==================== flit_meta_unpacker
**src/rtl/flit_meta_unpacker.sv**
```systemverilog
// Ingress unpacker ahead of the flit decompressor: latches per-packet base/encoding
// metadata from the head flit and tags each following body flit with its pair.
module flit_meta_unpacker #(
    parameter int FLIT_WIDTH = 128,
    parameter int CHUNK_SIZE = 8,
    parameter int EN_BITS    = 3,
    parameter int NUM_PAIRS  = 4
) (
    input  logic                  clk_in,
    input  logic                  rst_in,
    input  logic                  in_valid,
    output logic                  in_ready,
    input  logic [FLIT_WIDTH-1:0] flit_in,
    input  logic                  is_head,
    input  logic                  is_tail,
    output logic                  out_valid,
    input  logic                  out_ready,
    output logic [FLIT_WIDTH-1:0] data_out,
    output logic [EN_BITS-1:0]    en_bits,
    output logic [CHUNK_SIZE-1:0] base,
    output logic                  out_bypass,
    output logic                  out_last,
    output logic                  proto_err
);

    // state | meaning
    // IDLE  | waiting for a head flit; non-head flits are dropped with proto_err
    // BODY  | metadata latched; body flits take pair[cnt]

    localparam int PAIR_W = EN_BITS + CHUNK_SIZE;
    localparam int META_W = NUM_PAIRS * PAIR_W;
    localparam int CNT_W  = (NUM_PAIRS > 1) ? $clog2(NUM_PAIRS) : 1;
    localparam logic [CNT_W-1:0] CNT_MAX = CNT_W'(NUM_PAIRS - 1);

    typedef enum logic {IDLE, BODY} state_t;

    state_t            state, state_next;
    logic [CNT_W-1:0]  cnt, cnt_next;
    logic [META_W-1:0] meta_reg, meta_next;
    // Set once the last pair has been handed out; a further body flit is an overrun.
    logic              sat, sat_next;
    logic              err_next;

    logic                  xfer_in;
    logic                  load;
    logic                  bypass_next;
    logic [EN_BITS-1:0]    en_next;
    logic [CHUNK_SIZE-1:0] base_next;
    logic [PAIR_W-1:0]     pairs [NUM_PAIRS];
    logic [PAIR_W-1:0]     pair_sel;

    assign in_ready = !out_valid || out_ready;
    assign xfer_in  = in_valid && in_ready;

    always_ff @(posedge clk_in or posedge rst_in) begin
        if (rst_in) begin
            state    <= IDLE;
            cnt      <= '0;
            meta_reg <= '0;
            sat      <= 1'b0;
        end else begin
            state    <= state_next;
            cnt      <= cnt_next;
            meta_reg <= meta_next;
            sat      <= sat_next;
        end
    end

    always_comb begin
        state_next = state;
        cnt_next   = cnt;
        meta_next  = meta_reg;
        sat_next   = sat;
        err_next   = 1'b0;
        if (xfer_in) begin
            if (is_head) begin
                meta_next  = flit_in[META_W-1:0];
                cnt_next   = '0;
                sat_next   = 1'b0;
                state_next = is_tail ? IDLE : BODY;
                if (state == BODY) err_next = 1'b1;
            end else if (state == IDLE) begin
                err_next = 1'b1;
            end else begin
                if (sat) err_next = 1'b1;
                if (cnt == CNT_MAX) sat_next = 1'b1;
                else                cnt_next = cnt + 1'b1;
                if (is_tail) begin
                    state_next = IDLE;
                    cnt_next   = '0;
                    sat_next   = 1'b0;
                end
            end
        end
    end

    // Pair 0 sits in the most significant slice of the metadata field.
    always_comb begin
        for (int k = 0; k < NUM_PAIRS; k++) begin
            pairs[k] = meta_reg[META_W-1-k*PAIR_W -: PAIR_W];
        end
    end

    assign pair_sel = pairs[cnt];

    always_comb begin
        load        = xfer_in && (is_head || state == BODY);
        bypass_next = is_head;
        en_next     = '0;
        base_next   = '0;
        if (!is_head) begin
            {en_next, base_next} = pair_sel;
        end
    end

    always_ff @(posedge clk_in or posedge rst_in) begin
        if (rst_in) begin
            out_valid  <= 1'b0;
            data_out   <= '0;
            en_bits    <= '0;
            base       <= '0;
            out_bypass <= 1'b0;
            out_last   <= 1'b0;
            proto_err  <= 1'b0;
        end else begin
            proto_err <= err_next;
            if (load) begin
                out_valid  <= 1'b1;
                data_out   <= flit_in;
                en_bits    <= en_next;
                base       <= base_next;
                out_bypass <= bypass_next;
                out_last   <= is_tail;
            end else if (out_ready) begin
                out_valid <= 1'b0;
            end
        end
    end

endmodule

```
**config.mk**
```make
export PLATFORM = sky130hd
export DESIGN_NAME = flit_meta_unpacker
export DESIGN_NICKNAME = d
export VERILOG_FILES = /design/src/rtl/flit_meta_unpacker.sv
export SDC_FILE = /design/constraint.sdc
export NUM_CORES = 1
export LEC_CHECK = 0
export ABC_CLOCK_PERIOD_IN_PS = 15400
export CORE_MARGIN = 8
export CORE_UTILIZATION = 42
export CTS_CLUSTER_SIZE = 24
export DETAILED_ROUTE_END_ITERATION = 12
export GPL_TIMING_DRIVEN = 0
export PLACE_DENSITY = 0.76
export SLEW_MARGIN = 25
export SYNTH_ARGS = -nofsm -noshare
export SYNTH_HDL_FRONTEND = slang
export SYNTH_SLANG_ARGS = --single-unit
```
**constraint.sdc**
```tcl
create_clock -name clk_in -period 15.4 [get_ports clk_in]
set_input_delay 1.54 -clock clk_in [delete_from_list [all_inputs] [get_ports clk_in]]
set_output_delay 1.54 -clock clk_in [all_outputs]
set_load 0.01 [all_outputs]
```
==================== router_fsm_flat
**config.mk**
```make
export PLATFORM = sky130hd
export DESIGN_NAME = router_fsm_flat
export DESIGN_NICKNAME = d
export VERILOG_FILES = /design/src/rtl/router_fsm_if.sv /design/src/rtl/router_fsm.sv /design/src/flat_wrapper.sv
export SDC_FILE = /design/constraint.sdc
export NUM_CORES = 1
export LEC_CHECK = 0
export ABC_CLOCK_PERIOD_IN_PS = 1400
export CORE_MARGIN = 4
export CORE_UTILIZATION = 35
export DETAILED_ROUTE_END_ITERATION = 12
export PLACE_DENSITY = 0.72
export REMOVE_ABC_BUFFERS = 1
export SLEW_MARGIN = 20
export SYNTH_ARGS = -nofsm -noshare
export SYNTH_HDL_FRONTEND = slang
export SYNTH_SLANG_ARGS = --single-unit
```
**constraint.sdc**
```tcl
create_clock -name clock -period 1.4 [get_ports clock]
set_clock_uncertainty 0.2 [all_clocks]
set_input_delay 0.21 -clock clock [delete_from_list [all_inputs] [get_ports clock]]
set_output_delay 0.21 -clock clock [all_outputs]
set_load 0.02 [all_outputs]
```
**src/rtl/router_fsm_if.sv**
```systemverilog
// Router FSM handshake bundle: source byte stream, FIFO status flags,
// register-block status and the FSM's control outputs.
// master = environment side (source, FIFOs, register block), slave = the FSM.
interface router_fsm_if;
   logic       pkt_valid;
   logic [1:0] data_in;
   logic       fifo_full;
   logic       fifo_empty_0;
   logic       fifo_empty_1;
   logic       fifo_empty_2;
   logic       soft_reset_0;
   logic       soft_reset_1;
   logic       soft_reset_2;
   logic       parity_done;
   logic       low_pkt_valid;
   logic       write_enb_reg;
   logic       detect_add;
   logic       lfd_state;
   logic       ld_state;
   logic       laf_state;
   logic       full_state;
   logic       rst_int_reg;
   logic       busy;
   logic       wait_timeout;

   modport master (
      output pkt_valid, data_in, fifo_full,
             fifo_empty_0, fifo_empty_1, fifo_empty_2,
             soft_reset_0, soft_reset_1, soft_reset_2,
             parity_done, low_pkt_valid,
      input  write_enb_reg, detect_add, lfd_state, ld_state, laf_state,
             full_state, rst_int_reg, busy, wait_timeout
   );

   modport slave (
      input  pkt_valid, data_in, fifo_full,
             fifo_empty_0, fifo_empty_1, fifo_empty_2,
             soft_reset_0, soft_reset_1, soft_reset_2,
             parity_done, low_pkt_valid,
      output write_enb_reg, detect_add, lfd_state, ld_state, laf_state,
             full_state, rst_int_reg, busy, wait_timeout
   );
endinterface

```
**src/rtl/router_fsm.sv**
```systemverilog
// Control FSM of the 1x3 router. Moore machine, 8 binary-encoded states;
// every output decodes from registered state only.
// Optional feature macro ROUTER_FSM_WAIT_TIMEOUT_EN: bounds the time spent in
// WAIT_TILL_EMPTY to WAIT_TIMEOUT cycles and flags the give-up with a
// one-cycle wait_timeout pulse. Without it the FSM waits indefinitely.
module router_fsm #(
   parameter int WAIT_TIMEOUT = 1000,
   parameter int TO_W         = 16
) (
   input logic         clock,
   input logic         reset,
   router_fsm_if.slave bus
);
   localparam logic [2:0] DECODE_ADDRESS     = 3'd0;
   localparam logic [2:0] LOAD_FIRST_DATA    = 3'd1;
   localparam logic [2:0] LOAD_DATA          = 3'd2;
   localparam logic [2:0] FIFO_FULL_STATE    = 3'd3;
   localparam logic [2:0] LOAD_AFTER_FULL    = 3'd4;
   localparam logic [2:0] LOAD_PARITY        = 3'd5;
   localparam logic [2:0] CHECK_PARITY_ERROR = 3'd6;
   localparam logic [2:0] WAIT_TILL_EMPTY    = 3'd7;

   // An empty block here marks an impossible timeout/counter-width pairing.
   if (WAIT_TIMEOUT < 1 || WAIT_TIMEOUT >= (2 ** TO_W)) begin : g_bad_wait_timeout_config
   end

   logic [2:0] state_q;
   logic [2:0] state_d;
   logic [1:0] addr_q;
   logic [3:0] emptyVec;
   logic [3:0] softVec;
   logic       emptyHdr;
   logic       emptyAddr;
   logic       softHit;
   logic       hdrValid;
   logic       timeoutHit;

   // Index 3 is the invalid address; padding with 0 keeps lookups in range.
   assign emptyVec  = {1'b0, bus.fifo_empty_2, bus.fifo_empty_1, bus.fifo_empty_0};
   assign softVec   = {1'b0, bus.soft_reset_2, bus.soft_reset_1, bus.soft_reset_0};
   assign emptyHdr  = emptyVec[bus.data_in];
   assign emptyAddr = emptyVec[addr_q];
   assign softHit   = (state_q != DECODE_ADDRESS) && softVec[addr_q];
   assign hdrValid  = bus.pkt_valid && (bus.data_in != 2'b11);

`ifdef ROUTER_FSM_WAIT_TIMEOUT_EN
   localparam logic [TO_W-1:0] WAIT_LAST = TO_W'(WAIT_TIMEOUT - 1);

   logic [TO_W-1:0] waitCnt_q;
   logic            wait_timeout_q;

   assign timeoutHit = (state_q == WAIT_TILL_EMPTY) && (waitCnt_q == WAIT_LAST);

   // Count cycles spent in WAIT_TILL_EMPTY; zero everywhere else so entry starts at 0.
   always_ff @(posedge clock) begin
      if (reset) begin
         waitCnt_q <= '0;
      end else if (state_q == WAIT_TILL_EMPTY) begin
         waitCnt_q <= waitCnt_q + 1'b1;
      end else begin
         waitCnt_q <= '0;
      end
   end

   // Pulse only when the timeout actually takes the exit (empty and soft reset win).
   always_ff @(posedge clock) begin
      if (reset) begin
         wait_timeout_q <= 1'b0;
      end else begin
         wait_timeout_q <= timeoutHit && !emptyAddr && !softHit;
      end
   end

   assign bus.wait_timeout = wait_timeout_q;
`else
   assign timeoutHit       = 1'b0;
   assign bus.wait_timeout = 1'b0;
`endif

   // Next-state logic: soft reset on the active port overrides the transition table.
   always_comb begin
      state_d = state_q;
      if (softHit) begin
         state_d = DECODE_ADDRESS;
      end else begin
         case (state_q)
            DECODE_ADDRESS: begin
               if (hdrValid) state_d = emptyHdr ? LOAD_FIRST_DATA : WAIT_TILL_EMPTY;
            end
            LOAD_FIRST_DATA: state_d = LOAD_DATA;
            LOAD_DATA: begin
               if (bus.fifo_full)       state_d = FIFO_FULL_STATE;
               else if (!bus.pkt_valid) state_d = LOAD_PARITY;
            end
            FIFO_FULL_STATE: begin
               if (!bus.fifo_full) state_d = LOAD_AFTER_FULL;
            end
            LOAD_AFTER_FULL: begin
               if (bus.parity_done)        state_d = DECODE_ADDRESS;
               else if (bus.low_pkt_valid) state_d = LOAD_PARITY;
               else                        state_d = LOAD_DATA;
            end
            LOAD_PARITY: state_d = CHECK_PARITY_ERROR;
            CHECK_PARITY_ERROR: begin
               state_d = bus.fifo_full ? FIFO_FULL_STATE : DECODE_ADDRESS;
            end
            WAIT_TILL_EMPTY: begin
               if (emptyAddr)       state_d = LOAD_FIRST_DATA;
               else if (timeoutHit) state_d = DECODE_ADDRESS;
            end
            default: state_d = DECODE_ADDRESS;
         endcase
      end
   end

   // State register.
   always_ff @(posedge clock) begin
      if (reset) begin
         state_q <= DECODE_ADDRESS;
      end else begin
         state_q <= state_d;
      end
   end

   // Latch the destination from a valid header; invalid address 3 leaves it untouched.
   always_ff @(posedge clock) begin
      if (reset) begin
         addr_q <= 2'b00;
      end else if ((state_q == DECODE_ADDRESS) && hdrValid) begin
         addr_q <= bus.data_in;
      end
   end

   assign bus.detect_add    = (state_q == DECODE_ADDRESS);
   assign bus.lfd_state     = (state_q == LOAD_FIRST_DATA);
   assign bus.ld_state      = (state_q == LOAD_DATA);
   assign bus.laf_state     = (state_q == LOAD_AFTER_FULL);
   assign bus.full_state    = (state_q == FIFO_FULL_STATE);
   assign bus.rst_int_reg   = (state_q == CHECK_PARITY_ERROR);
   assign bus.write_enb_reg = (state_q == LOAD_DATA) || (state_q == LOAD_AFTER_FULL) ||
                              (state_q == LOAD_PARITY);
   assign bus.busy          = !((state_q == DECODE_ADDRESS) || (state_q == LOAD_DATA));
endmodule

```
**src/flat_wrapper.sv**
```systemverilog
// flat-port wrapper written by rule: the top's interface ports become plain ports
module router_fsm_flat 
#(
   parameter int WAIT_TIMEOUT = 1000,
   parameter int TO_W         = 16
)
  (clock, reset, bus_pkt_valid, bus_data_in, bus_fifo_full, bus_fifo_empty_0, bus_fifo_empty_1, bus_fifo_empty_2, bus_soft_reset_0, bus_soft_reset_1, bus_soft_reset_2, bus_parity_done, bus_low_pkt_valid, bus_write_enb_reg, bus_detect_add, bus_lfd_state, bus_ld_state, bus_laf_state, bus_full_state, bus_rst_int_reg, bus_busy, bus_wait_timeout);
  router_fsm_if bus_i ();
  input logic clock;
  input logic reset;
  input wire logic [$bits(bus_i.pkt_valid)-1:0] bus_pkt_valid;
  input wire logic [$bits(bus_i.data_in)-1:0] bus_data_in;
  input wire logic [$bits(bus_i.fifo_full)-1:0] bus_fifo_full;
  input wire logic [$bits(bus_i.fifo_empty_0)-1:0] bus_fifo_empty_0;
  input wire logic [$bits(bus_i.fifo_empty_1)-1:0] bus_fifo_empty_1;
  input wire logic [$bits(bus_i.fifo_empty_2)-1:0] bus_fifo_empty_2;
  input wire logic [$bits(bus_i.soft_reset_0)-1:0] bus_soft_reset_0;
  input wire logic [$bits(bus_i.soft_reset_1)-1:0] bus_soft_reset_1;
  input wire logic [$bits(bus_i.soft_reset_2)-1:0] bus_soft_reset_2;
  input wire logic [$bits(bus_i.parity_done)-1:0] bus_parity_done;
  input wire logic [$bits(bus_i.low_pkt_valid)-1:0] bus_low_pkt_valid;
  output wire logic [$bits(bus_i.write_enb_reg)-1:0] bus_write_enb_reg;
  output wire logic [$bits(bus_i.detect_add)-1:0] bus_detect_add;
  output wire logic [$bits(bus_i.lfd_state)-1:0] bus_lfd_state;
  output wire logic [$bits(bus_i.ld_state)-1:0] bus_ld_state;
  output wire logic [$bits(bus_i.laf_state)-1:0] bus_laf_state;
  output wire logic [$bits(bus_i.full_state)-1:0] bus_full_state;
  output wire logic [$bits(bus_i.rst_int_reg)-1:0] bus_rst_int_reg;
  output wire logic [$bits(bus_i.busy)-1:0] bus_busy;
  output wire logic [$bits(bus_i.wait_timeout)-1:0] bus_wait_timeout;
  assign bus_i.pkt_valid = bus_pkt_valid;
  assign bus_i.data_in = bus_data_in;
  assign bus_i.fifo_full = bus_fifo_full;
  assign bus_i.fifo_empty_0 = bus_fifo_empty_0;
  assign bus_i.fifo_empty_1 = bus_fifo_empty_1;
  assign bus_i.fifo_empty_2 = bus_fifo_empty_2;
  assign bus_i.soft_reset_0 = bus_soft_reset_0;
  assign bus_i.soft_reset_1 = bus_soft_reset_1;
  assign bus_i.soft_reset_2 = bus_soft_reset_2;
  assign bus_i.parity_done = bus_parity_done;
  assign bus_i.low_pkt_valid = bus_low_pkt_valid;
  assign bus_write_enb_reg = bus_i.write_enb_reg;
  assign bus_detect_add = bus_i.detect_add;
  assign bus_lfd_state = bus_i.lfd_state;
  assign bus_ld_state = bus_i.ld_state;
  assign bus_laf_state = bus_i.laf_state;
  assign bus_full_state = bus_i.full_state;
  assign bus_rst_int_reg = bus_i.rst_int_reg;
  assign bus_busy = bus_i.busy;
  assign bus_wait_timeout = bus_i.wait_timeout;
  router_fsm #(.WAIT_TIMEOUT(WAIT_TIMEOUT), .TO_W(TO_W)) u_core (.clock(clock), .reset(reset), .bus(bus_i));
endmodule
```
==================== queued_instr_decoder_flat
--- src/rtl/queued_instr_decoder_if.sv ---
// Opcode delivery channel: valid/ready handshake from the instruction source into the decoder.
interface queued_instr_decoder_if #(
  parameter int OP_W = 4
);
  logic [OP_W-1:0] instr;
  logic            instr_valid;
  logic            instr_ready;

  modport master (output instr, output instr_valid, input instr_ready);
  modport slave  (input instr, input instr_valid, output instr_ready);
endinterface

--- src/rtl/queued_instr_decoder.sv ---
// Buffered MiniCPU decoder: a small opcode FIFO feeding an issue FSM that emits one
// registered strobe set per opcode, stretches CLEAR and counts illegal opcodes.
module queued_instr_decoder #(
  parameter int OP_W       = 4,
  parameter int SEL_W      = 3,
  parameter int DEPTH      = 4,
  parameter int CLR_CYCLES = 2,
  parameter int ERR_W      = 8
) (
  input  logic                   clk,
  input  logic                   rst,
  queued_instr_decoder_if.slave  bus,
  output logic                   CLR,
  output logic                   EN_A,
  output logic                   EN_B,
  output logic                   EN_OUT,
  output logic                   SRC_SEL,
  output logic [SEL_W-1:0]       ALU_SEL,
  output logic                   illegal,
  output logic [ERR_W-1:0]       err_count,
  output logic                   busy
);

  localparam int PTR_W    = $clog2(DEPTH);
  localparam int CNT_W    = PTR_W + 1;
  localparam int CLR_W    = $clog2(CLR_CYCLES + 1);
  localparam int ALU_LAST = 3 + 2**SEL_W;

  typedef enum logic [1:0] {
    IDLE  = 2'd0,
    ISSUE = 2'd1,
    CLEAR = 2'd2
  } state_t;

  state_t            state_r;
  logic [OP_W-1:0]   mem_r [DEPTH];
  logic [PTR_W-1:0]  wr_ptr_r;
  logic [PTR_W-1:0]  rd_ptr_r;
  logic [CNT_W-1:0]  count_r;
  logic [CNT_W-1:0]  count_nxt_s;
  logic              ready_r;
  logic [CLR_W-1:0]  clr_left_r;
  logic              stall_s;
  logic              push_s;
  logic              pop_s;
  logic [OP_W-1:0]   head_s;

  function automatic logic is_alu(input logic [OP_W-1:0] op);
    return (int'(op) >= 32'sd4) && (int'(op) <= ALU_LAST);
  endfunction

  assign bus.instr_ready = ready_r;
  assign busy            = (count_r != {CNT_W{1'b0}}) || (state_r != IDLE);

  // Handshake qualification and next FIFO occupancy; pops are held off while CLEAR is stretched.
  always_comb begin
    stall_s = (state_r == CLEAR) && (clr_left_r != {CLR_W{1'b0}});
    push_s  = bus.instr_valid & ready_r;
    pop_s   = (count_r != {CNT_W{1'b0}}) & ~stall_s;
    head_s  = mem_r[rd_ptr_r];
    if (push_s && !pop_s) begin
      count_nxt_s = count_r + CNT_W'(1);
    end else if (pop_s && !push_s) begin
      count_nxt_s = count_r - CNT_W'(1);
    end else begin
      count_nxt_s = count_r;
    end
  end

  // Opcode storage; contents need no reset because count gates every read.
  always_ff @(posedge clk) begin
    if (push_s) begin
      mem_r[wr_ptr_r] <= bus.instr;
    end
  end

  // Pointers, occupancy and ready, which is derived from the post-edge count.
  always_ff @(posedge clk or posedge rst) begin
    if (rst) begin
      wr_ptr_r <= {PTR_W{1'b0}};
      rd_ptr_r <= {PTR_W{1'b0}};
      count_r  <= {CNT_W{1'b0}};
      ready_r  <= 1'b0;
    end else begin
      if (push_s) begin
        wr_ptr_r <= wr_ptr_r + PTR_W'(1);
      end
      if (pop_s) begin
        rd_ptr_r <= rd_ptr_r + PTR_W'(1);
      end
      count_r <= count_nxt_s;
      ready_r <= (count_nxt_s != CNT_W'(DEPTH));
    end
  end

  // Issue FSM with registered strobes; during a CLEAR stall the strobes simply hold.
  always_ff @(posedge clk or posedge rst) begin
    if (rst) begin
      state_r    <= IDLE;
      clr_left_r <= {CLR_W{1'b0}};
      CLR        <= 1'b0;
      EN_A       <= 1'b0;
      EN_B       <= 1'b0;
      EN_OUT     <= 1'b0;
      SRC_SEL    <= 1'b0;
      ALU_SEL    <= {SEL_W{1'b0}};
      illegal    <= 1'b0;
      err_count  <= {ERR_W{1'b0}};
    end else begin
      illegal <= 1'b0;
      if (stall_s) begin
        clr_left_r <= clr_left_r - CLR_W'(1);
      end else if (pop_s) begin
        state_r                    <= ISSUE;
        {CLR, EN_A, EN_B, EN_OUT}  <= 4'b0000;
        case (head_s)
          OP_W'(0): begin
            {CLR, EN_A, EN_B, EN_OUT} <= 4'b1111;
            state_r                   <= CLEAR;
            clr_left_r                <= CLR_W'(CLR_CYCLES - 1);
          end
          OP_W'(1): EN_A <= 1'b1;
          OP_W'(2): begin
            EN_B    <= 1'b1;
            SRC_SEL <= 1'b0;
          end
          OP_W'(3): begin
            EN_B    <= 1'b1;
            SRC_SEL <= 1'b1;
          end
          default: begin
            if (is_alu(head_s)) begin
              EN_OUT  <= 1'b1;
              ALU_SEL <= SEL_W'(head_s - OP_W'(4));
            end else begin
              illegal <= 1'b1;
              if (err_count != {ERR_W{1'b1}}) begin
                err_count <= err_count + ERR_W'(1);
              end
            end
          end
        endcase
      end else begin
        state_r                   <= IDLE;
        {CLR, EN_A, EN_B, EN_OUT} <= 4'b0000;
      end
    end
  end

endmodule

--- src/flat_wrapper.sv ---
// flat-port wrapper written by rule: the top's interface ports become plain ports
module queued_instr_decoder_flat 
#(
  parameter int OP_W       = 4,
  parameter int SEL_W      = 3,
  parameter int DEPTH      = 4,
  parameter int CLR_CYCLES = 2,
  parameter int ERR_W      = 8
)
  (clk, rst, CLR, EN_A, EN_B, EN_OUT, SRC_SEL, ALU_SEL, illegal, err_count, busy, bus_instr, bus_instr_valid, bus_instr_ready);
  queued_instr_decoder_if #(.OP_W(OP_W)) bus_i ();
  input  logic clk;
  input  logic rst;
  output logic CLR;
  output logic EN_A;
  output logic EN_B;
  output logic EN_OUT;
  output logic SRC_SEL;
  output logic [SEL_W-1:0] ALU_SEL;
  output logic illegal;
  output logic [ERR_W-1:0] err_count;
  output logic busy;
  input wire logic [$bits(bus_i.instr)-1:0] bus_instr;
  input wire logic [$bits(bus_i.instr_valid)-1:0] bus_instr_valid;
  output wire logic [$bits(bus_i.instr_ready)-1:0] bus_instr_ready;
  assign bus_i.instr = bus_instr;
  assign bus_i.instr_valid = bus_instr_valid;
  assign bus_instr_ready = bus_i.instr_ready;
  queued_instr_decoder #(.OP_W(OP_W), .SEL_W(SEL_W), .DEPTH(DEPTH), .CLR_CYCLES(CLR_CYCLES), .ERR_W(ERR_W)) u_core (.clk(clk), .rst(rst), .bus(bus_i), .CLR(CLR), .EN_A(EN_A), .EN_B(EN_B), .EN_OUT(EN_OUT), .SRC_SEL(SRC_SEL), .ALU_SEL(ALU_SEL), .illegal(illegal), .err_count(err_count), .busy(busy));
endmodule
--- config.mk ---
export PLATFORM = sky130hd
export DESIGN_NAME = queued_instr_decoder_flat
export DESIGN_NICKNAME = d
export VERILOG_FILES = /design/src/rtl/queued_instr_decoder_if.sv /design/src/rtl/queued_instr_decoder.sv /design/src/flat_wrapper.sv
export SDC_FILE = /design/constraint.sdc
export NUM_CORES = 1
export LEC_CHECK = 0
export ABC_AREA = 1
export CORE_ASPECT_RATIO = 1.75
export CORE_MARGIN = 4
export CORE_UTILIZATION = 55
export CTS_CLUSTER_SIZE = 20
export DETAILED_ROUTE_END_ITERATION = 6
export PLACE_DENSITY = 0.79
export SLEW_MARGIN = 30
export SYNTH_ARGS = -nofsm -noshare
export SYNTH_HDL_FRONTEND = slang
export SYNTH_SLANG_ARGS = --single-unit
--- constraint.sdc ---
create_clock -name clk -period 1.8 [get_ports clk]
set_input_delay 0.18 -clock clk [delete_from_list [all_inputs] [get_ports clk]]
set_output_delay 0.18 -clock clk [all_outputs]
set_load 0.005 [all_outputs]
==================== ch_fifo_flat
**config.mk**
```make
export PLATFORM = sky130hd
export DESIGN_NAME = ch_fifo_flat
export DESIGN_NICKNAME = d
export VERILOG_FILES = /design/src/rtl/ch_fifo_if.sv /design/src/rtl/ch_fifo.sv /design/src/flat_wrapper.sv
export SDC_FILE = /design/constraint.sdc
export NUM_CORES = 1
export LEC_CHECK = 0
export CORE_UTILIZATION = 25
export CTS_CLUSTER_SIZE = 20
export DETAILED_ROUTE_END_ITERATION = 8
export GPL_TIMING_DRIVEN = 0
export SYNTH_ARGS = -nofsm -noshare
export SYNTH_HDL_FRONTEND = slang
export SYNTH_SLANG_ARGS = --single-unit
```
**constraint.sdc**
```tcl
create_clock -name clk -period 2.4 [get_ports clk]
set_clock_uncertainty 0.2 [all_clocks]
set_input_delay 0.48 -clock clk [delete_from_list [all_inputs] [get_ports clk]]
set_output_delay 0.48 -clock clk [all_outputs]
set_load 0.02 [all_outputs]
```
**src/rtl/ch_fifo_if.sv**
```systemverilog
// ch_fifo_if: enqueue/dequeue ready-valid bundle with flush and occupancy status.
// The FIFO takes the slave modport; the producer/consumer side takes master.
interface ch_fifo_if #(
  parameter int DATA_WIDTH = 4,
  parameter int DEPTH      = 2
);
  localparam int AW = $clog2(DEPTH);

  logic                  flush;
  logic                  enq_valid;
  logic [DATA_WIDTH-1:0] enq_data;
  logic                  enq_ready;
  logic                  deq_valid;
  logic [DATA_WIDTH-1:0] deq_data;
  logic                  deq_ready;
  logic [AW:0]           size;
  logic                  almost_full;
  logic                  almost_empty;

  modport slave (
    input  flush, enq_valid, enq_data, deq_ready,
    output enq_ready, deq_valid, deq_data, size, almost_full, almost_empty
  );

  modport master (
    output flush, enq_valid, enq_data, deq_ready,
    input  enq_ready, deq_valid, deq_data, size, almost_full, almost_empty
  );
endinterface

```
**src/rtl/ch_fifo.sv**
```systemverilog
// ch_fifo: parametrised single-clock ready/valid FIFO with synchronous flush,
// almost-full/almost-empty thresholds and an optional empty-bypass path.
// Optional feature macro: CH_FIFO_BYPASS_EN (when defined, an empty FIFO
// forwards the enqueue word straight to the dequeue side in the same cycle).
module ch_fifo #(
  parameter int DATA_WIDTH   = 4,
  parameter int DEPTH        = 2,
  parameter int AFULL_LEVEL  = DEPTH - 1,
  parameter int AEMPTY_LEVEL = 1
) (
  input  logic     clk,
  input  logic     reset,
  ch_fifo_if.slave io
);
  localparam int AW = $clog2(DEPTH);
  localparam logic [AW:0] AFULL_LVL  = (AW+1)'(AFULL_LEVEL);
  localparam logic [AW:0] AEMPTY_LVL = (AW+1)'(AEMPTY_LEVEL);

  // Storage is intentionally not reset; validity is tracked by the pointers.
  logic [DATA_WIDTH-1:0] mem_q [DEPTH];
  logic [AW:0]           wr_ptr_q, wr_ptr_d;
  logic [AW:0]           rd_ptr_q, rd_ptr_d;
  logic [AW:0]           size_s;
  logic                  empty_s, full_s, clear_s;
  logic                  bypass_s, pass_s;
  logic                  enq_fire_s, deq_fire_s, mem_we_s;

  // Status derived from the registered pointers, plus the bypass qualifier.
  always_comb begin
    clear_s = reset | io.flush;
    empty_s = (wr_ptr_q == rd_ptr_q);
    full_s  = (wr_ptr_q[AW-1:0] == rd_ptr_q[AW-1:0]) && (wr_ptr_q[AW] != rd_ptr_q[AW]);
    size_s  = wr_ptr_q - rd_ptr_q;
`ifdef CH_FIFO_BYPASS_EN
    bypass_s = empty_s & io.enq_valid & ~clear_s;
`else
    bypass_s = 1'b0;
`endif
    pass_s = bypass_s & io.deq_ready;
  end

  // Output decode: handshake flags, head data (or bypassed word) and occupancy.
  always_comb begin
    io.enq_ready    = ~full_s;
    io.deq_valid    = ~empty_s | bypass_s;
    if (bypass_s) begin
      io.deq_data = io.enq_data;
    end else begin
      io.deq_data = mem_q[rd_ptr_q[AW-1:0]];
    end
    io.size         = size_s;
    io.almost_full  = (size_s >= AFULL_LVL);
    io.almost_empty = (size_s <= AEMPTY_LVL);
  end

  // Next-state pointers: reset/flush clear everything, a passed-through word
  // leaves state untouched, otherwise each side advances on its handshake.
  always_comb begin
    enq_fire_s = io.enq_valid & ~full_s;
    deq_fire_s = ~empty_s & io.deq_ready;
    wr_ptr_d   = wr_ptr_q;
    rd_ptr_d   = rd_ptr_q;
    mem_we_s   = 1'b0;
    if (clear_s) begin
      wr_ptr_d = {(AW+1){1'b0}};
      rd_ptr_d = {(AW+1){1'b0}};
    end else if (pass_s) begin
      wr_ptr_d = wr_ptr_q;
      rd_ptr_d = rd_ptr_q;
    end else begin
      mem_we_s = enq_fire_s;
      wr_ptr_d = wr_ptr_q + {{AW{1'b0}}, enq_fire_s};
      rd_ptr_d = rd_ptr_q + {{AW{1'b0}}, deq_fire_s};
    end
  end

  // Pointer registers with synchronous active-high reset.
  always_ff @(posedge clk) begin
    if (reset) begin
      wr_ptr_q <= {(AW+1){1'b0}};
      rd_ptr_q <= {(AW+1){1'b0}};
    end else begin
      wr_ptr_q <= wr_ptr_d;
      rd_ptr_q <= rd_ptr_d;
    end
  end

  // Storage write at the write index on an accepted, non-discarded enqueue.
  always_ff @(posedge clk) begin
    if (mem_we_s) begin
      mem_q[wr_ptr_q[AW-1:0]] <= io.enq_data;
    end
  end
endmodule

```
**src/flat_wrapper.sv**
```systemverilog
// flat-port wrapper written by rule: the top's interface ports become plain ports
module ch_fifo_flat 
#(
  parameter int DATA_WIDTH   = 4,
  parameter int DEPTH        = 2,
  parameter int AFULL_LEVEL  = DEPTH - 1,
  parameter int AEMPTY_LEVEL = 1
)
  (clk, reset, io_flush, io_enq_valid, io_enq_data, io_deq_ready, io_enq_ready, io_deq_valid, io_deq_data, io_size, io_almost_full, io_almost_empty);
  ch_fifo_if #(.DATA_WIDTH(DATA_WIDTH), .DEPTH(DEPTH)) io_i ();
  input  logic clk;
  input  logic reset;
  input wire logic [$bits(io_i.flush)-1:0] io_flush;
  input wire logic [$bits(io_i.enq_valid)-1:0] io_enq_valid;
  input wire logic [$bits(io_i.enq_data)-1:0] io_enq_data;
  input wire logic [$bits(io_i.deq_ready)-1:0] io_deq_ready;
  output wire logic [$bits(io_i.enq_ready)-1:0] io_enq_ready;
  output wire logic [$bits(io_i.deq_valid)-1:0] io_deq_valid;
  output wire logic [$bits(io_i.deq_data)-1:0] io_deq_data;
  output wire logic [$bits(io_i.size)-1:0] io_size;
  output wire logic [$bits(io_i.almost_full)-1:0] io_almost_full;
  output wire logic [$bits(io_i.almost_empty)-1:0] io_almost_empty;
  assign io_i.flush = io_flush;
  assign io_i.enq_valid = io_enq_valid;
  assign io_i.enq_data = io_enq_data;
  assign io_i.deq_ready = io_deq_ready;
  assign io_enq_ready = io_i.enq_ready;
  assign io_deq_valid = io_i.deq_valid;
  assign io_deq_data = io_i.deq_data;
  assign io_size = io_i.size;
  assign io_almost_full = io_i.almost_full;
  assign io_almost_empty = io_i.almost_empty;
  ch_fifo #(.DATA_WIDTH(DATA_WIDTH), .DEPTH(DEPTH), .AFULL_LEVEL(AFULL_LEVEL), .AEMPTY_LEVEL(AEMPTY_LEVEL)) u_core (.clk(clk), .reset(reset), .io(io_i));
endmodule
```
flit_meta_unpacker/wires.png
Bar = 50 um.
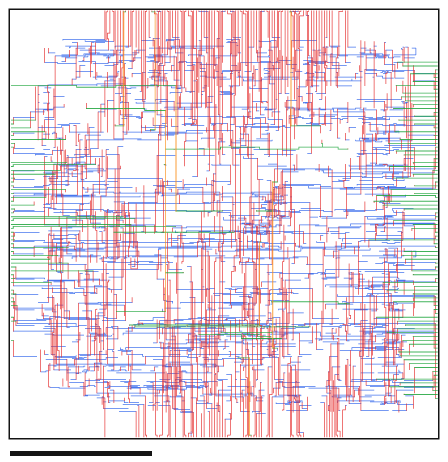
Key: metal 2 = red [wire length 10500 um]; metal 1 = blue [wire length 7970 um]; metal 4 = orange [wire length 352 um]; metal 3 = green [wire length 1770 um]
detail-routed net length per standard cell: 21.1 um
via total after detailed routing: 4841
overall global routing resource usage: 18.0%
wirelength, routed: 20600 um

==> reports/README.md, flit_meta_unpacker <==
| Quantity | Value |
|:---|:---|
| Largest net degree at the start of global routing | 100 |
| Routed length on met3 | 1770 um |
| Global route overflow | 0 |
| Total Negative Setup Slacks | 0 ps |
| Adder and majority gate portion of the synthesized area | 0.164% |
| Final sequential cell count | 191 |
| Result of the run | completed |
| End of the worst hold path | out_bypass |
| Setup repair after global routing missed its margin | false |
| Antenna-violating nets left | 0 |
| Clock transition at the register clock pins on the worst setup and hold paths after CTS | 70 ps |
| Worst reg2reg endpoint | en_bits[1] |
| Ys async rst share | 100% |
| Required time worst endpoint | 13860 ps |
| Post-Syn Instances | 436 |
| Tightest hold margin | 492 ps |
| Startpoint of the tightest hold check path | out_bypass |
| Yosys stat cell total | 436 |
| Placed instance area | 10700 um^2 |
| Leakage component of the power | 4.82 nW |
| Most repeated library cell on the critical path | clkdlybuf4s50_1 |
| Fin crit share | 28.4% |
| I/O Buffers | 276 |
| Mapped Nets | 571 |
| Floorplan die area | 22700 um^2 |
| FP Core Util | 42.5% |
| Clock buffers created by TritonCTS | 17 |
| Worst setup SP type | input port |
| Met3 track demand over resource | 6.10% |
| Worst Tran Pin Value | 889 ps |
| Delay of the slowest cell on the worst path | 600 ps |
| Critical Path End Type | primary output |
| Commonest cells in the synthesized netlist | dfrtp_1 (191), mux2_2 (139), mux2_4 (34) |
| DRC violations left | 0 |
| Worst Path Max Fanout | 7 |
| Clock period minus worst slack | 4370 ps |
| Placed wire-length estimate | 15600 um |
| Flip-flop and latch area | 4780 um^2 |
| Post-CTS Resized | 0 |
| Max stage delay cell, worst path | clkdlybuf4s50_1 |
| Most common library cell in the layout ignoring fill and taps | clkdlybuf4s50_1 |
| Share of layout cells above drive strength 1 | 33.0% |
| Non-clock buffer instance count of the final layout | 301 |
| # hold bufs at CTS | 0 |
-- flit_meta_unpacker: stage by stage --
stage	worst slack (ps)	util (%)	power, mW	std cells
final	11030	63.1	1.61	975
after global routing	10990	63.1	1.69	974
after CTS	11030	63.1	1.63	974
after detailed placement	11040	59.7	1.18	942
after global placement	6440	59.5	1.16	941
after floorplan	8660	-	0.900	436
-- flit_meta_unpacker: power breakdown --
part	switching, mW	internal (mW)
Sequential	0.0621	0.615
Combinational	0.174	0.310
Clock	0.200	0.245
-- flit_meta_unpacker: critical path, delay by kind of cell --
family / cells / cell delay [ps]
buf+inv: 3 / 1220
simple gates: 1 / 60
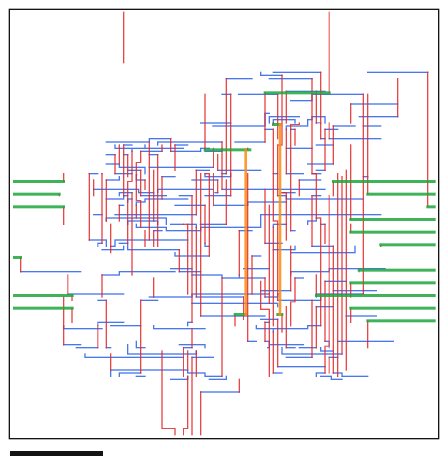
router_fsm_flat/wires.png
Bar = 10 um.
Key: metal 1 = blue [wire length 583 um]; metal 2 = red [wire length 730 um]; metal 3 = green [wire length 130 um]; metal 4 = orange [wire length 38.1 um]
wirelength, routed: 1480 um
overall global routing resource usage: 16.9%
detail-routed net length per standard cell: 13.2 um
via total after detailed routing: 594

==> reports/README.md, router_fsm_flat <==
| Quantity | Value |
|:---|:---|
| Fin crit share | 111% |
| Clock transition at the register clock pins on the worst setup and hold paths after CTS | 40 ps |
| Arrival time of the worst setup path | 1520 ps |
| Class of the tightest hold or removal check | in -> reg |
| Result of the run | complete, but fails checks |
| Ys async rst share | 0% |
| Yosys-reported design area after synthesis | 504 um^2 |
| Violated checks | negative setup slack |
| FP Core Util | 37.8% |
| Placed wire-length estimate | 1120 um |
| Vertical die size | 46.0 um |
| Tapcells | 15 |
| Drt first pass iters | 3 |
| Non-clock buffer instance count of the final layout | 34 |
| Met1 Wirelength | 583 um |
| Uppermost metal layer occupied by signal nets | met4 |
| Unique masters post-synth | 36 |
| Maximum Capacitance Violations | 0 |
| Final setup margin | -156 ps |
| Last weighted congestion value of the routability-driven placer | 0.855 |
| Final setup fails | 13 |
| Logic gate share of total power | 70.8% |
## router_fsm_flat: kinds of logic after synthesis
kind of cell | synth area share, %
other | 0.744
XOR/XNOR | 1.74
AND/OR/NAND/NOR | 36.5
buffers and inverters | 7.20
flip-flops | 19.9
multiplexers | 9.93
AND-OR/OR-AND | 24.1
## router_fsm_flat: power by group through the flow
stage / Clock [mW] / Combinational, mW / Sequential, mW
global placement: 0 / 0.943 / 0.253
CTS: 0.172 / 1.03 / 0.271
global route: 0.185 / 1.16 / 0.281
floorplan: 0 / 0.481 / 0.282
detailed placement: 0 / 0.949 / 0.259
finish: 0.168 / 1.06 / 0.268
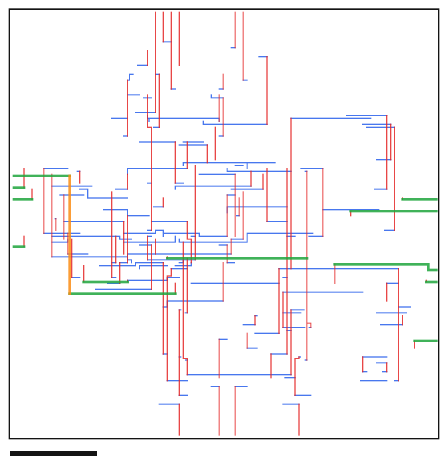
ch_fifo_flat/wires.png
Bar = 10 um.
Key: metal 2 = red [wire length 457 um]; metal 3 = green [wire length 74.0 um]; metal 4 = orange [wire length 13.6 um]; metal 1 = blue [wire length 393 um]

==> reports/README.md, ch_fifo_flat <==
| Quantity | Value |
|:---|:---|
| Width of the chip | 49.4 um |
| DRC violations left | 0 |
| Xor+xnor area frac | 10.2% |
| Total area of multi-input combinational cells | 225 um^2 |
| Final setup fails | 0 |
| Worst voltage drop across the vdd grid | 276 uV |
| Number of enable-type register cells in the synthesized netlist | 8 |
| Yosys stat cell total | 41 |
| Max Freq | 0.445 GHz |
| Pwr/cell area | 517 nW/um^2 |
| Final hold violation count | 0 |
| Top_reg_cell synth | edfxtp_1 |
| # hold bufs at CTS | 0 |
| Result of the run | completed |
| Core area | 2040 um^2 |
| Yosys-reported design area after synthesis | 562 um^2 |
| I/O Buffers | 18 |
| FP Core Util | 27.5% |
| Setup slack, reg-to-reg | 410 ps |
| Worst Path Max Fanout | 6 |
| Cell Rows | 16 |
| Maximum Capacitance Violations | 0 |
| Fraction of met1 tracks used by global routing | 10.6% |
| Number of design-rule violations left by the first detailed-router iteration | 4 |
| Capturing element of the worst setup path | io_deq_data[3] |
| Logic depth of the worst register-to-register path | 3 |
| Number of vias per cell after detailed routing | 4.32 |
| Simple-gate area share of the yosys netlist | 8.91% |
| Uppermost metal layer occupied by signal nets | met4 |
| Final setup margin | 153 ps |
| Setup repair after global routing missed its margin | false |
| Clock network area share | 3.30% |
| Critical Path End Type | primary output |
| Flip-flop and latch area | 322 um^2 |
| Via total after detailed routing | 389 |
[ch_fifo_flat: power by group]
group | leakage, nW | switching [mW] | internal (mW) | total (mW)
Combinational | 0.200 | 0.0299 | 0.0318 | 0.0617
Clock | 0.0154 | 0.0622 | 0.0600 | 0.122
Sequential | 0.106 | 0.00272 | 0.225 | 0.227
Total | 0.321 | 0.0948 | 0.316 | 0.411
queued_instr_decoder_flat/placement.png
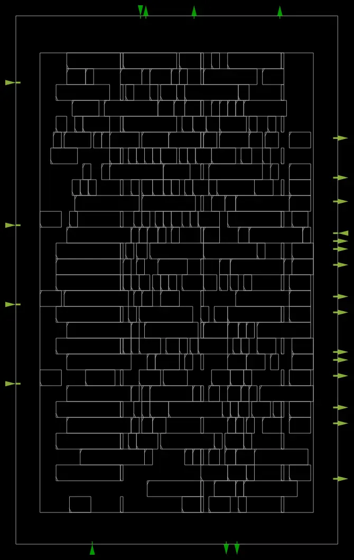
final sequential cell count: 44
post-route core utilization: 69.4%
Cell Rows: 29
final standard cell count with taps included and fillers excluded: 297
Tapcells: 46

==> reports/README.md, queued_instr_decoder_flat <==
| Quantity | Value |
|:---|:---|
| Synthesized flop and latch total | 44 |
| CLK BUF | 5 |
| Worst reg2reg endpoint | u_core.bus.instr_ready |
| Main kind of combinational logic by area | simple AND/OR/NAND/NOR gates |
| # hold bufs at CTS | 0 |
| Clock tree from TritonCTS | yes |
| Simple-gate area share of the yosys netlist | 26.6% |
| Category of the most critical setup path | reg -> out |
| Yosys stat cell total | 214 |
| Placed instance count | 285 |
| Logic depth of the worst register-to-register path | 11 |
| Number of design-rule violations left by the first detailed-router iteration | 22 |
| Final setup fails | 0 |
| Global-route wire length before repair | 6080 um |
| CP Buf/Inv Count | 2 |
| Result of the run | completed |
| Top-level I/O count | 26 |
| Sequential group share of total power | 38.3% |
| Clock buffers created by TritonCTS | 5 |
| Nets | 266 |
| Arrival time of the worst setup path | 1500 ps |
| I/O Buffers | 25 |
| Clock transition at the register clock pins on the worst setup and hold paths after CTS | 80 ps |
| Via count of the first global-routing pass | 1508 |
| Non-clock buffer instance count of the final layout | 31 |
| Overall global routing resource usage | 15.1% |
| Antenna violations before repair | 0 |
| Maximum Capacitance Violations | 0 |
| Yosys-reported design area after synthesis | 2150 um^2 |
| Leakage component of the power | 1.23 nW |
| Clk. pwr | 571 uW |
| Setup repair after global routing missed its margin | true |
| Worst Tran Pin Value | 406 ps |
| Worst-case setup slack after placement | 120 ps |
| Sequential element share of the synthesized area | 55.0% |
| Top_reg_cell synth | dfrtp_1 |
| Cell depth of the worst setup path | 5 |
[queued_instr_decoder_flat: logic make-up (layout without fill, tap and decap cells)]
| group | count (synthesis) | in the layout |
|---|---|---|
| fa+ha+maj | 9 | 9 |
| buf+inv | 31 | 68 |
| xor+xnor | 9 | 9 |
| compound gates | 10 | 10 |
| flops | 44 | 44 |
| simple gates | 111 | 111 |
[queued_instr_decoder_flat: routing by layer]
layer / up-vias / global-route usage [%] / part of all wire [%]
met4: 0 / 7.30 / 2.0
met5: - / 0 / 0
li1: 753 / - / -
met1: 713 / 13.5 / 37
met2: 27 / 29.5 / 56
met3: 6 / 4.15 / 4.3

==================== score_display
score_display/io_placement.png
Pins as bars across the die edge, other pins in grey.
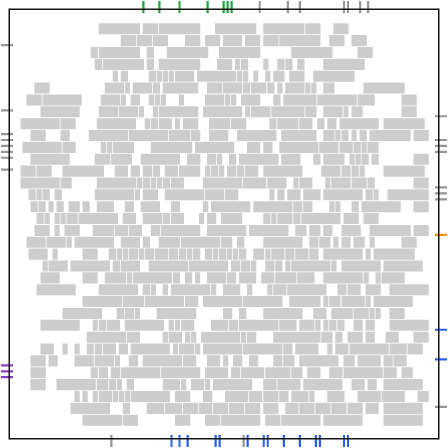

==> config.mk <==
export PLATFORM = sky130hd
export DESIGN_NAME = score_display
export DESIGN_NICKNAME = d
export VERILOG_FILES = /design/src/rtl/platformer_pkg.sv /design/src/rtl/seven_seg_decoder.sv /design/src/rtl/score_display.sv
export SDC_FILE = /design/constraint.sdc
export NUM_CORES = 1
export LEC_CHECK = 0
export CAP_MARGIN = 5
export CORE_MARGIN = 2
export CORE_UTILIZATION = 62
export DETAILED_ROUTE_END_ITERATION = 12
export PLACE_DENSITY = 0.85
export SYNTH_ARGS = -nofsm -noshare
export SYNTH_HDL_FRONTEND = slang
export SYNTH_SLANG_ARGS = --single-unit
==> constraint.sdc <==
create_clock -name clk -period 3.9 [get_ports clk]
set_clock_uncertainty 0.05 [all_clocks]
set_input_delay 1.17 -clock clk [delete_from_list [all_inputs] [get_ports clk]]
set_output_delay 1.17 -clock clk [all_outputs]
set_load 0.05 [all_outputs]
==> src/rtl/platformer_pkg.sv <==
// Shared definitions for the platformer: game state encodings, seven-segment
// codes and the BCD digit correction used by the score display.
package platformer_pkg;

   typedef enum logic [2:0] {
      S_RUNNING   = 3'd0,
      S_GAME_OVER = 3'd1,
      S_WIN       = 3'd2
   } game_state_e;

   typedef enum logic [1:0] {
      IDLE    = 2'd0,
      CONVERT = 2'd1,
      LOAD    = 2'd2
   } conv_state_e;

   localparam int TICK_HZ = 60;

   // Active-low segments, bit0 = a .. bit6 = g.
   localparam logic [6:0] SEG_BLANK = 7'h7F;
   localparam logic [6:0] SEG_0     = 7'h40;
   localparam logic [6:0] SEG_1     = 7'h79;
   localparam logic [6:0] SEG_2     = 7'h24;
   localparam logic [6:0] SEG_3     = 7'h30;
   localparam logic [6:0] SEG_4     = 7'h19;
   localparam logic [6:0] SEG_5     = 7'h12;
   localparam logic [6:0] SEG_6     = 7'h02;
   localparam logic [6:0] SEG_7     = 7'h78;
   localparam logic [6:0] SEG_8     = 7'h00;
   localparam logic [6:0] SEG_9     = 7'h10;

   // Double-dabble correction applied to every nibble before each shift.
   function automatic logic [15:0] dabble_word(input logic [15:0] bcd);
      logic [15:0] r;
      r = bcd;
      for (int i = 0; i < 4; i++) begin
         if (r[4*i +: 4] >= 4'd5) begin
            r[4*i +: 4] = r[4*i +: 4] + 4'd3;
         end
      end
      return r;
   endfunction

endpackage

==> src/rtl/seven_seg_decoder.sv <==
// Combinational BCD digit to active-low seven-segment decoder.
module seven_seg_decoder
   import platformer_pkg::*;
(
   input  logic [3:0] digit_i,
   output logic [6:0] seg_o
);

   always_comb begin
      seg_o = SEG_BLANK;
      case (digit_i)
         4'd0:    seg_o = SEG_0;
         4'd1:    seg_o = SEG_1;
         4'd2:    seg_o = SEG_2;
         4'd3:    seg_o = SEG_3;
         4'd4:    seg_o = SEG_4;
         4'd5:    seg_o = SEG_5;
         4'd6:    seg_o = SEG_6;
         4'd7:    seg_o = SEG_7;
         4'd8:    seg_o = SEG_8;
         4'd9:    seg_o = SEG_9;
         default: seg_o = SEG_BLANK;
      endcase
   end

endmodule

==> src/rtl/score_display.sv <==
// Samples the game score on game_tick, converts it to BCD one bit per clock
// and drives four blinking, leading-zero-blanked seven-segment digits.
module score_display
   import platformer_pkg::*;
#(
   parameter int          BLINK_TICKS        = 30,
   parameter bit          LEADING_ZERO_BLANK = 1'b1,
   parameter logic [15:0] MAX_SCORE          = 16'd9999
) (
   input  logic        clk,
   input  logic        rst,
   input  logic        game_tick,
   input  logic [15:0] score,
   input  logic [2:0]  game_state,
   output logic [6:0]  HEX0,
   output logic [6:0]  HEX1,
   output logic [6:0]  HEX2,
   output logic [6:0]  HEX3,
   output logic        busy,
   output logic        saturated
);

   localparam int            BW         = (BLINK_TICKS > 1) ? $clog2(BLINK_TICKS) : 1;
   localparam logic [BW-1:0] BLINK_LAST = BW'(BLINK_TICKS - 1);
   localparam logic [6:0]    SEG_LEAD   = LEADING_ZERO_BLANK ? SEG_BLANK : SEG_0;

   function automatic logic [15:0] sat_score(input logic [15:0] s);
      return (s > MAX_SCORE) ? MAX_SCORE : s;
   endfunction

   conv_state_e   state_q, state_d;
   logic [15:0]   operand_q, operand_d;
   logic [15:0]   bcd_work_q, bcd_work_d;
   logic [15:0]   bcd_q, bcd_d;
   logic [15:0]   last_score_q, last_score_d;
   logic [3:0]    shift_cnt_q, shift_cnt_d;
   logic          sat_pending_q, sat_pending_d;
   logic          busy_q, busy_d;
   logic          saturated_q, saturated_d;
   logic [BW-1:0] blink_cnt_q, blink_cnt_d;
   logic          blank_phase_q, blank_phase_d;
   logic          blink_active;
   logic [6:0]    digit_seg [4];
   logic [3:0]    lead_blank;
   logic [6:0]    hex_q [4];
   logic [6:0]    hex_d [4];

   always_ff @(posedge clk or negedge rst) begin
      if (!rst) begin
         state_q       <= IDLE;
         operand_q     <= '0;
         bcd_work_q    <= '0;
         bcd_q         <= '0;
         last_score_q  <= '0;
         shift_cnt_q   <= '0;
         sat_pending_q <= 1'b0;
         busy_q        <= 1'b0;
         saturated_q   <= 1'b0;
         blink_cnt_q   <= '0;
         blank_phase_q <= 1'b0;
         hex_q[0]      <= SEG_0;
         hex_q[1]      <= SEG_LEAD;
         hex_q[2]      <= SEG_LEAD;
         hex_q[3]      <= SEG_LEAD;
      end else begin
         state_q       <= state_d;
         operand_q     <= operand_d;
         bcd_work_q    <= bcd_work_d;
         bcd_q         <= bcd_d;
         last_score_q  <= last_score_d;
         shift_cnt_q   <= shift_cnt_d;
         sat_pending_q <= sat_pending_d;
         busy_q        <= busy_d;
         saturated_q   <= saturated_d;
         blink_cnt_q   <= blink_cnt_d;
         blank_phase_q <= blank_phase_d;
         hex_q         <= hex_d;
      end
   end

   // Conversion FSM: capture, 16 dabble-and-shift iterations, load.
   always_comb begin
      state_d       = state_q;
      operand_d     = operand_q;
      bcd_work_d    = bcd_work_q;
      bcd_d         = bcd_q;
      last_score_d  = last_score_q;
      shift_cnt_d   = shift_cnt_q;
      sat_pending_d = sat_pending_q;
      busy_d        = busy_q;
      saturated_d   = saturated_q;
      case (state_q)
         IDLE: begin
            if (game_tick && (score != last_score_q)) begin
               operand_d     = sat_score(score);
               sat_pending_d = (score > MAX_SCORE);
               last_score_d  = score;
               shift_cnt_d   = '0;
               bcd_work_d    = '0;
               busy_d        = 1'b1;
               state_d       = CONVERT;
            end
         end
         CONVERT: begin
            {bcd_work_d, operand_d} = {dabble_word(bcd_work_q), operand_q} << 1;
            shift_cnt_d = shift_cnt_q + 4'd1;
            if (shift_cnt_q == 4'd15) begin
               state_d = LOAD;
            end
         end
         LOAD: begin
            bcd_d       = bcd_work_q;
            saturated_d = sat_pending_q;
            busy_d      = 1'b0;
            state_d     = IDLE;
         end
         default: begin
            state_d = IDLE;
            busy_d  = 1'b0;
         end
      endcase
   end

   assign blink_active = (game_state == S_GAME_OVER) || (game_state == S_WIN);

   always_comb begin
      blink_cnt_d   = blink_cnt_q;
      blank_phase_d = blank_phase_q;
      if (!blink_active) begin
         blink_cnt_d   = '0;
         blank_phase_d = 1'b0;
      end else if (game_tick) begin
         if (blink_cnt_q == BLINK_LAST) begin
            blink_cnt_d   = '0;
            blank_phase_d = ~blank_phase_q;
         end else begin
            blink_cnt_d = blink_cnt_q + BW'(1);
         end
      end
   end

   for (genvar g = 0; g < 4; g++) begin : g_dec
      seven_seg_decoder u_dec (
         .digit_i (bcd_d[4*g +: 4]),
         .seg_o   (digit_seg[g])
      );
   end

   // Segments are decoded from next-state values so the display lands on the LOAD edge.
   always_comb begin
      lead_blank    = '0;
      lead_blank[3] = LEADING_ZERO_BLANK && (bcd_d[15:12] == 4'd0);
      lead_blank[2] = lead_blank[3] && (bcd_d[11:8] == 4'd0);
      lead_blank[1] = lead_blank[2] && (bcd_d[7:4] == 4'd0);
      for (int i = 0; i < 4; i++) begin
         hex_d[i] = (blank_phase_d || lead_blank[i]) ? SEG_BLANK : digit_seg[i];
      end
   end

   assign HEX0      = hex_q[0];
   assign HEX1      = hex_q[1];
   assign HEX2      = hex_q[2];
   assign HEX3      = hex_q[3];
   assign busy      = busy_q;
   assign saturated = saturated_q;

endmodule
==================== tx_fifo_p_flat
$ cat config.mk
export PLATFORM = sky130hd
export DESIGN_NAME = tx_fifo_p_flat
export DESIGN_NICKNAME = d
export VERILOG_FILES = /design/src/rtl/tx_fifo_p_if.sv /design/src/rtl/tx_fifo_p.sv /design/src/flat_wrapper.sv
export SDC_FILE = /design/constraint.sdc
export NUM_CORES = 1
export LEC_CHECK = 0
export CORE_MARGIN = 5
export CORE_UTILIZATION = 45
export DETAILED_ROUTE_END_ITERATION = 16
export PLACE_DENSITY_LB_ADDON = 0.08
export SYNTH_ARGS = -nofsm -noshare
export SYNTH_HDL_FRONTEND = slang
export SYNTH_SLANG_ARGS = --single-unit
$ cat constraint.sdc
create_clock -name clk -period 5 [get_ports clk]
set_clock_uncertainty 0.1 [all_clocks]
set_input_delay 1 -clock clk [delete_from_list [all_inputs] [get_ports clk]]
set_output_delay 1 -clock clk [all_outputs]
set_load 0.02 [all_outputs]
$ cat src/rtl/tx_fifo_p_if.sv
// Handshake bundle for tx_fifo_p: router-side req1/ack1/data1, remote-side req2/ack2/data2, plus occupancy status.
// master is the FIFO's view; slave is the partners' view.
interface tx_fifo_p_if #(
  parameter int WIDTH = 8,
  parameter int DEPTH = 4
);
  localparam int CW = $clog2(DEPTH) + 1;

  logic             req1;
  logic [WIDTH-1:0] data1;
  logic             ack1;
  logic             req2;
  logic [WIDTH-1:0] data2;
  logic             ack2;
  logic [CW-1:0]    count;
  logic             full;
  logic             empty;

  modport master (
    input  req1, data1, ack2,
    output ack1, req2, data2, count, full, empty
  );

  modport slave (
    output req1, data1, ack2,
    input  ack1, req2, data2, count, full, empty
  );
endinterface

$ cat src/rtl/tx_fifo_p.sv
// Buffered two-phase handshake transmitter: DEPTH-entry FIFO between a router req1/ack1 port and a remote req2/ack2 link.
// Optional macro TX_FIFO_SYNC_EN adds 2-flop synchronizers on req1 and ack2 for partners in another clock domain.
module tx_fifo_p #(
  parameter int WIDTH    = 8,
  parameter int DEPTH    = 4,
  parameter int routerid = -1,
  parameter     port     = "unknown"
) (
  input  logic         clk,
  input  logic         reset,
  tx_fifo_p_if.master  bus
);
  localparam int AW = $clog2(DEPTH);
  localparam int CW = AW + 1;
  localparam logic [CW-1:0] FULL_CNT = CW'(DEPTH);

  function automatic logic [AW-1:0] ptr_inc(input logic [AW-1:0] p);
    return p + 1'b1;
  endfunction

  logic             req1_s;
  logic             ack2_s;
  logic             ack1_r;
  logic             req2_r;
  logic [WIDTH-1:0] data2_r;
  logic [CW-1:0]    count_r;
  logic             full_r;
  logic             empty_r;
  logic [AW-1:0]    wr_ptr;
  logic [AW-1:0]    rd_ptr;
  logic [WIDTH-1:0] mem [DEPTH];
  logic             push;
  logic             launch;
  logic [CW-1:0]    count_nxt;

  // Debug-only identity; keeps the parameters referenced without affecting logic.
  logic unused_dbg;
  assign unused_dbg = ^{routerid, port};

`ifdef TX_FIFO_SYNC_EN
  logic req1_p0, req1_p1, ack2_p0, ack2_p1;

  // Synchronizer stages p0 -> p1
  always_ff @(posedge clk or negedge reset) begin
    if (!reset) begin
      req1_p0 <= 1'b0;
      req1_p1 <= 1'b0;
      ack2_p0 <= 1'b0;
      ack2_p1 <= 1'b0;
    end else begin
      req1_p0 <= bus.req1;
      req1_p1 <= req1_p0;
      ack2_p0 <= bus.ack2;
      ack2_p1 <= ack2_p0;
    end
  end

  assign req1_s = req1_p1;
  assign ack2_s = ack2_p1;
`else
  assign req1_s = bus.req1;
  assign ack2_s = bus.ack2;
`endif

  // Full/empty are start-of-cycle registered flags, so a push into a full FIFO waits even if a launch frees a slot this edge.
  assign push   = (req1_s != ack1_r) && !full_r;
  assign launch = (req2_r == ack2_s) && !empty_r;

  always_comb begin
    count_nxt = count_r;
    case ({push, launch})
      2'b10:   count_nxt = count_r + 1'b1;
      2'b01:   count_nxt = count_r - 1'b1;
      default: count_nxt = count_r;
    endcase
  end

  always_ff @(posedge clk or negedge reset) begin
    if (!reset) begin
      ack1_r  <= 1'b0;
      req2_r  <= 1'b0;
      data2_r <= '0;
      count_r <= '0;
      full_r  <= 1'b0;
      empty_r <= 1'b1;
      wr_ptr  <= '0;
      rd_ptr  <= '0;
    end else begin
      if (push) begin
        ack1_r <= ~ack1_r;
        wr_ptr <= ptr_inc(wr_ptr);
      end
      if (launch) begin
        data2_r <= mem[rd_ptr];
        req2_r  <= ~req2_r;
        rd_ptr  <= ptr_inc(rd_ptr);
      end
      count_r <= count_nxt;
      full_r  <= (count_nxt == FULL_CNT);
      empty_r <= (count_nxt == '0);
    end
  end

  // Storage carries no reset; occupancy is tracked solely by the pointers and count.
  always_ff @(posedge clk) begin
    if (push) mem[wr_ptr] <= bus.data1;
  end

  assign bus.ack1  = ack1_r;
  assign bus.req2  = req2_r;
  assign bus.data2 = data2_r;
  assign bus.count = count_r;
  assign bus.full  = full_r;
  assign bus.empty = empty_r;
endmodule

$ cat src/flat_wrapper.sv
// flat-port wrapper written by rule: the top's interface ports become plain ports
module tx_fifo_p_flat 
#(
  parameter int WIDTH    = 8,
  parameter int DEPTH    = 4,
  parameter int routerid = -1,
  parameter     port     = "       "
)
  (clk, reset, bus_req1, bus_data1, bus_ack2, bus_ack1, bus_req2, bus_data2, bus_count, bus_full, bus_empty);
  tx_fifo_p_if #(.WIDTH(WIDTH), .DEPTH(DEPTH)) bus_i ();
  input  logic clk;
  input  logic reset;
  input wire logic [$bits(bus_i.req1)-1:0] bus_req1;
  input wire logic [$bits(bus_i.data1)-1:0] bus_data1;
  input wire logic [$bits(bus_i.ack2)-1:0] bus_ack2;
  output wire logic [$bits(bus_i.ack1)-1:0] bus_ack1;
  output wire logic [$bits(bus_i.req2)-1:0] bus_req2;
  output wire logic [$bits(bus_i.data2)-1:0] bus_data2;
  output wire logic [$bits(bus_i.count)-1:0] bus_count;
  output wire logic [$bits(bus_i.full)-1:0] bus_full;
  output wire logic [$bits(bus_i.empty)-1:0] bus_empty;
  assign bus_i.req1 = bus_req1;
  assign bus_i.data1 = bus_data1;
  assign bus_i.ack2 = bus_ack2;
  assign bus_ack1 = bus_i.ack1;
  assign bus_req2 = bus_i.req2;
  assign bus_data2 = bus_i.data2;
  assign bus_count = bus_i.count;
  assign bus_full = bus_i.full;
  assign bus_empty = bus_i.empty;
  tx_fifo_p #(.WIDTH(WIDTH), .DEPTH(DEPTH), .routerid(routerid), .port(port)) u_core (.clk(clk), .reset(reset), .bus(bus_i));
endmodule
==================== dcache_controller
File: config.mk
export PLATFORM = sky130hd
export DESIGN_NAME = dcache_controller
export DESIGN_NICKNAME = d
export VERILOG_FILES = /design/src/rtl/dcache_pkg.sv /design/src/rtl/dcache_line_store.sv /design/src/rtl/dcache_controller.sv
export SDC_FILE = /design/constraint.sdc
export NUM_CORES = 1
export LEC_CHECK = 0
export CORE_ASPECT_RATIO = 1.4
export CORE_UTILIZATION = 33
export DETAILED_ROUTE_END_ITERATION = 12
export SETUP_SLACK_MARGIN = 0.05
export SYNTH_ARGS = -nofsm -noshare
export SYNTH_HDL_FRONTEND = slang
export SYNTH_SLANG_ARGS = --single-unit
File: constraint.sdc
create_clock -name clk_i -period 6.5 [get_ports clk_i]
set_input_delay 1.3 -clock clk_i [delete_from_list [all_inputs] [get_ports clk_i]]
set_output_delay 1.3 -clock clk_i [all_outputs]
set_load 0.01 [all_outputs]
File: src/rtl/dcache_pkg.sv
// Shared types and geometry helpers for the direct-mapped data cache.
package dcache_pkg;

    localparam int DCACHE_LINES = 16;

    typedef enum logic [1:0] {
        S_IDLE      = 2'd0,
        S_WRITEBACK = 2'd1,
        S_REFILL    = 2'd2
    } dcache_state_e;

    localparam logic [1:0] ST_IDLE      = S_IDLE;
    localparam logic [1:0] ST_WRITEBACK = S_WRITEBACK;
    localparam logic [1:0] ST_REFILL    = S_REFILL;

    function automatic int idx_width(input int lines);
        return $clog2(lines);
    endfunction

    // Byte offset is two bits; everything above the index is tag.
    function automatic int tag_width(input int lines);
        return 32 - $clog2(lines) - 2;
    endfunction

endpackage

File: src/rtl/dcache_line_store.sv
// Line storage: valid/dirty/tag/data arrays, one combinational read port, one edge write port.
module dcache_line_store
    import dcache_pkg::*;
#(
    parameter int LINES = DCACHE_LINES,
    parameter int IDX   = idx_width(DCACHE_LINES),
    parameter int TW    = tag_width(DCACHE_LINES)
) (
    input  logic           clk,
    input  logic           rst,
    input  logic [IDX-1:0] idx,
    output logic           rd_valid,
    output logic           rd_dirty,
    output logic [TW-1:0]  rd_tag,
    output logic [31:0]    rd_data,
    input  logic           valid_we,
    input  logic           valid_d,
    input  logic           dirty_we,
    input  logic           dirty_d,
    input  logic           tag_we,
    input  logic [TW-1:0]  tag_d,
    input  logic           data_we,
    input  logic [31:0]    data_d
);

    logic [LINES-1:0] valid;
    logic [LINES-1:0] dirty;
    logic [TW-1:0]    tags  [LINES];
    logic [31:0]      datas [LINES];

    assign rd_valid = valid[idx];
    assign rd_dirty = dirty[idx];
    assign rd_tag   = tags[idx];
    assign rd_data  = datas[idx];

    // Only the status bits are cleared; tag/data are don't-care while invalid.
    always_ff @(posedge clk) begin
        if (rst) begin
            valid <= '0;
            dirty <= '0;
        end else begin
            if (valid_we) valid[idx] <= valid_d;
            if (dirty_we) dirty[idx] <= dirty_d;
        end
    end

    always_ff @(posedge clk) begin
        if (tag_we)  tags[idx]  <= tag_d;
        if (data_we) datas[idx] <= data_d;
    end

endmodule

File: src/rtl/dcache_controller.sv
// Write-back, write-allocate direct-mapped data cache controller: hit logic and miss FSM.
module dcache_controller
    import dcache_pkg::*;
#(
    parameter int LINES = DCACHE_LINES
) (
    input  logic        clk_i,
    input  logic        rst_i,
    input  logic [31:0] address_i,
    input  logic [31:0] write_data_i,
    input  logic        memread_i,
    input  logic        memwrite_i,
    output logic [31:0] read_data_o,
    output logic        stall_o,
    output logic        mem_req_o,
    output logic        mem_we_o,
    output logic [31:0] mem_addr_o,
    output logic [31:0] mem_data_o,
    input  logic        mem_ack_i,
    input  logic [31:0] mem_data_i
);

    localparam int IDX = idx_width(LINES);
    localparam int TW  = tag_width(LINES);

    // Backing memory handshake: mem_req_o and its qualifiers stay constant until
    // the cycle mem_ack_i is sampled high; req drops the cycle after that ack.
    logic [1:0]     state;
    logic [1:0]     state_d;
    logic [31:2]    miss_addr;
    logic           access;
    logic           hit;
    logic [IDX-1:0] idx;
    logic [TW-1:0]  req_tag;

    logic           l_valid, l_dirty;
    logic [TW-1:0]  l_tag;
    logic [31:0]    l_data;
    logic           valid_we, valid_d, dirty_we, dirty_d, tag_we, data_we;
    logic [TW-1:0]  tag_d;
    logic [31:0]    data_d;

    logic unused_ok;
    assign unused_ok = ^address_i[1:0];

    assign access  = memread_i | memwrite_i;
    assign req_tag = address_i[31:IDX+2];
    assign idx     = (state == ST_IDLE) ? address_i[IDX+1:2] : miss_addr[IDX+1:2];
    assign hit     = l_valid && (l_tag == req_tag);

    dcache_line_store #(.LINES(LINES), .IDX(IDX), .TW(TW)) u_store (
        .clk      (clk_i),
        .rst      (rst_i),
        .idx      (idx),
        .rd_valid (l_valid),
        .rd_dirty (l_dirty),
        .rd_tag   (l_tag),
        .rd_data  (l_data),
        .valid_we (valid_we),
        .valid_d  (valid_d),
        .dirty_we (dirty_we),
        .dirty_d  (dirty_d),
        .tag_we   (tag_we),
        .tag_d    (tag_d),
        .data_we  (data_we),
        .data_d   (data_d)
    );

    always_comb begin
        state_d     = state;
        stall_o     = 1'b0;
        read_data_o = 32'd0;
        mem_req_o   = 1'b0;
        mem_we_o    = 1'b0;
        mem_addr_o  = 32'd0;
        mem_data_o  = 32'd0;
        valid_we    = 1'b0;
        valid_d     = 1'b0;
        dirty_we    = 1'b0;
        dirty_d     = 1'b0;
        tag_we      = 1'b0;
        tag_d       = miss_addr[31:IDX+2];
        data_we     = 1'b0;
        data_d      = write_data_i;
        case (state)
            ST_IDLE: begin
                if (access && hit) begin
                    if (memread_i) read_data_o = l_data;
                    if (memwrite_i) begin
                        data_we  = 1'b1;
                        dirty_we = 1'b1;
                        dirty_d  = 1'b1;
                    end
                end else if (access) begin
                    stall_o = 1'b1;
                    state_d = (l_valid && l_dirty) ? ST_WRITEBACK : ST_REFILL;
                end
            end
            ST_WRITEBACK: begin
                stall_o    = 1'b1;
                mem_req_o  = 1'b1;
                mem_we_o   = 1'b1;
                mem_addr_o = {l_tag, idx, 2'b00};
                mem_data_o = l_data;
                if (mem_ack_i) begin
                    dirty_we = 1'b1;
                    state_d  = ST_REFILL;
                end
            end
            ST_REFILL: begin
                stall_o    = 1'b1;
                mem_req_o  = 1'b1;
                mem_addr_o = {miss_addr, 2'b00};
                if (mem_ack_i) begin
                    valid_we = 1'b1;
                    valid_d  = 1'b1;
                    dirty_we = 1'b1;
                    tag_we   = 1'b1;
                    data_we  = 1'b1;
                    data_d   = mem_data_i;
                    state_d  = ST_IDLE;
                end
            end
            default: state_d = ST_IDLE;
        endcase
    end

    always_ff @(posedge clk_i) begin
        if (rst_i) begin
            state     <= ST_IDLE;
            miss_addr <= '0;
        end else begin
            state <= state_d;
            if (state == ST_IDLE && access && !hit) miss_addr <= address_i[31:2];
        end
    end

endmodule


==> gallery <==
Routed metal, one colour a layer.
image #1
Bar = 20 um.
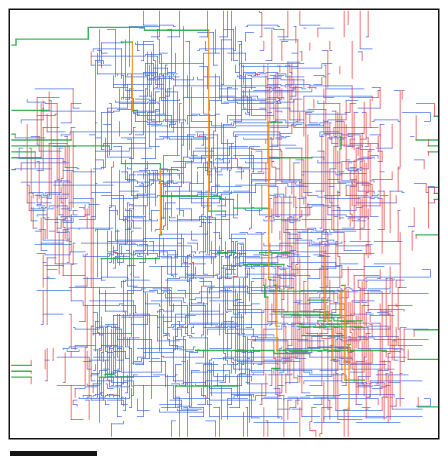
image #2
Bar = 20 um.
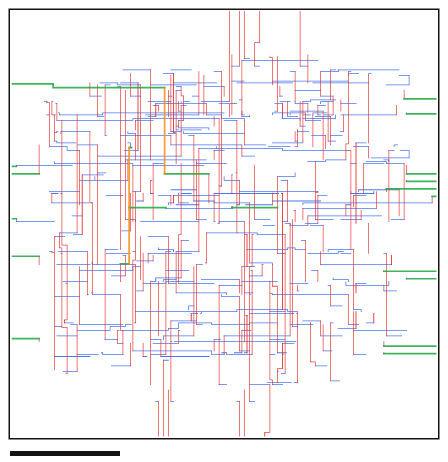
image #3
Bar = 100 um.
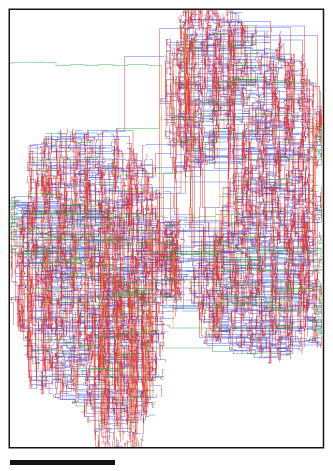
The one with the least wire is image #2.
Image #2 comes from tx_fifo_p_flat.
Image #1 comes from score_display.
Image #3 comes from dcache_controller.

dcache_controller/placement.png
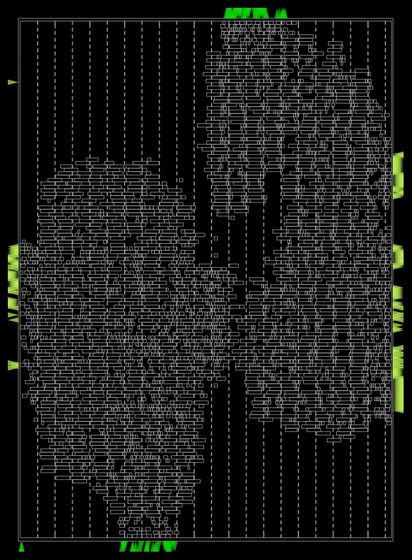
core area: 121000 um^2
final standard cell count with taps included and fillers excluded: 4968
layout filler cell count: 11000
Cell Rows: 151

dcache_controller/io_placement.png
Pins as bars across the die edge, other pins in grey.
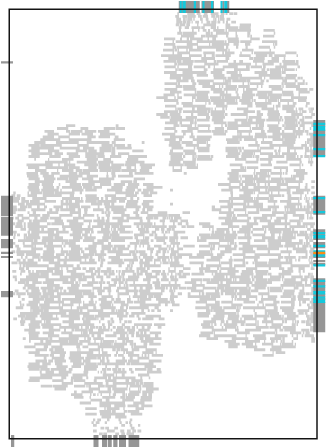
Key: memread_i = orange [pins 1, direction input, edge right]; read_data_o = cyan [pins 32, direction output, edge 23 right, 9 top]
I/O Buffers: 195
vertical die size: 416 um
width of the chip: 297 um

==> reports/README.md, dcache_controller <==
| Quantity | Value |
|:---|:---|
| Result of the run | completed |
| Nets | 3379 |
| Met1 Wirelength | 46200 um |
| Floorplan die area | 124000 um^2 |
| Flop+latch power | 7.24 mW |
| Yosys-reported design area after synthesis | 40300 um^2 |
| WHS Path Cells | 1 |
| Top-level I/O count | 200 |
| Area-dominant cell class after layout | sequential cells |
| Arrival time of the worst setup path | 5060 ps |
| Placed instance count | 4744 |
| Yosys stat cell total | 2947 |
| FP Core Util | 33.3% |
| Clk. pwr | 5.65 mW |
| Number of warning messages in the logs | 35 |
| Count of inverters other than clock inverters in the layout | 8 |
| Total area of multi-input combinational cells | 10900 um^2 |
| Simple-gate area share of the yosys netlist | 13.1% |
| Main kind of combinational logic by area | simple AND/OR/NAND/NOR gates |
| Setup fix buffers added after clock tree synthesis | 22 |
| Post-Syn Instances | 2947 |
| Yosys aoi share | 6.41% |
| Max stage delay cell, worst path | clkdlybuf4s50_1 |
| Critical Path End Type | primary output |
| Maximum Capacitance Violations | 0 |
| Count of synthesis-stage warnings from yosys | 0 |
| Beginning of the worst register-to-register path | state[1] |
| Share of layout cells above drive strength 1 | 16.6% |
| Leading cell types by total area after synthesis | edfxtp_1 (69%), nand2_1 (6.8%), mux4_2 (3.6%) |
| Detail-routed net length per standard cell | 23.6 um |
| Adder and majority gate portion of the synthesized area | 0.124% |
| Setup repair after global routing missed its margin | false |
| Clock network area share | 6.43% |
| Cell taking the most area after synthesis | edfxtp_1 |
| Source of the critical timing path | address_i[4] |
| Logic gate share of total power | 14.1% |
| Antenna violations before repair | 8 |
| Proportion of cell area occupied by registers | 58.9% |
| Diodes inserted | 4 |
| Multi-input comb cells | 1753 |
| Logic depth of the worst register-to-register path | 18 |
| Number of design-rule violations left by the first detailed-router iteration | 2198 |
==> dcache_controller: state kept, by name, indices dropped and copies added, names as in the netlist <==
| name | flops |
|---|---|
| u_store.datas | 512 |
| state | 2 |
| miss_addr | 30 |
| u_store.tags | 416 |
| u_store.dirty | 16 |
| u_store.valid | 16 |
==> dcache_controller: how the worst max path moves through the flow <==
stage,end,slack (ps)
CTS,read_data_o[17],30
finish,read_data_o[8],140
detailed placement,read_data_o[17],-360
global placement,read_data_o[17],-390
global route,read_data_o[31],30
floorplan,u_store.datas[10][0],820
score_display/placement.png
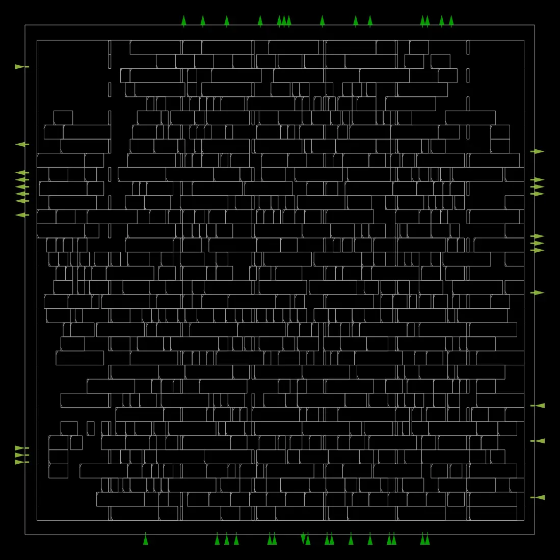
final standard cell count with taps included and fillers excluded: 667
Cell Rows: 34
Tapcells: 108
core area: 8680 um^2

About score_display/io_placement.png:
Key: game_state = purple [pins 3, direction input, edge left]; HEX1 = green [pins 7, direction output, edge top]; score = blue [pins 16, direction input, edge 14 bottom, 2 right]; saturated = orange [pins 1, direction output, edge right]
All pins by edge: 16 bottom, 14 top, 11 left, 11 right.

==> reports/README.md, score_display <==
| Quantity | Value |
|:---|:---|
| Total area of multi-input combinational cells | 2500 um^2 |
| Clock transition at the register clock pins on the worst setup and hold paths after CTS | 90 ps |
| Adder and majority gate portion of the synthesized area | 7.06% |
| Result of the run | completed |
| Required time worst endpoint | 4100 ps |
| Delay of the slowest cell on the worst path | 500 ps |
| Biggest consumer | combinational cells |
| Final hold violation count | 0 |
| CLK BUF | 12 |
| Synthesized flop and latch total | 107 |
| Share of layout cells above drive strength 1 | 15.9% |
| Leading cell types in the layout, fill and taps excluded | dfrtp_1 (85), clkdlybuf4s50_1 (50), inv_1 (42) |
| Logic gate share of total power | 44.6% |
| Detail-routed net length per standard cell | 16.3 um |
| Total number of clock tree sinks | 107 |
| FP Core Util | 63.3% |
| Met1 Wirelength | 4670 um |
| Clock tree from TritonCTS | yes |
| Beginning of the worst register-to-register path | state_q[1] |
| Drt first pass iters | 4 |
| Worst Path Max Fanout | 25 |
| Count of synthesis-stage warnings from yosys | 0 |
## score_display: worst register-to-register path: stages, from the launching register on
cell and delay [ps]:
dfrtp_1 540, nand2b_1 160, buf_4 320, mux2i_1 510
ha_1 290, o211ai_1 230, nor4_4 340, a211oi_2 170
o21ai_1 140
## score_display: how the worst max path moves through the flow
stage                     startpoint                to  slack, ps  cells after the start
after floorplan             score[5]  last_score_q[13]       1150                      7
after global placement     score[10]   last_score_q[1]        510                      7
after detailed placement   score[10]   last_score_q[1]        480                      7
after CTS                   score[4]   last_score_q[2]        820                      7
after global routing       score[10]   last_score_q[2]        670                      7
final                       score[4]   last_score_q[1]        760                      7
tx_fifo_p_flat/placement.png
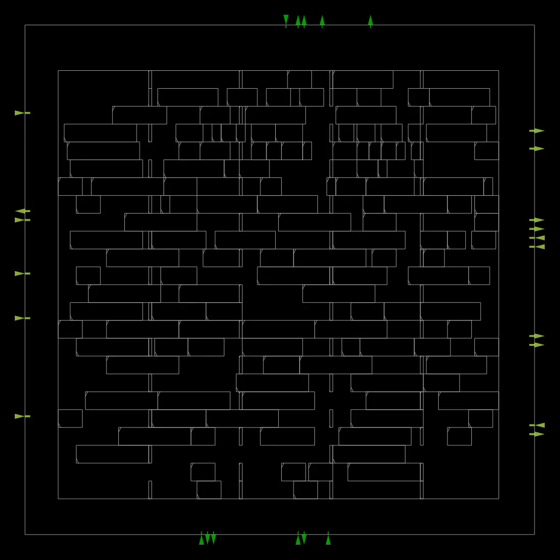
layout filler cell count: 337
post-route core utilization: 56.1%
Cell Rows: 24
proportion of cell area occupied by registers: 58.4%
final sequential cell count: 51

==> reports/README.md, tx_fifo_p_flat <==
| Quantity | Value |
|:---|:---|
| Total Negative Setup Slacks | 0 ps |
| Number of H-tree levels | 2 |
| Most repeated library cell on the critical path | xor2_1 |
| Share of layout cells above drive strength 1 | 20.7% |
| Logic depth of the worst register-to-register path | 8 |
| Net switching power figure | 469 uW |
| Max Freq | 0.308 GHz |
| Final standard cell count with taps included and fillers excluded | 192 |
| Result of the run | completed |
| Category of the most critical setup path | in -> reg |
| Synthesized flop and latch total | 51 |
| Worst relative slew slack | 43.7% |
| Uppermost metal layer occupied by signal nets | met4 |
| Delay of the slowest cell on the worst path | 440 ps |
| Main kind of combinational logic by area | multiplexers |
| Leading cell types in the layout, fill and taps excluded | edfxtp_1 (32), clkdlybuf4s50_1 (26), dfrtp_1 (18) |
-- tx_fifo_p_flat: stage by stage --
step	worst slack, ps	util [%]	instance area, um^2	power, mW
finish	1750	56.1	2460	1.47
global route	1630	56.1	2460	1.57
CTS	1730	56.1	2460	1.50
detailed placement	1410	54.1	2370	1.26
global placement	1470	54.1	2370	1.25
floorplan	2030	-	2060	1.07
-- tx_fifo_p_flat: metal layers --
layer | track usage, % | vias up
li1 | - | 464
met1 | 14.4 | 493
met2 | 18.9 | 21
met3 | 3.94 | 5
met4 | 4.12 | 0
met5 | 0 | -

==================== vending_machine
## src/rtl/vending_machine.sv

```systemverilog
// Single-product vending controller: price 15, accepts 5- and 10-unit coins
// one per clock, emits registered one-cycle dispense and 5-unit change pulses.
module vending_machine (
  input  logic       clk,
  input  logic       rst,
  input  logic [1:0] coin,
  output logic       product,
  output logic       change
);

  // Credit states; 2'b11 is never entered in normal operation and recovers to S0.
  typedef enum logic [1:0] {
    S0       = 2'b00,
    S5       = 2'b01,
    S10      = 2'b10,
    S_UNUSED = 2'b11
  } state_t;

  // Coin codes; 2'b00 and 2'b11 both mean "no credit".
  localparam logic [1:0] COIN_5  = 2'b01;
  localparam logic [1:0] COIN_10 = 2'b10;

  state_t present;
  state_t next;
  logic   next_product;
  logic   next_change;

  // Next-state and next-output decode from current credit and the sampled coin.
  always_comb begin
    // NOTE: every signal gets a default before the case so no path leaves it
    // unassigned; otherwise synthesis infers a latch.
    next         = present;
    next_product = 1'b0;
    next_change  = 1'b0;
    case (present)
      S0: begin
        if (coin == COIN_5)       next = S5;
        else if (coin == COIN_10) next = S10;
      end
      S5: begin
        if (coin == COIN_5) begin
          next = S10;
        end else if (coin == COIN_10) begin
          next         = S0;
          next_product = 1'b1;
        end
      end
      S10: begin
        if (coin == COIN_5) begin
          next         = S0;
          next_product = 1'b1;
        end else if (coin == COIN_10) begin
          next         = S0;
          next_product = 1'b1;
          next_change  = 1'b1;
        end
      end
      default: begin
        next = S0;
      end
    endcase
  end

  // State and output registers; outputs are registered so coin never reaches
  // product/change combinationally, and reset discards credit with no refund.
  always_ff @(posedge clk or posedge rst) begin
    if (rst) begin
      present <= S0;
      product <= 1'b0;
      change  <= 1'b0;
    end else begin
      // NOTE: non-blocking assignments so all registers update from the same
      // pre-edge values, matching real flip-flop behaviour.
      present <= next;
      product <= next_product;
      change  <= next_change;
    end
  end

endmodule

```

## config.mk

```make
export PLATFORM = sky130hd
export DESIGN_NAME = vending_machine
export DESIGN_NICKNAME = d
export VERILOG_FILES = /design/src/rtl/vending_machine.sv
export SDC_FILE = /design/constraint.sdc
export NUM_CORES = 1
export LEC_CHECK = 0
export CORE_AREA = 3 3 40 42
export CTS_BUF_LIST = sky130_fd_sc_hd__clkbuf_4
export DETAILED_ROUTE_END_ITERATION = 10
export DIE_AREA = 0 0 43 45
export PLACE_DENSITY = 0.45
export SLEW_MARGIN = 0
export SYNTH_ARGS = -nofsm -noshare
export SYNTH_HDL_FRONTEND = slang
export SYNTH_SLANG_ARGS = --single-unit
```

## constraint.sdc

```tcl
create_clock -name clk -period 1.5 [get_ports clk]
set_clock_uncertainty 0.1 [all_clocks]
set_input_delay 0.3 -clock clk [delete_from_list [all_inputs] [get_ports clk]]
set_output_delay 0.3 -clock clk [all_outputs]
set_load 0.005 [all_outputs]
```

==================== sync_fifo_param_flat
==> config.mk <==
export PLATFORM = sky130hd
export DESIGN_NAME = sync_fifo_param_flat
export DESIGN_NICKNAME = d
export VERILOG_FILES = /design/src/rtl/sync_fifo_param_pkg.sv /design/src/rtl/sync_fifo_param_if.sv /design/src/rtl/sync_fifo_param_ram.sv /design/src/rtl/sync_fifo_param.sv /design/src/flat_wrapper.sv
export SDC_FILE = /design/constraint.sdc
export NUM_CORES = 1
export LEC_CHECK = 0
export CELL_PAD_IN_SITES_DETAIL_PLACEMENT = 1
export CELL_PAD_IN_SITES_GLOBAL_PLACEMENT = 2
export CORE_MARGIN = 4
export CORE_UTILIZATION = 43
export CTS_CLUSTER_DIAMETER = 80
export CTS_CLUSTER_SIZE = 20
export DETAILED_ROUTE_END_ITERATION = 16
export PLACE_DENSITY = 0.8
export SETUP_SLACK_MARGIN = 0.15
export SYNTH_ARGS = -nofsm -noshare
export SYNTH_HDL_FRONTEND = slang
export SYNTH_SLANG_ARGS = --single-unit
==> constraint.sdc <==
create_clock -name clk -period 5 [get_ports clk]
set_clock_uncertainty 0.15 [all_clocks]
set_input_delay 1.25 -clock clk [delete_from_list [all_inputs] [get_ports clk]]
set_output_delay 1.25 -clock clk [all_outputs]
set_load 0.005 [all_outputs]
==> src/rtl/sync_fifo_param_pkg.sv <==
// Shared constants and helpers for the parametrised synchronous FIFO.
// Latency: n/a (compile-time definitions only).
// Backpressure: n/a.
package fifo_pkg;

  localparam int FIFO_DATA_W = 16;
  localparam int FIFO_ADDR_W = 2;

  // Occupancy must represent 0..DEPTH inclusive, so one bit wider than a pointer.
  function automatic int cnt_width(input int addr_w);
    return addr_w + 1;
  endfunction

endpackage

==> src/rtl/sync_fifo_param_if.sv <==
// FIFO data/handshake bundle: producer/consumer side (master) and FIFO side (slave).
// Latency: n/a (wiring only).
// Backpressure: master observes fullp/emptyp and the sticky error flags.
interface sync_fifo_param_if
  import fifo_pkg::*;
#(
  parameter int DATA_W = FIFO_DATA_W,
  parameter int ADDR_W = FIFO_ADDR_W
);

  localparam int CNT_W = cnt_width(ADDR_W);

  logic [DATA_W-1:0] din;
  logic              writep;
  logic              readp;
  logic [DATA_W-1:0] dout;
  logic              dout_valid;
  logic              emptyp;
  logic              fullp;
  logic              almostemptyp;
  logic              almostfullp;
  logic [CNT_W-1:0]  count;
  logic              overflowp;
  logic              underflowp;

  modport master (
    output din, writep, readp,
    input  dout, dout_valid, emptyp, fullp, almostemptyp, almostfullp,
           count, overflowp, underflowp
  );

  modport slave (
    input  din, writep, readp,
    output dout, dout_valid, emptyp, fullp, almostemptyp, almostfullp,
           count, overflowp, underflowp
  );

endinterface

==> src/rtl/sync_fifo_param_ram.sv <==
// Simple dual-port register array, DEPTH x DATA_W, for FIFO storage.
// Latency: write lands at the clock edge; read data registered, 1 cycle after re.
// Backpressure: none; the caller guarantees valid addresses and enables.
module fifo_ram
  import fifo_pkg::*;
#(
  parameter int DATA_W = FIFO_DATA_W,
  parameter int ADDR_W = FIFO_ADDR_W
) (
  input  logic              clk,
  input  logic              rst,
  input  logic              we,
  input  logic [ADDR_W-1:0] waddr,
  input  logic [DATA_W-1:0] wdata,
  input  logic              re,
  input  logic [ADDR_W-1:0] raddr,
  output logic [DATA_W-1:0] rdata
);

  localparam int DEPTH = 1 << ADDR_W;

  logic [DATA_W-1:0] mem [DEPTH];

  // Storage array: written on we, intentionally never reset.
  always_ff @(posedge clk) begin
    if (we) begin
      mem[waddr] <= wdata;
    end
  end

  // Registered read port: holds its last value when re is low, cleared by reset.
  always_ff @(posedge clk) begin
    if (rst) begin
      rdata <= '0;
    end else if (re) begin
      rdata <= mem[raddr];
    end
  end

endmodule

==> src/rtl/sync_fifo_param.sv <==
// Single-clock FIFO with occupancy count, almost flags, flush and sticky error flags.
// Latency: popped word appears on dout (with dout_valid) the cycle after an accepted read.
// Backpressure: writes rejected when full unless a read is accepted the same cycle; flags sticky.
module sync_fifo_param
  import fifo_pkg::*;
#(
  parameter int DATA_W   = FIFO_DATA_W,
  parameter int ADDR_W   = FIFO_ADDR_W,
  parameter int AF_LEVEL = 3,
  parameter int AE_LEVEL = 1
) (
  input  logic              clk,
  input  logic              rstp,
  input  logic              flushp,
  sync_fifo_param_if.slave  bus
);

  localparam int DEPTH = 1 << ADDR_W;
  localparam int CNT_W = cnt_width(ADDR_W);

  localparam logic [CNT_W-1:0] DEPTH_C = CNT_W'(DEPTH);
  localparam logic [CNT_W-1:0] AF_C    = CNT_W'(AF_LEVEL);
  localparam logic [CNT_W-1:0] AE_C    = CNT_W'(AE_LEVEL);

  logic [ADDR_W-1:0] head;
  logic [ADDR_W-1:0] tail;
  logic [CNT_W-1:0]  cnt;
  logic              vld;
  logic              ovf;
  logic              unf;

  logic empty;
  logic full;
  logic rd_acc;
  logic wr_acc;
  logic rd_en;
  logic wr_en;

  // Status decodes of the registered count; glitch-free relative to clk.
  always_comb begin
    empty = (cnt == '0);
    full  = (cnt == DEPTH_C);
  end

  // Acceptance on registered state; a full FIFO still takes a write when a read drains it.
  // Reset and flush suppress any storage/pointer activity in that cycle.
  always_comb begin
    rd_acc = bus.readp & ~empty;
    wr_acc = bus.writep & (~full | rd_acc);
    rd_en  = rd_acc & ~flushp & ~rstp;
    wr_en  = wr_acc & ~flushp & ~rstp;
  end

  // Pointer, occupancy, valid strobe and sticky error state.
  always_ff @(posedge clk) begin
    if (rstp) begin
      head <= '0;
      tail <= '0;
      cnt  <= '0;
      vld  <= 1'b0;
      ovf  <= 1'b0;
      unf  <= 1'b0;
    end else if (flushp) begin
      head <= '0;
      tail <= '0;
      cnt  <= '0;
      vld  <= 1'b0;
    end else begin
      if (wr_acc) begin
        head <= head + 1'b1;
      end
      if (rd_acc) begin
        tail <= tail + 1'b1;
      end
      if (wr_acc && !rd_acc) begin
        cnt <= cnt + 1'b1;
      end else if (rd_acc && !wr_acc) begin
        cnt <= cnt - 1'b1;
      end
      vld <= rd_acc;
      if (bus.writep && !wr_acc) begin
        ovf <= 1'b1;
      end
      if (bus.readp && empty) begin
        unf <= 1'b1;
      end
    end
  end

  fifo_ram #(
    .DATA_W (DATA_W),
    .ADDR_W (ADDR_W)
  ) u_ram (
    .clk   (clk),
    .rst   (rstp),
    .we    (wr_en),
    .waddr (head),
    .wdata (bus.din),
    .re    (rd_en),
    .raddr (tail),
    .rdata (bus.dout)
  );

  // Drive the remaining status outputs from registered state.
  always_comb begin
    bus.dout_valid   = vld;
    bus.emptyp       = empty;
    bus.fullp        = full;
    bus.almostemptyp = (cnt <= AE_C);
    bus.almostfullp  = (cnt >= AF_C);
    bus.count        = cnt;
    bus.overflowp    = ovf;
    bus.underflowp   = unf;
  end

endmodule
==> src/flat_wrapper.sv <==
// flat-port wrapper written by rule: the top's interface ports become plain ports
module sync_fifo_param_flat import fifo_pkg::*;
#(
  parameter int DATA_W   = FIFO_DATA_W,
  parameter int ADDR_W   = FIFO_ADDR_W,
  parameter int AF_LEVEL = 3,
  parameter int AE_LEVEL = 1
)
  (clk, rstp, flushp, bus_din, bus_writep, bus_readp, bus_dout, bus_dout_valid, bus_emptyp, bus_fullp, bus_almostemptyp, bus_almostfullp, bus_count, bus_overflowp, bus_underflowp);
  sync_fifo_param_if #(.DATA_W(DATA_W), .ADDR_W(ADDR_W)) bus_i ();
  input  logic clk;
  input  logic rstp;
  input  logic flushp;
  input wire logic [$bits(bus_i.din)-1:0] bus_din;
  input wire logic [$bits(bus_i.writep)-1:0] bus_writep;
  input wire logic [$bits(bus_i.readp)-1:0] bus_readp;
  output wire logic [$bits(bus_i.dout)-1:0] bus_dout;
  output wire logic [$bits(bus_i.dout_valid)-1:0] bus_dout_valid;
  output wire logic [$bits(bus_i.emptyp)-1:0] bus_emptyp;
  output wire logic [$bits(bus_i.fullp)-1:0] bus_fullp;
  output wire logic [$bits(bus_i.almostemptyp)-1:0] bus_almostemptyp;
  output wire logic [$bits(bus_i.almostfullp)-1:0] bus_almostfullp;
  output wire logic [$bits(bus_i.count)-1:0] bus_count;
  output wire logic [$bits(bus_i.overflowp)-1:0] bus_overflowp;
  output wire logic [$bits(bus_i.underflowp)-1:0] bus_underflowp;
  assign bus_i.din = bus_din;
  assign bus_i.writep = bus_writep;
  assign bus_i.readp = bus_readp;
  assign bus_dout = bus_i.dout;
  assign bus_dout_valid = bus_i.dout_valid;
  assign bus_emptyp = bus_i.emptyp;
  assign bus_fullp = bus_i.fullp;
  assign bus_almostemptyp = bus_i.almostemptyp;
  assign bus_almostfullp = bus_i.almostfullp;
  assign bus_count = bus_i.count;
  assign bus_overflowp = bus_i.overflowp;
  assign bus_underflowp = bus_i.underflowp;
  sync_fifo_param #(.DATA_W(DATA_W), .ADDR_W(ADDR_W), .AF_LEVEL(AF_LEVEL), .AE_LEVEL(AE_LEVEL)) u_core (.clk(clk), .rstp(rstp), .flushp(flushp), .bus(bus_i));
endmodule
==================== uart_tx_serializer_flat
===== config.mk =====
export PLATFORM = sky130hd
export DESIGN_NAME = uart_tx_serializer_flat
export DESIGN_NICKNAME = d
export VERILOG_FILES = /design/src/rtl/uart_tx_serializer_pkg.sv /design/src/rtl/uart_tx_serializer_if.sv /design/src/rtl/uart_tx_serializer.sv /design/src/flat_wrapper.sv
export SDC_FILE = /design/constraint.sdc
export NUM_CORES = 1
export LEC_CHECK = 0
export ABC_CLOCK_PERIOD_IN_PS = 2800
export CORE_AREA = 3 3 54 56
export CTS_BUF_LIST = sky130_fd_sc_hd__clkbuf_4 sky130_fd_sc_hd__clkbuf_8
export CTS_CLUSTER_DIAMETER = 120
export DETAILED_ROUTE_END_ITERATION = 10
export DIE_AREA = 0 0 57 59
export PLACE_DENSITY_LB_ADDON = 0.08
export SYNTH_ARGS = -nofsm -noshare
export SYNTH_HDL_FRONTEND = slang
export SYNTH_SLANG_ARGS = --single-unit

===== constraint.sdc =====
create_clock -name clk -period 2.8 [get_ports clk]
set_clock_uncertainty 0.15 [all_clocks]
set_input_delay 0.56 -clock clk [delete_from_list [all_inputs] [get_ports clk]]
set_output_delay 0.56 -clock clk [all_outputs]
set_load 0.01 [all_outputs]

===== src/rtl/uart_tx_serializer_pkg.sv =====
// Shared UART definitions: transmit FSM states, line idle level, parity and frame-length helpers.
// The RX stage reuses the frame-length and parity helpers.
package uart_tx_serializer_pkg;

    typedef enum logic [2:0] {
        ST_IDLE   = 3'd0,
        ST_SYNC   = 3'd1,
        ST_START  = 3'd2,
        ST_DATA   = 3'd3,
        ST_PARITY = 3'd4,
        ST_STOP   = 3'd5
    } state_t;

    localparam logic IDLE_LEVEL = 1'b1;

    // Whole-frame length in baud periods: start + data + optional parity + stop bits.
    function automatic int unsigned frame_ticks(input int unsigned data_bits,
                                                input int unsigned parity_en,
                                                input int unsigned stop_bits);
        return 1 + data_bits + parity_en + stop_bits;
    endfunction

    // Even parity is the XOR of the low data_bits bits; odd parity inverts it.
    function automatic logic calc_parity(input logic [7:0]  data,
                                         input int unsigned data_bits,
                                         input logic        odd);
        logic p;
        p = odd;
        for (int i = 0; i < 8; i++) begin
            if (i < int'(data_bits)) begin
                p = p ^ data[i];
            end
        end
        return p;
    endfunction

endpackage


===== src/rtl/uart_tx_serializer_if.sv =====
// Parallel-side handshake and status bundle between a host (FIFO/FSM) and the UART transmitter.
interface uart_tx_serializer_if #(
    parameter int DATA_BITS = 8
) ();
    logic [DATA_BITS-1:0] tx_data;
    logic                 tx_valid;
    logic                 tx_ready;
    logic                 tx;
    logic                 busy;
    logic                 tx_done;

    modport master (
        output tx_data,
        output tx_valid,
        input  tx_ready,
        input  tx,
        input  busy,
        input  tx_done
    );

    modport slave (
        input  tx_data,
        input  tx_valid,
        output tx_ready,
        output tx,
        output busy,
        output tx_done
    );
endinterface


===== src/rtl/uart_tx_serializer.sv =====
// UART transmit serializer: frames one accepted word as start, LSB-first data, optional parity
// and stop bits, advancing one bit per baud tick. Every output is a register.
module uart_tx_serializer
    import uart_tx_serializer_pkg::*;
#(
    parameter int DATA_BITS  = 8,
    parameter int PARITY_EN  = 0,
    parameter int PARITY_ODD = 0,
    parameter int STOP_BITS  = 1
) (
    input  logic                  clk,
    input  logic                  rst,
    input  logic                  baud_tick,
    uart_tx_serializer_if.slave   bus
);

    state_t               state_reg,    state_next;
    logic [DATA_BITS-1:0] shift_reg,    shift_next;
    logic [3:0]           bit_cnt_reg,  bit_cnt_next;
    logic [1:0]           stop_cnt_reg, stop_cnt_next;
    logic                 parity_reg,   parity_next;
    logic                 tx_reg,       tx_next;
    logic                 ready_reg,    ready_next;
    logic                 busy_reg,     busy_next;
    logic                 done_reg,     done_next;

    logic       accept;
    logic       data_last;
    logic       stop_last;
    logic [7:0] data_ext;

    assign accept    = bus.tx_valid && ready_reg;
    assign data_last = (bit_cnt_reg >= 4'(DATA_BITS));
    assign stop_last = (stop_cnt_reg >= 2'(STOP_BITS));

    always_comb begin
        data_ext                = '0;
        data_ext[DATA_BITS-1:0] = bus.tx_data;
    end

    // State and datapath registers; reset aborts any frame and parks the line high.
    always_ff @(posedge clk or posedge rst) begin
        if (rst) begin
            state_reg    <= ST_IDLE;
            shift_reg    <= '0;
            bit_cnt_reg  <= '0;
            stop_cnt_reg <= '0;
            parity_reg   <= 1'b0;
            tx_reg       <= IDLE_LEVEL;
            ready_reg    <= 1'b1;
            busy_reg     <= 1'b0;
            done_reg     <= 1'b0;
        end else begin
            state_reg    <= state_next;
            shift_reg    <= shift_next;
            bit_cnt_reg  <= bit_cnt_next;
            stop_cnt_reg <= stop_cnt_next;
            parity_reg   <= parity_next;
            tx_reg       <= tx_next;
            ready_reg    <= ready_next;
            busy_reg     <= busy_next;
            done_reg     <= done_next;
        end
    end

    always_comb begin
        state_next = state_reg;
        unique case (state_reg)
            ST_IDLE:   if (accept)    state_next = ST_SYNC;
            ST_SYNC:   if (baud_tick) state_next = ST_START;
            ST_START:  if (baud_tick) state_next = ST_DATA;
            ST_DATA: begin
                if (baud_tick && data_last) begin
                    state_next = (PARITY_EN != 0) ? ST_PARITY : ST_STOP;
                end
            end
            ST_PARITY: if (baud_tick) state_next = ST_STOP;
            ST_STOP:   if (baud_tick && stop_last) state_next = ST_IDLE;
            default:   state_next = ST_IDLE;
        endcase
    end

    // Next values for the registered outputs and datapath; TxDone defaults low so it only pulses.
    always_comb begin
        shift_next    = shift_reg;
        bit_cnt_next  = bit_cnt_reg;
        stop_cnt_next = stop_cnt_reg;
        parity_next   = parity_reg;
        tx_next       = tx_reg;
        ready_next    = ready_reg;
        busy_next     = busy_reg;
        done_next     = 1'b0;
        unique case (state_reg)
            ST_IDLE: begin
                tx_next = IDLE_LEVEL;
                if (accept) begin
                    shift_next    = bus.tx_data;
                    parity_next   = calc_parity(data_ext, DATA_BITS, PARITY_ODD != 0);
                    bit_cnt_next  = '0;
                    stop_cnt_next = '0;
                    ready_next    = 1'b0;
                    busy_next     = 1'b1;
                end
            end
            ST_SYNC: begin
                if (baud_tick) tx_next = 1'b0;
            end
            ST_START: begin
                if (baud_tick) begin
                    tx_next      = shift_reg[0];
                    shift_next   = shift_reg >> 1;
                    bit_cnt_next = 4'd1;
                end
            end
            ST_DATA: begin
                if (baud_tick) begin
                    if (!data_last) begin
                        tx_next      = shift_reg[0];
                        shift_next   = shift_reg >> 1;
                        bit_cnt_next = bit_cnt_reg + 4'd1;
                    end else if (PARITY_EN != 0) begin
                        tx_next = parity_reg;
                    end else begin
                        tx_next       = IDLE_LEVEL;
                        stop_cnt_next = 2'd1;
                    end
                end
            end
            ST_PARITY: begin
                if (baud_tick) begin
                    tx_next       = IDLE_LEVEL;
                    stop_cnt_next = 2'd1;
                end
            end
            ST_STOP: begin
                if (baud_tick) begin
                    if (!stop_last) begin
                        stop_cnt_next = stop_cnt_reg + 2'd1;
                    end else begin
                        ready_next = 1'b1;
                        busy_next  = 1'b0;
                        done_next  = 1'b1;
                    end
                end
            end
            default: begin
                tx_next    = IDLE_LEVEL;
                ready_next = 1'b1;
                busy_next  = 1'b0;
            end
        endcase
    end

    assign bus.tx       = tx_reg;
    assign bus.tx_ready = ready_reg;
    assign bus.busy     = busy_reg;
    assign bus.tx_done  = done_reg;

endmodule


===== src/flat_wrapper.sv =====
// flat-port wrapper written by rule: the top's interface ports become plain ports
module uart_tx_serializer_flat import uart_tx_serializer_pkg::*;
#(
    parameter int DATA_BITS  = 8,
    parameter int PARITY_EN  = 0,
    parameter int PARITY_ODD = 0,
    parameter int STOP_BITS  = 1
)
  (clk, rst, baud_tick, bus_tx_data, bus_tx_valid, bus_tx_ready, bus_tx, bus_busy, bus_tx_done);
  uart_tx_serializer_if #(.DATA_BITS(DATA_BITS)) bus_i ();
  input  logic clk;
  input  logic rst;
  input  logic baud_tick;
  input wire logic [$bits(bus_i.tx_data)-1:0] bus_tx_data;
  input wire logic [$bits(bus_i.tx_valid)-1:0] bus_tx_valid;
  output wire logic [$bits(bus_i.tx_ready)-1:0] bus_tx_ready;
  output wire logic [$bits(bus_i.tx)-1:0] bus_tx;
  output wire logic [$bits(bus_i.busy)-1:0] bus_busy;
  output wire logic [$bits(bus_i.tx_done)-1:0] bus_tx_done;
  assign bus_i.tx_data = bus_tx_data;
  assign bus_i.tx_valid = bus_tx_valid;
  assign bus_tx_ready = bus_i.tx_ready;
  assign bus_tx = bus_i.tx;
  assign bus_busy = bus_i.busy;
  assign bus_tx_done = bus_i.tx_done;
  uart_tx_serializer #(.DATA_BITS(DATA_BITS), .PARITY_EN(PARITY_EN), .PARITY_ODD(PARITY_ODD), .STOP_BITS(STOP_BITS)) u_core (.clk(clk), .rst(rst), .baud_tick(baud_tick), .bus(bus_i));
endmodule


==> gallery <==
Port wiring.
Plate I
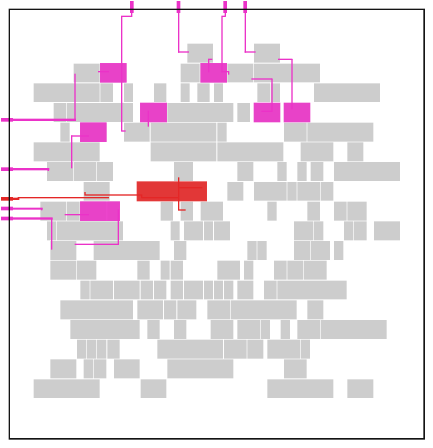
Plate II
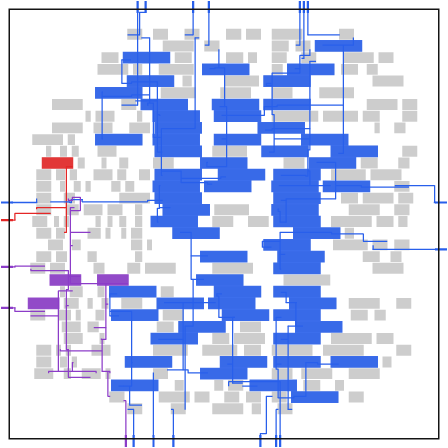
Plate III
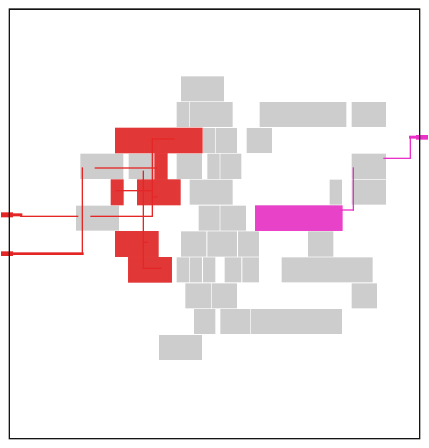
| picture | from |
|---|---|
| Plate III | vending_machine |
| Plate I | uart_tx_serializer_flat |
| Plate II | sync_fifo_param_flat |
- most cells: Plate II
- fewest cells: Plate III

vending_machine/clk_routes.png
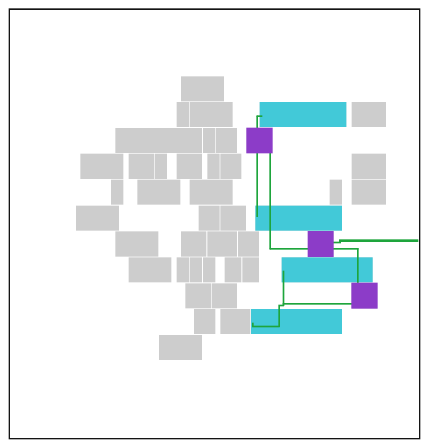
Key: clock drivers = purple [count 3]; clock wires = green [length 66.6 um]; flip-flops = cyan [count 4]
There are 4 routed clock nets.
Clk. pwr: 131 uW
power share of the clock group: 23.3%
clock latency of the later-clocked register in the worst-skew pair: 230 ps

vending_machine/io_placement.png
Pins as bars across the die edge, other pins in grey.
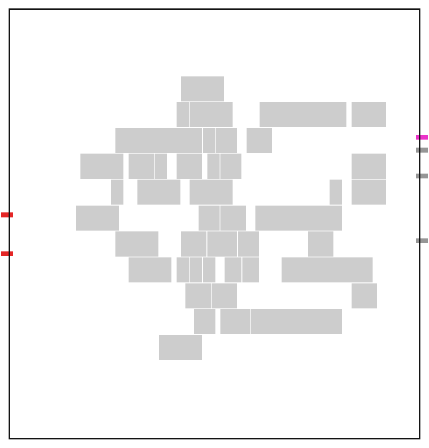
Key: product = magenta [pins 1, direction output, edge right]; coin = red [pins 2, direction input, edge left]
All pins by edge: 4 right, 2 left.

==> reports/README.md, vending_machine <==
| Quantity | Value |
|:---|:---|
| Unique masters post-synth | 16 |
| Logic depth of the worst register-to-register path | 5 |
| Antenna violations before repair | 0 |
| Capturing element of the worst setup path | product |
| Antenna-violating nets left | 0 |
| Vertical die size | 45 um |
| Worst relative slew slack | 86.0% |
| Cell taking the most area after synthesis | dfrtp_1 |
| Layout filler cell count | 132 |
| Synthesized flop and latch total | 4 |
| DRC violations left | 0 |
| Number of warning messages in the logs | 32 |
| Core area | 1280 um^2 |
| Clock transition at the register clock pins on the worst setup and hold paths after CTS | 40 ps |
| Fin crit share | 95.3% |
| Result of the run | completed |
| CP Buf/Inv Count | 1 |
| Leading cell types by total area after synthesis | dfrtp_1 (31%), ha_1 (31%), inv_1 (8.1%) |
| Number of max-slew violations in the final report | 0 |
| Combinational share of cell area | 46.5% |
| Last weighted congestion value of the routability-driven placer | 0.650 |
| Largest net degree at the start of global routing | 6 |
| Post-Syn Instances | 34 |
| Cell Rows | 13 |
| Count of synthesis-stage warnings from yosys | 0 |
| Area growth syn-to-layout | 39.1% |
| Global-route wire length before repair | 1090 um |
| Number of enable-type register cells in the synthesized netlist | 0 |
| Worst setup SP type | register |
| Number of vias per cell after detailed routing | 4.37 |
| Worst Path Max Fanout | 1 |
| Multi-input comb cells | 23 |
| Yosys top cell area share | 31.0% |
| Floorplan die area | 1940 um^2 |
| # hold bufs at CTS | 0 |
| Mux share | 0% |
| Maximum Capacitance Violations | 0 |
| Synth top cell by count | ha_1 |
[vending_machine: repair_timing]
item,CTS,global route
gates resized,1,5
pin swaps,0,1
endpoints found under the setup margin,2,1
[vending_machine: flip-flops by register name (all words and copies together) (netlist names)]
register / count
change: 1
present: 2
product: 1
[vending_machine: per-layer routing]
metal | up-vias | GRT usage, % | part of all wire (%)
met2 | 6 | 13.8 | 56
met5 | - | 0 | 0
li1 | 133 | - | -
met4 | 0 | 5.42 | 0
met3 | 0 | 3.98 | 3.3
met1 | 119 | 7.51 | 41
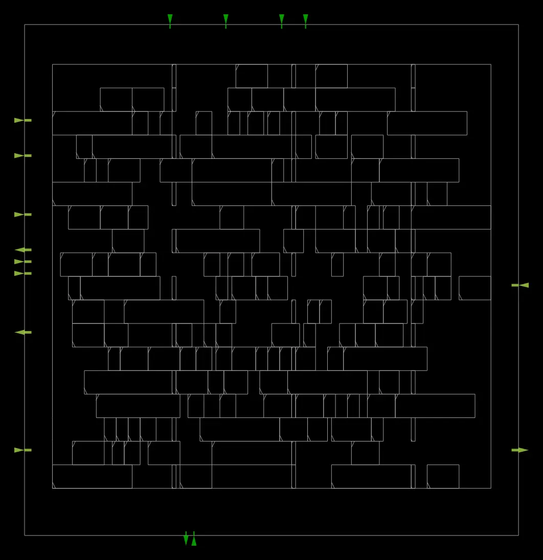
uart_tx_serializer_flat/placement.png
Cell Rows: 18
layout filler cell count: 235
final standard cell count with taps included and fillers excluded: 171

==> reports/README.md, uart_tx_serializer_flat <==
| Quantity | Value |
|:---|:---|
| Worst Tran Pin Value | 806 ps |
| Drt first pass iters | 4 |
| Setup repair after global routing missed its margin | false |
| Number of enable-type register cells in the synthesized netlist | 0 |
| Cells along the critical path | clkdlybuf4s50_1 |
| Result of the run | completed |
| I/O Buffers | 15 |
| Cell depth of the worst setup path | 1 |
| Clock period minus worst slack | 2180 ps |
| Number of buffers on the longest clock path | 2 |
| Sequential group share of total power | 44.2% |
| Ys async rst share | 100% |
| Met3 track demand over resource | 2.18% |
| CP Buf/Inv Count | 1 |
| Placed instance count | 167 |
| Routing usage on met2 | 24.3% |
| Global-route wire length before repair | 4270 um |
| Sequential element share of the synthesized area | 43.1% |
| Setup fix buffers added after clock tree synthesis | 0 |
| Required time worst endpoint | 2090 ps |
| Via total after detailed routing | 968 |
| Antenna violations before repair | 0 |
| Cell Area, Synth | 1220 um^2 |
| Max stage delay cell, worst path | dfstp_2 |
[uart_tx_serializer_flat: cell type report]
type | instances | area [um^2]
Fill cell | 235 | 1080
Multi-Input combinational cell | 89 | 606
Clock buffer | 3 | 22.5
Tap cell | 30 | 37.5
Inverter | 11 | 41.3
Timing Repair Buffer | 16 | 158
Clock inverter | 1 | 5.00
Sequential cell | 21 | 528
[uart_tx_serializer_flat: per-layer routing]
| layer | share of wire (%) | up-vias |
|---|---|---|
| li1 | - | 481 |
| met1 | 50 | 461 |
| met2 | 44 | 21 |
| met3 | 3.9 | 5 |
| met4 | 2.1 | 0 |
| met5 | 0 | - |
sync_fifo_param_flat/clk_routes.png
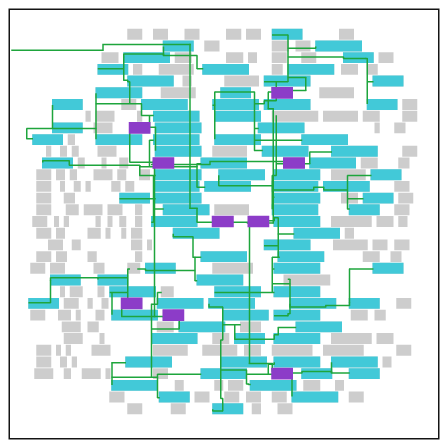
Key: clock drivers = purple [count 9]; flip-flops = cyan [count 90]; clock wires = green [length 1010 um]
There are 10 routed clock nets.
power share of the clock group: 36.7%
clock latency of the later-clocked register in the worst-skew pair: 350 ps
Clk. pwr: 548 uW

==> reports/README.md, sync_fifo_param_flat <==
| Quantity | Value |
|:---|:---|
| Placed instance area | 4130 um^2 |
| Total number of clock tree sinks | 90 |
| Result of the run | completed |
| Placed instance count | 355 |
| Source of the critical timing path | bus_readp |
| Nets | 292 |
| Number of max-slew violations in the final report | 0 |
| Leakage component of the power | 1.54 nW |
| Cell Rows | 33 |
| Average cell area after synthesis | 17.0 um^2 |
| Required time worst endpoint | 4830 ps |
| Number of warning messages in the logs | 32 |
| Setup fix buffers added after clock tree synthesis | 0 |
| Proportion of cell area occupied by registers | 56.0% |
| Unique masters post-synth | 37 |
| Post-layout total power | 1.49 mW |
| Last weighted congestion value of the routability-driven placer | 0.700 |
| Dominant delay contributor by cell family on the critical path | simple AND/OR/NAND/NOR gates |
| Combinational power | 120 uW |
| Final setup fails | 0 |
| Largest net degree at the start of global routing | 21 |
| Post-route core utilization | 53.3% |
| Post-CTS Resized | 0 |
| Clock period minus worst slack | 3270 ps |
| Global route overflow | 0 |
| Max stage delay cell, worst path | and3_1 |
| Mux share | 15.8% |
| I/O Buffers | 46 |
| Drt first pass iters | 4 |
| Worst setup SP type | input port |
| Logic depth of the worst register-to-register path | 5 |
| FP Core Util | 44.0% |
-- sync_fifo_param_flat: sequential cells by signal, summed over array words and instances, names as in the netlist --
signal	count
u_core.bus.count	3
u_core.bus.dout_valid	1
u_core.bus.overflowp	1
u_core.bus.underflowp	1
u_core.head	2
u_core.tail	2
u_core.u_ram.mem	64
u_core.u_ram.rdata	16
-- sync_fifo_param_flat: layer usage --
layer  up-vias  global-route usage [%]  wire length [um]
met3         9                    3.16               304
met1       965                    19.7              2860
met4         0                    6.83               132
met5         -                       0                 0
met2        46                    24.7              3330
li1        894                       -                 -

==================== stream_burst_drain
## config.mk

```make
export PLATFORM = sky130hd
export DESIGN_NAME = stream_burst_drain
export DESIGN_NICKNAME = d
export VERILOG_FILES = /design/src/rtl/stream_pkg.sv /design/src/rtl/stream_out_reg.sv /design/src/rtl/stream_burst_drain.sv
export SDC_FILE = /design/constraint.sdc
export NUM_CORES = 1
export LEC_CHECK = 0
export CAP_MARGIN = 10
export CORE_MARGIN = 1
export CORE_UTILIZATION = 40
export DETAILED_ROUTE_END_ITERATION = 10
export PLACE_DENSITY = 0.74
export SLEW_MARGIN = 20
export SYNTH_ARGS = -nofsm -noshare
export SYNTH_HDL_FRONTEND = slang
export SYNTH_HIERARCHICAL = 1
export SYNTH_SLANG_ARGS = --single-unit
```

## constraint.sdc

```tcl
create_clock -name ap_clk -period 3 [get_ports ap_clk]
set_clock_uncertainty 0.15 [all_clocks]
set_input_delay 0.45 -clock ap_clk [delete_from_list [all_inputs] [get_ports ap_clk]]
set_output_delay 0.45 -clock ap_clk [all_outputs]
set_load 0.02 [all_outputs]
```

## src/rtl/stream_pkg.sv

```systemverilog
// stream_pkg: shared state type and elaboration helpers for the FINN stream burst blocks
package stream_pkg;
  typedef enum logic {IDLE = 1'b0, DRAIN = 1'b1} state_t;
  function automatic int clog2(input int v);
    int r = 0;
    for (int x = v - 1; x > 0; x = x >> 1) r++;
    return r;
  endfunction
  function automatic int timer_w(input int timeout);
    return timeout > 0 ? clog2(timeout + 1) : 1;
  endfunction
  function automatic bit burst_len_ok(input int len, input int cw);
    return len >= 1 && (cw >= 31 || len < (1 << cw));
  endfunction
endpackage

```

## src/rtl/stream_out_reg.sv

```systemverilog
// stream_out_reg: single-slot registered AXI-Stream output stage carrying data and last
module stream_out_reg #(
  parameter int WIDTH = 8
) (
  input  logic             clk_i,
  input  logic             rst_ni,
  input  logic             load_i,
  input  logic [WIDTH-1:0] data_i,
  input  logic             last_i,
  input  logic             ready_i,
  output logic             free_o,
  output logic             valid_o,
  output logic [WIDTH-1:0] data_o,
  output logic             last_o
);
  logic valid_q, valid_d, last_q, last_d;
  logic [WIDTH-1:0] data_q, data_d;
  assign free_o  = !valid_q || ready_i;
  assign valid_o = valid_q;
  assign data_o  = data_q;
  assign last_o  = last_q;
  always_comb begin
    valid_d = load_i ? 1'b1 : valid_q && !ready_i;
    data_d  = load_i ? data_i : data_q;
    last_d  = load_i ? last_i : last_q && !ready_i;
  end
  always_ff @(posedge clk_i) begin
    if (!rst_ni) begin
      valid_q <= 1'b0;
      data_q  <= '0;
      last_q  <= 1'b0;
    end else begin
      valid_q <= valid_d;
      data_q  <= data_d;
      last_q  <= last_d;
    end
  end
endmodule

```

## src/rtl/stream_burst_drain.sv

```systemverilog
// stream_burst_drain: drains fixed-size TLAST-framed bursts from a FIFO stream, flushing partial bursts after an idle timeout
module stream_burst_drain
  import stream_pkg::*;
#(
  parameter int WIDTH     = 8,
  parameter int COUNT_W   = 13,
  parameter int BURST_LEN = 64,
  parameter int TIMEOUT   = 1024
) (
  input  logic               ap_clk,
  input  logic               ap_rst_n,
  input  logic [COUNT_W-1:0] fifo_count,
  input  logic [WIDTH-1:0]   in0_V_V_TDATA,
  input  logic               in0_V_V_TVALID,
  output logic               in0_V_V_TREADY,
  output logic [WIDTH-1:0]   out_V_V_TDATA,
  output logic               out_V_V_TVALID,
  input  logic               out_V_V_TREADY,
  output logic               out_V_V_TLAST,
  output logic [15:0]        bursts_done
);
  localparam int TW = timer_w(TIMEOUT);
  localparam logic [COUNT_W-1:0] BLEN = COUNT_W'(BURST_LEN);
  localparam logic [TW-1:0] TLIM = TW'(TIMEOUT - 1);
  if (!burst_len_ok(BURST_LEN, COUNT_W)) begin : g_bad_burst_len
    $error("stream_burst_drain: BURST_LEN must lie in 1..2**COUNT_W-1");
  end
  if (TIMEOUT < 0) begin : g_bad_timeout
    $error("stream_burst_drain: TIMEOUT must be non-negative");
  end
  state_t state_q, state_d;
  logic [COUNT_W-1:0] beats_q, beats_d;
  logic [TW-1:0] timer_q, timer_d;
  logic [15:0] done_q, done_d;
  logic slot_free, accept;
  // reads are gated by reset so the FIFO is never popped while we are being cleared
  assign in0_V_V_TREADY = ap_rst_n && state_q == DRAIN && beats_q != '0 && slot_free;
  assign accept = in0_V_V_TVALID && in0_V_V_TREADY;
  assign bursts_done = done_q;
  always_comb begin
    state_d = state_q;
    beats_d = beats_q;
    timer_d = timer_q;
    done_d  = done_q;
    if (state_q == IDLE) begin
      if (fifo_count >= BLEN) begin
        beats_d = BLEN;
        timer_d = '0;
        state_d = DRAIN;
      end else if (fifo_count == '0) begin
        timer_d = '0;
      end else if (TIMEOUT != 0 && timer_q == TLIM) begin
        beats_d = fifo_count;
        timer_d = '0;
        state_d = DRAIN;
      end else if (timer_q != '1) begin
        timer_d = timer_q + 1'b1;
      end
    end else if (accept) begin
      beats_d = beats_q - 1'b1;
      done_d  = beats_q == COUNT_W'(1) ? done_q + 16'd1 : done_q;
      state_d = beats_q == COUNT_W'(1) ? IDLE : DRAIN;
    end
  end
  always_ff @(posedge ap_clk) begin
    if (!ap_rst_n) begin
      state_q <= IDLE;
      beats_q <= '0;
      timer_q <= '0;
      done_q  <= '0;
    end else begin
      state_q <= state_d;
      beats_q <= beats_d;
      timer_q <= timer_d;
      done_q  <= done_d;
    end
  end
  stream_out_reg #(.WIDTH(WIDTH)) u_out (
    .clk_i  (ap_clk),
    .rst_ni (ap_rst_n),
    .load_i (accept),
    .data_i (in0_V_V_TDATA),
    .last_i (beats_q == COUNT_W'(1)),
    .ready_i(out_V_V_TREADY),
    .free_o (slot_free),
    .valid_o(out_V_V_TVALID),
    .data_o (out_V_V_TDATA),
    .last_o (out_V_V_TLAST)
  );
endmodule

```

stream_burst_drain/wires.png
Bar = 20 um.
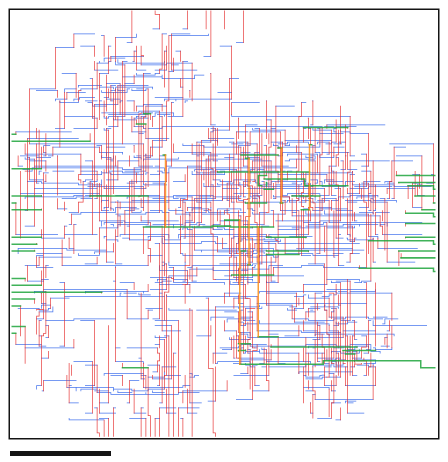
Key: metal 4 = orange [wire length 110 um]; metal 1 = blue [wire length 3190 um]; metal 3 = green [wire length 400 um]; metal 2 = red [wire length 3180 um]
overall global routing resource usage: 20.1%
detail-routed net length per standard cell: 15.2 um

==> reports/README.md <==
| Quantity | Value |
|:---|:---|
| Final hold violation count | 0 |
| Class of the tightest hold or removal check | reg -> reg |
| Mux share | 3.65% |
| Source of the critical timing path | beats_q[0] |
| Required time worst endpoint | 2400 ps |
| Worst reg2reg endpoint | beats_q[12] |
| Worst-case setup slack after placement | 295 ps |
| Antenna violations before repair | 0 |
| Number of vias per cell after detailed routing | 5.86 |
| Adder and majority gate portion of the synthesized area | 2.28% |
| DRC violations left | 4 |
| Total number of clock tree sinks | 51 |
| # hold bufs at CTS | 0 |
| Final sequential cell count | 51 |
| Worst Tran Pin Value | 638 ps |
| Share of layout cells above drive strength 1 | 11.4% |
| Tapcells | 77 |
| Yosys top cell area share | 37.2% |
| Non-clock buffer instance count of the final layout | 64 |
| I/O Buffers | 51 |
| End of the worst hold path | timer_q[10] |
| Global-route wire length before repair | 11800 um |
| WHS Path Cells | 2 |
| Global route overflow | 0 |
| Floorplan die area | 7200 um^2 |
| Number of H-tree levels | 2 |
| Ys async rst share | 0% |
| Yosys stat cell total | 319 |
| Violated checks | design-rule violations |
| Worst Path Max Fanout | 7 |
| Simple-gate area share of the yosys netlist | 29.8% |
| Via total after detailed routing | 2660 |
| Top-level I/O count | 52 |
| Count of synthesis-stage warnings from yosys | 6 |
| Result of the run | complete, but fails checks |
| Startpoint of the tightest hold check path | timer_q[10] |
## per-layer routing
metal,vias to the layer above,global-route usage [%],part of all wire [%]
li1,1294,-,-
met5,-,0,0
met2,89,32.7,46
met3,13,3.31,5.8
met1,1264,27.2,46
met4,0,6.78,1.6
## power groups by stage
stage	combinational (mW)	clock, mW	sequential, mW
final	0.238	0.406	0.708
after global routing	0.261	0.449	0.710
after CTS	0.235	0.421	0.708
after detailed placement	0.233	0	0.723
after global placement	0.233	0	0.723
after floorplan	0.143	0	0.726


==> notes/layouts.md <==
Pictures saved along the way, in no particular order.

Routed clock nets over the placement.
shot_01.png
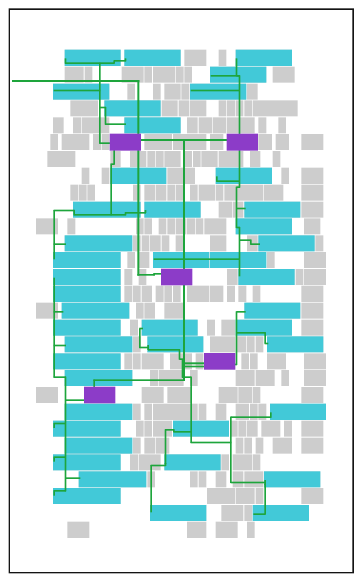
shot_02.png
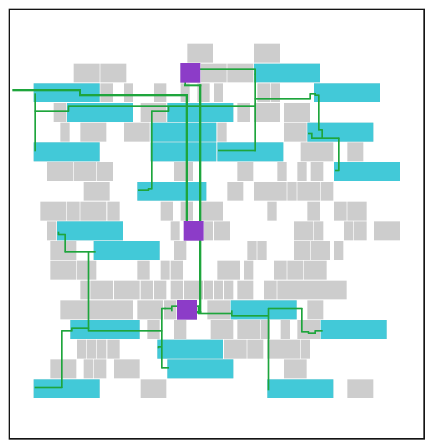
shot_03.png
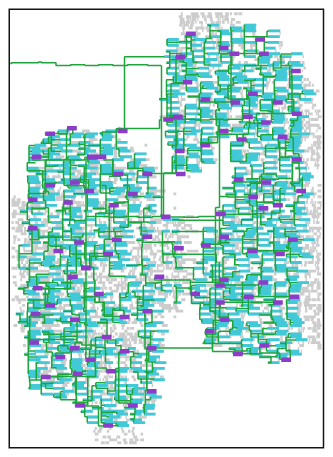
shot_04.png
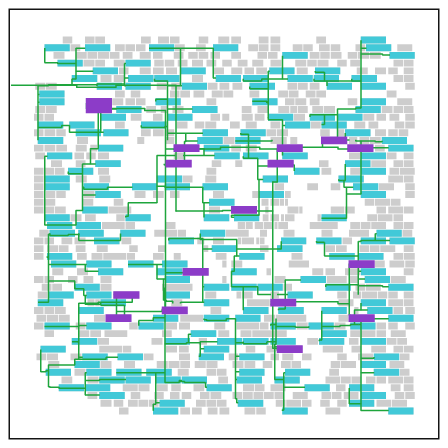
shot_05.png
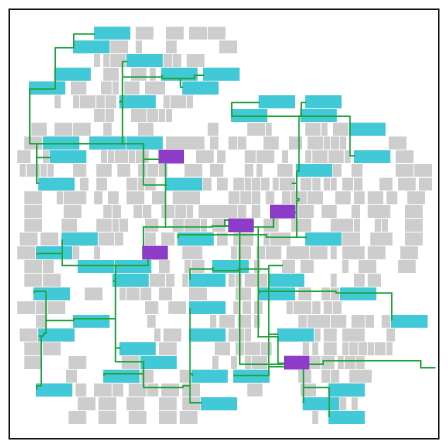
shot_06.png
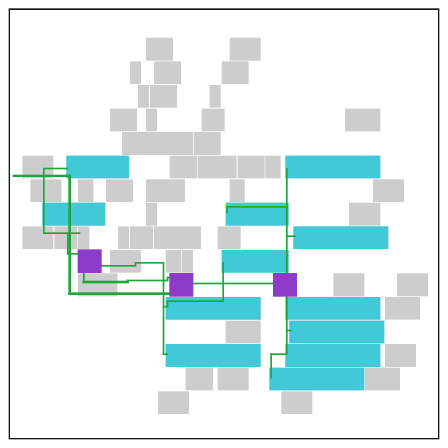
shot_05.png: stream_burst_drain
shot_02.png: uart_tx_serializer_flat
shot_06.png: ch_fifo_flat
shot_01.png: queued_instr_decoder_flat
shot_04.png: flit_meta_unpacker
shot_03.png: dcache_controller

Key to shot_04.png:
Key: clock drivers = purple [count 17]; clock wires = green [length 2170 um]; flip-flops = cyan [count 191]
Position of the flops: spread over the die. There are 18 routed clock nets.


==> notes/layouts.md <==
Pictures saved along the way, in no particular order.

Pin map.
Pins as bars across the die edge, other pins in grey.
picture 1
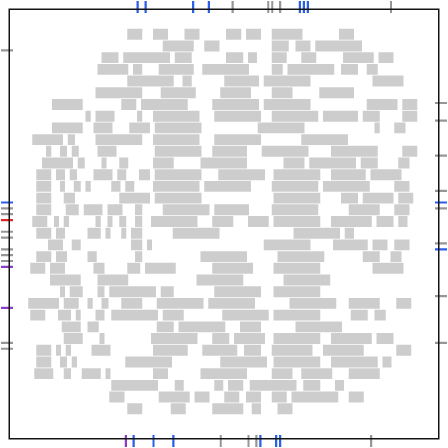
picture 2
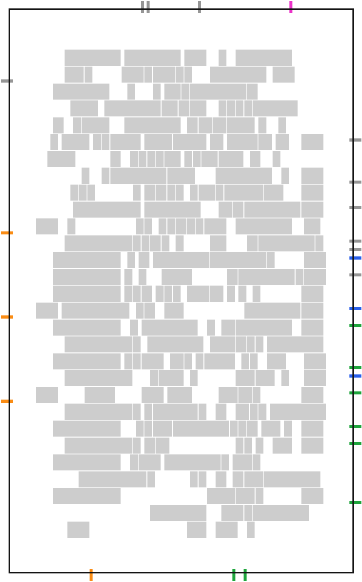
picture 3
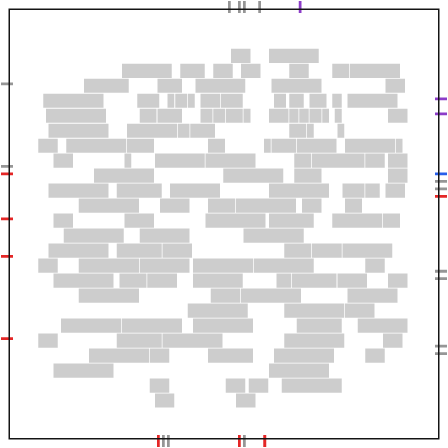
picture 4
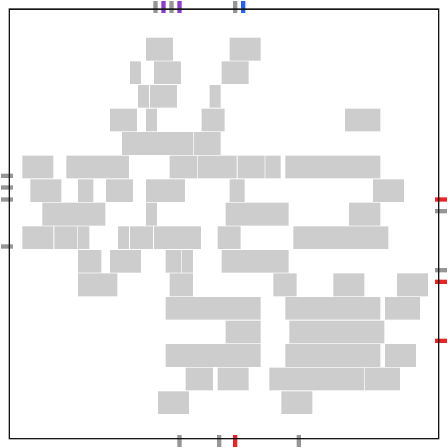
picture 5
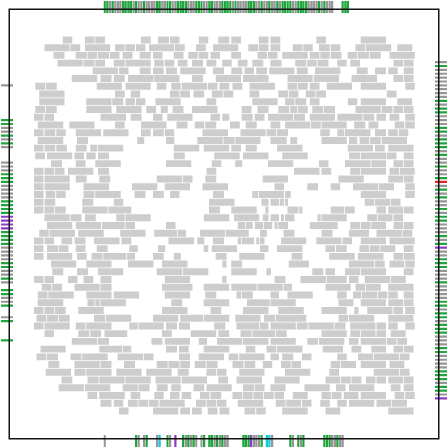
picture 6
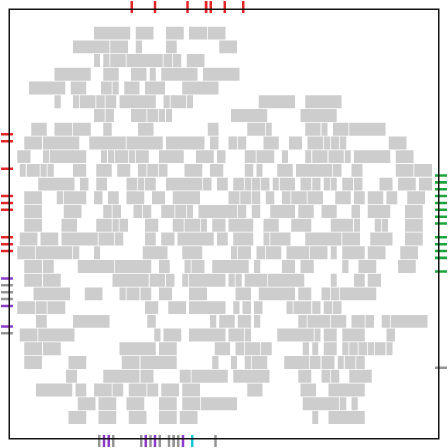
picture 2: queued_instr_decoder_flat
picture 1: sync_fifo_param_flat
picture 3: tx_fifo_p_flat
picture 4: ch_fifo_flat
picture 5: flit_meta_unpacker
picture 6: stream_burst_drain
The one with the most pins is picture 5.
The one with the fewest pins is picture 4.

Power figures rest on the tool's default switching activity, not on a simulated workload.
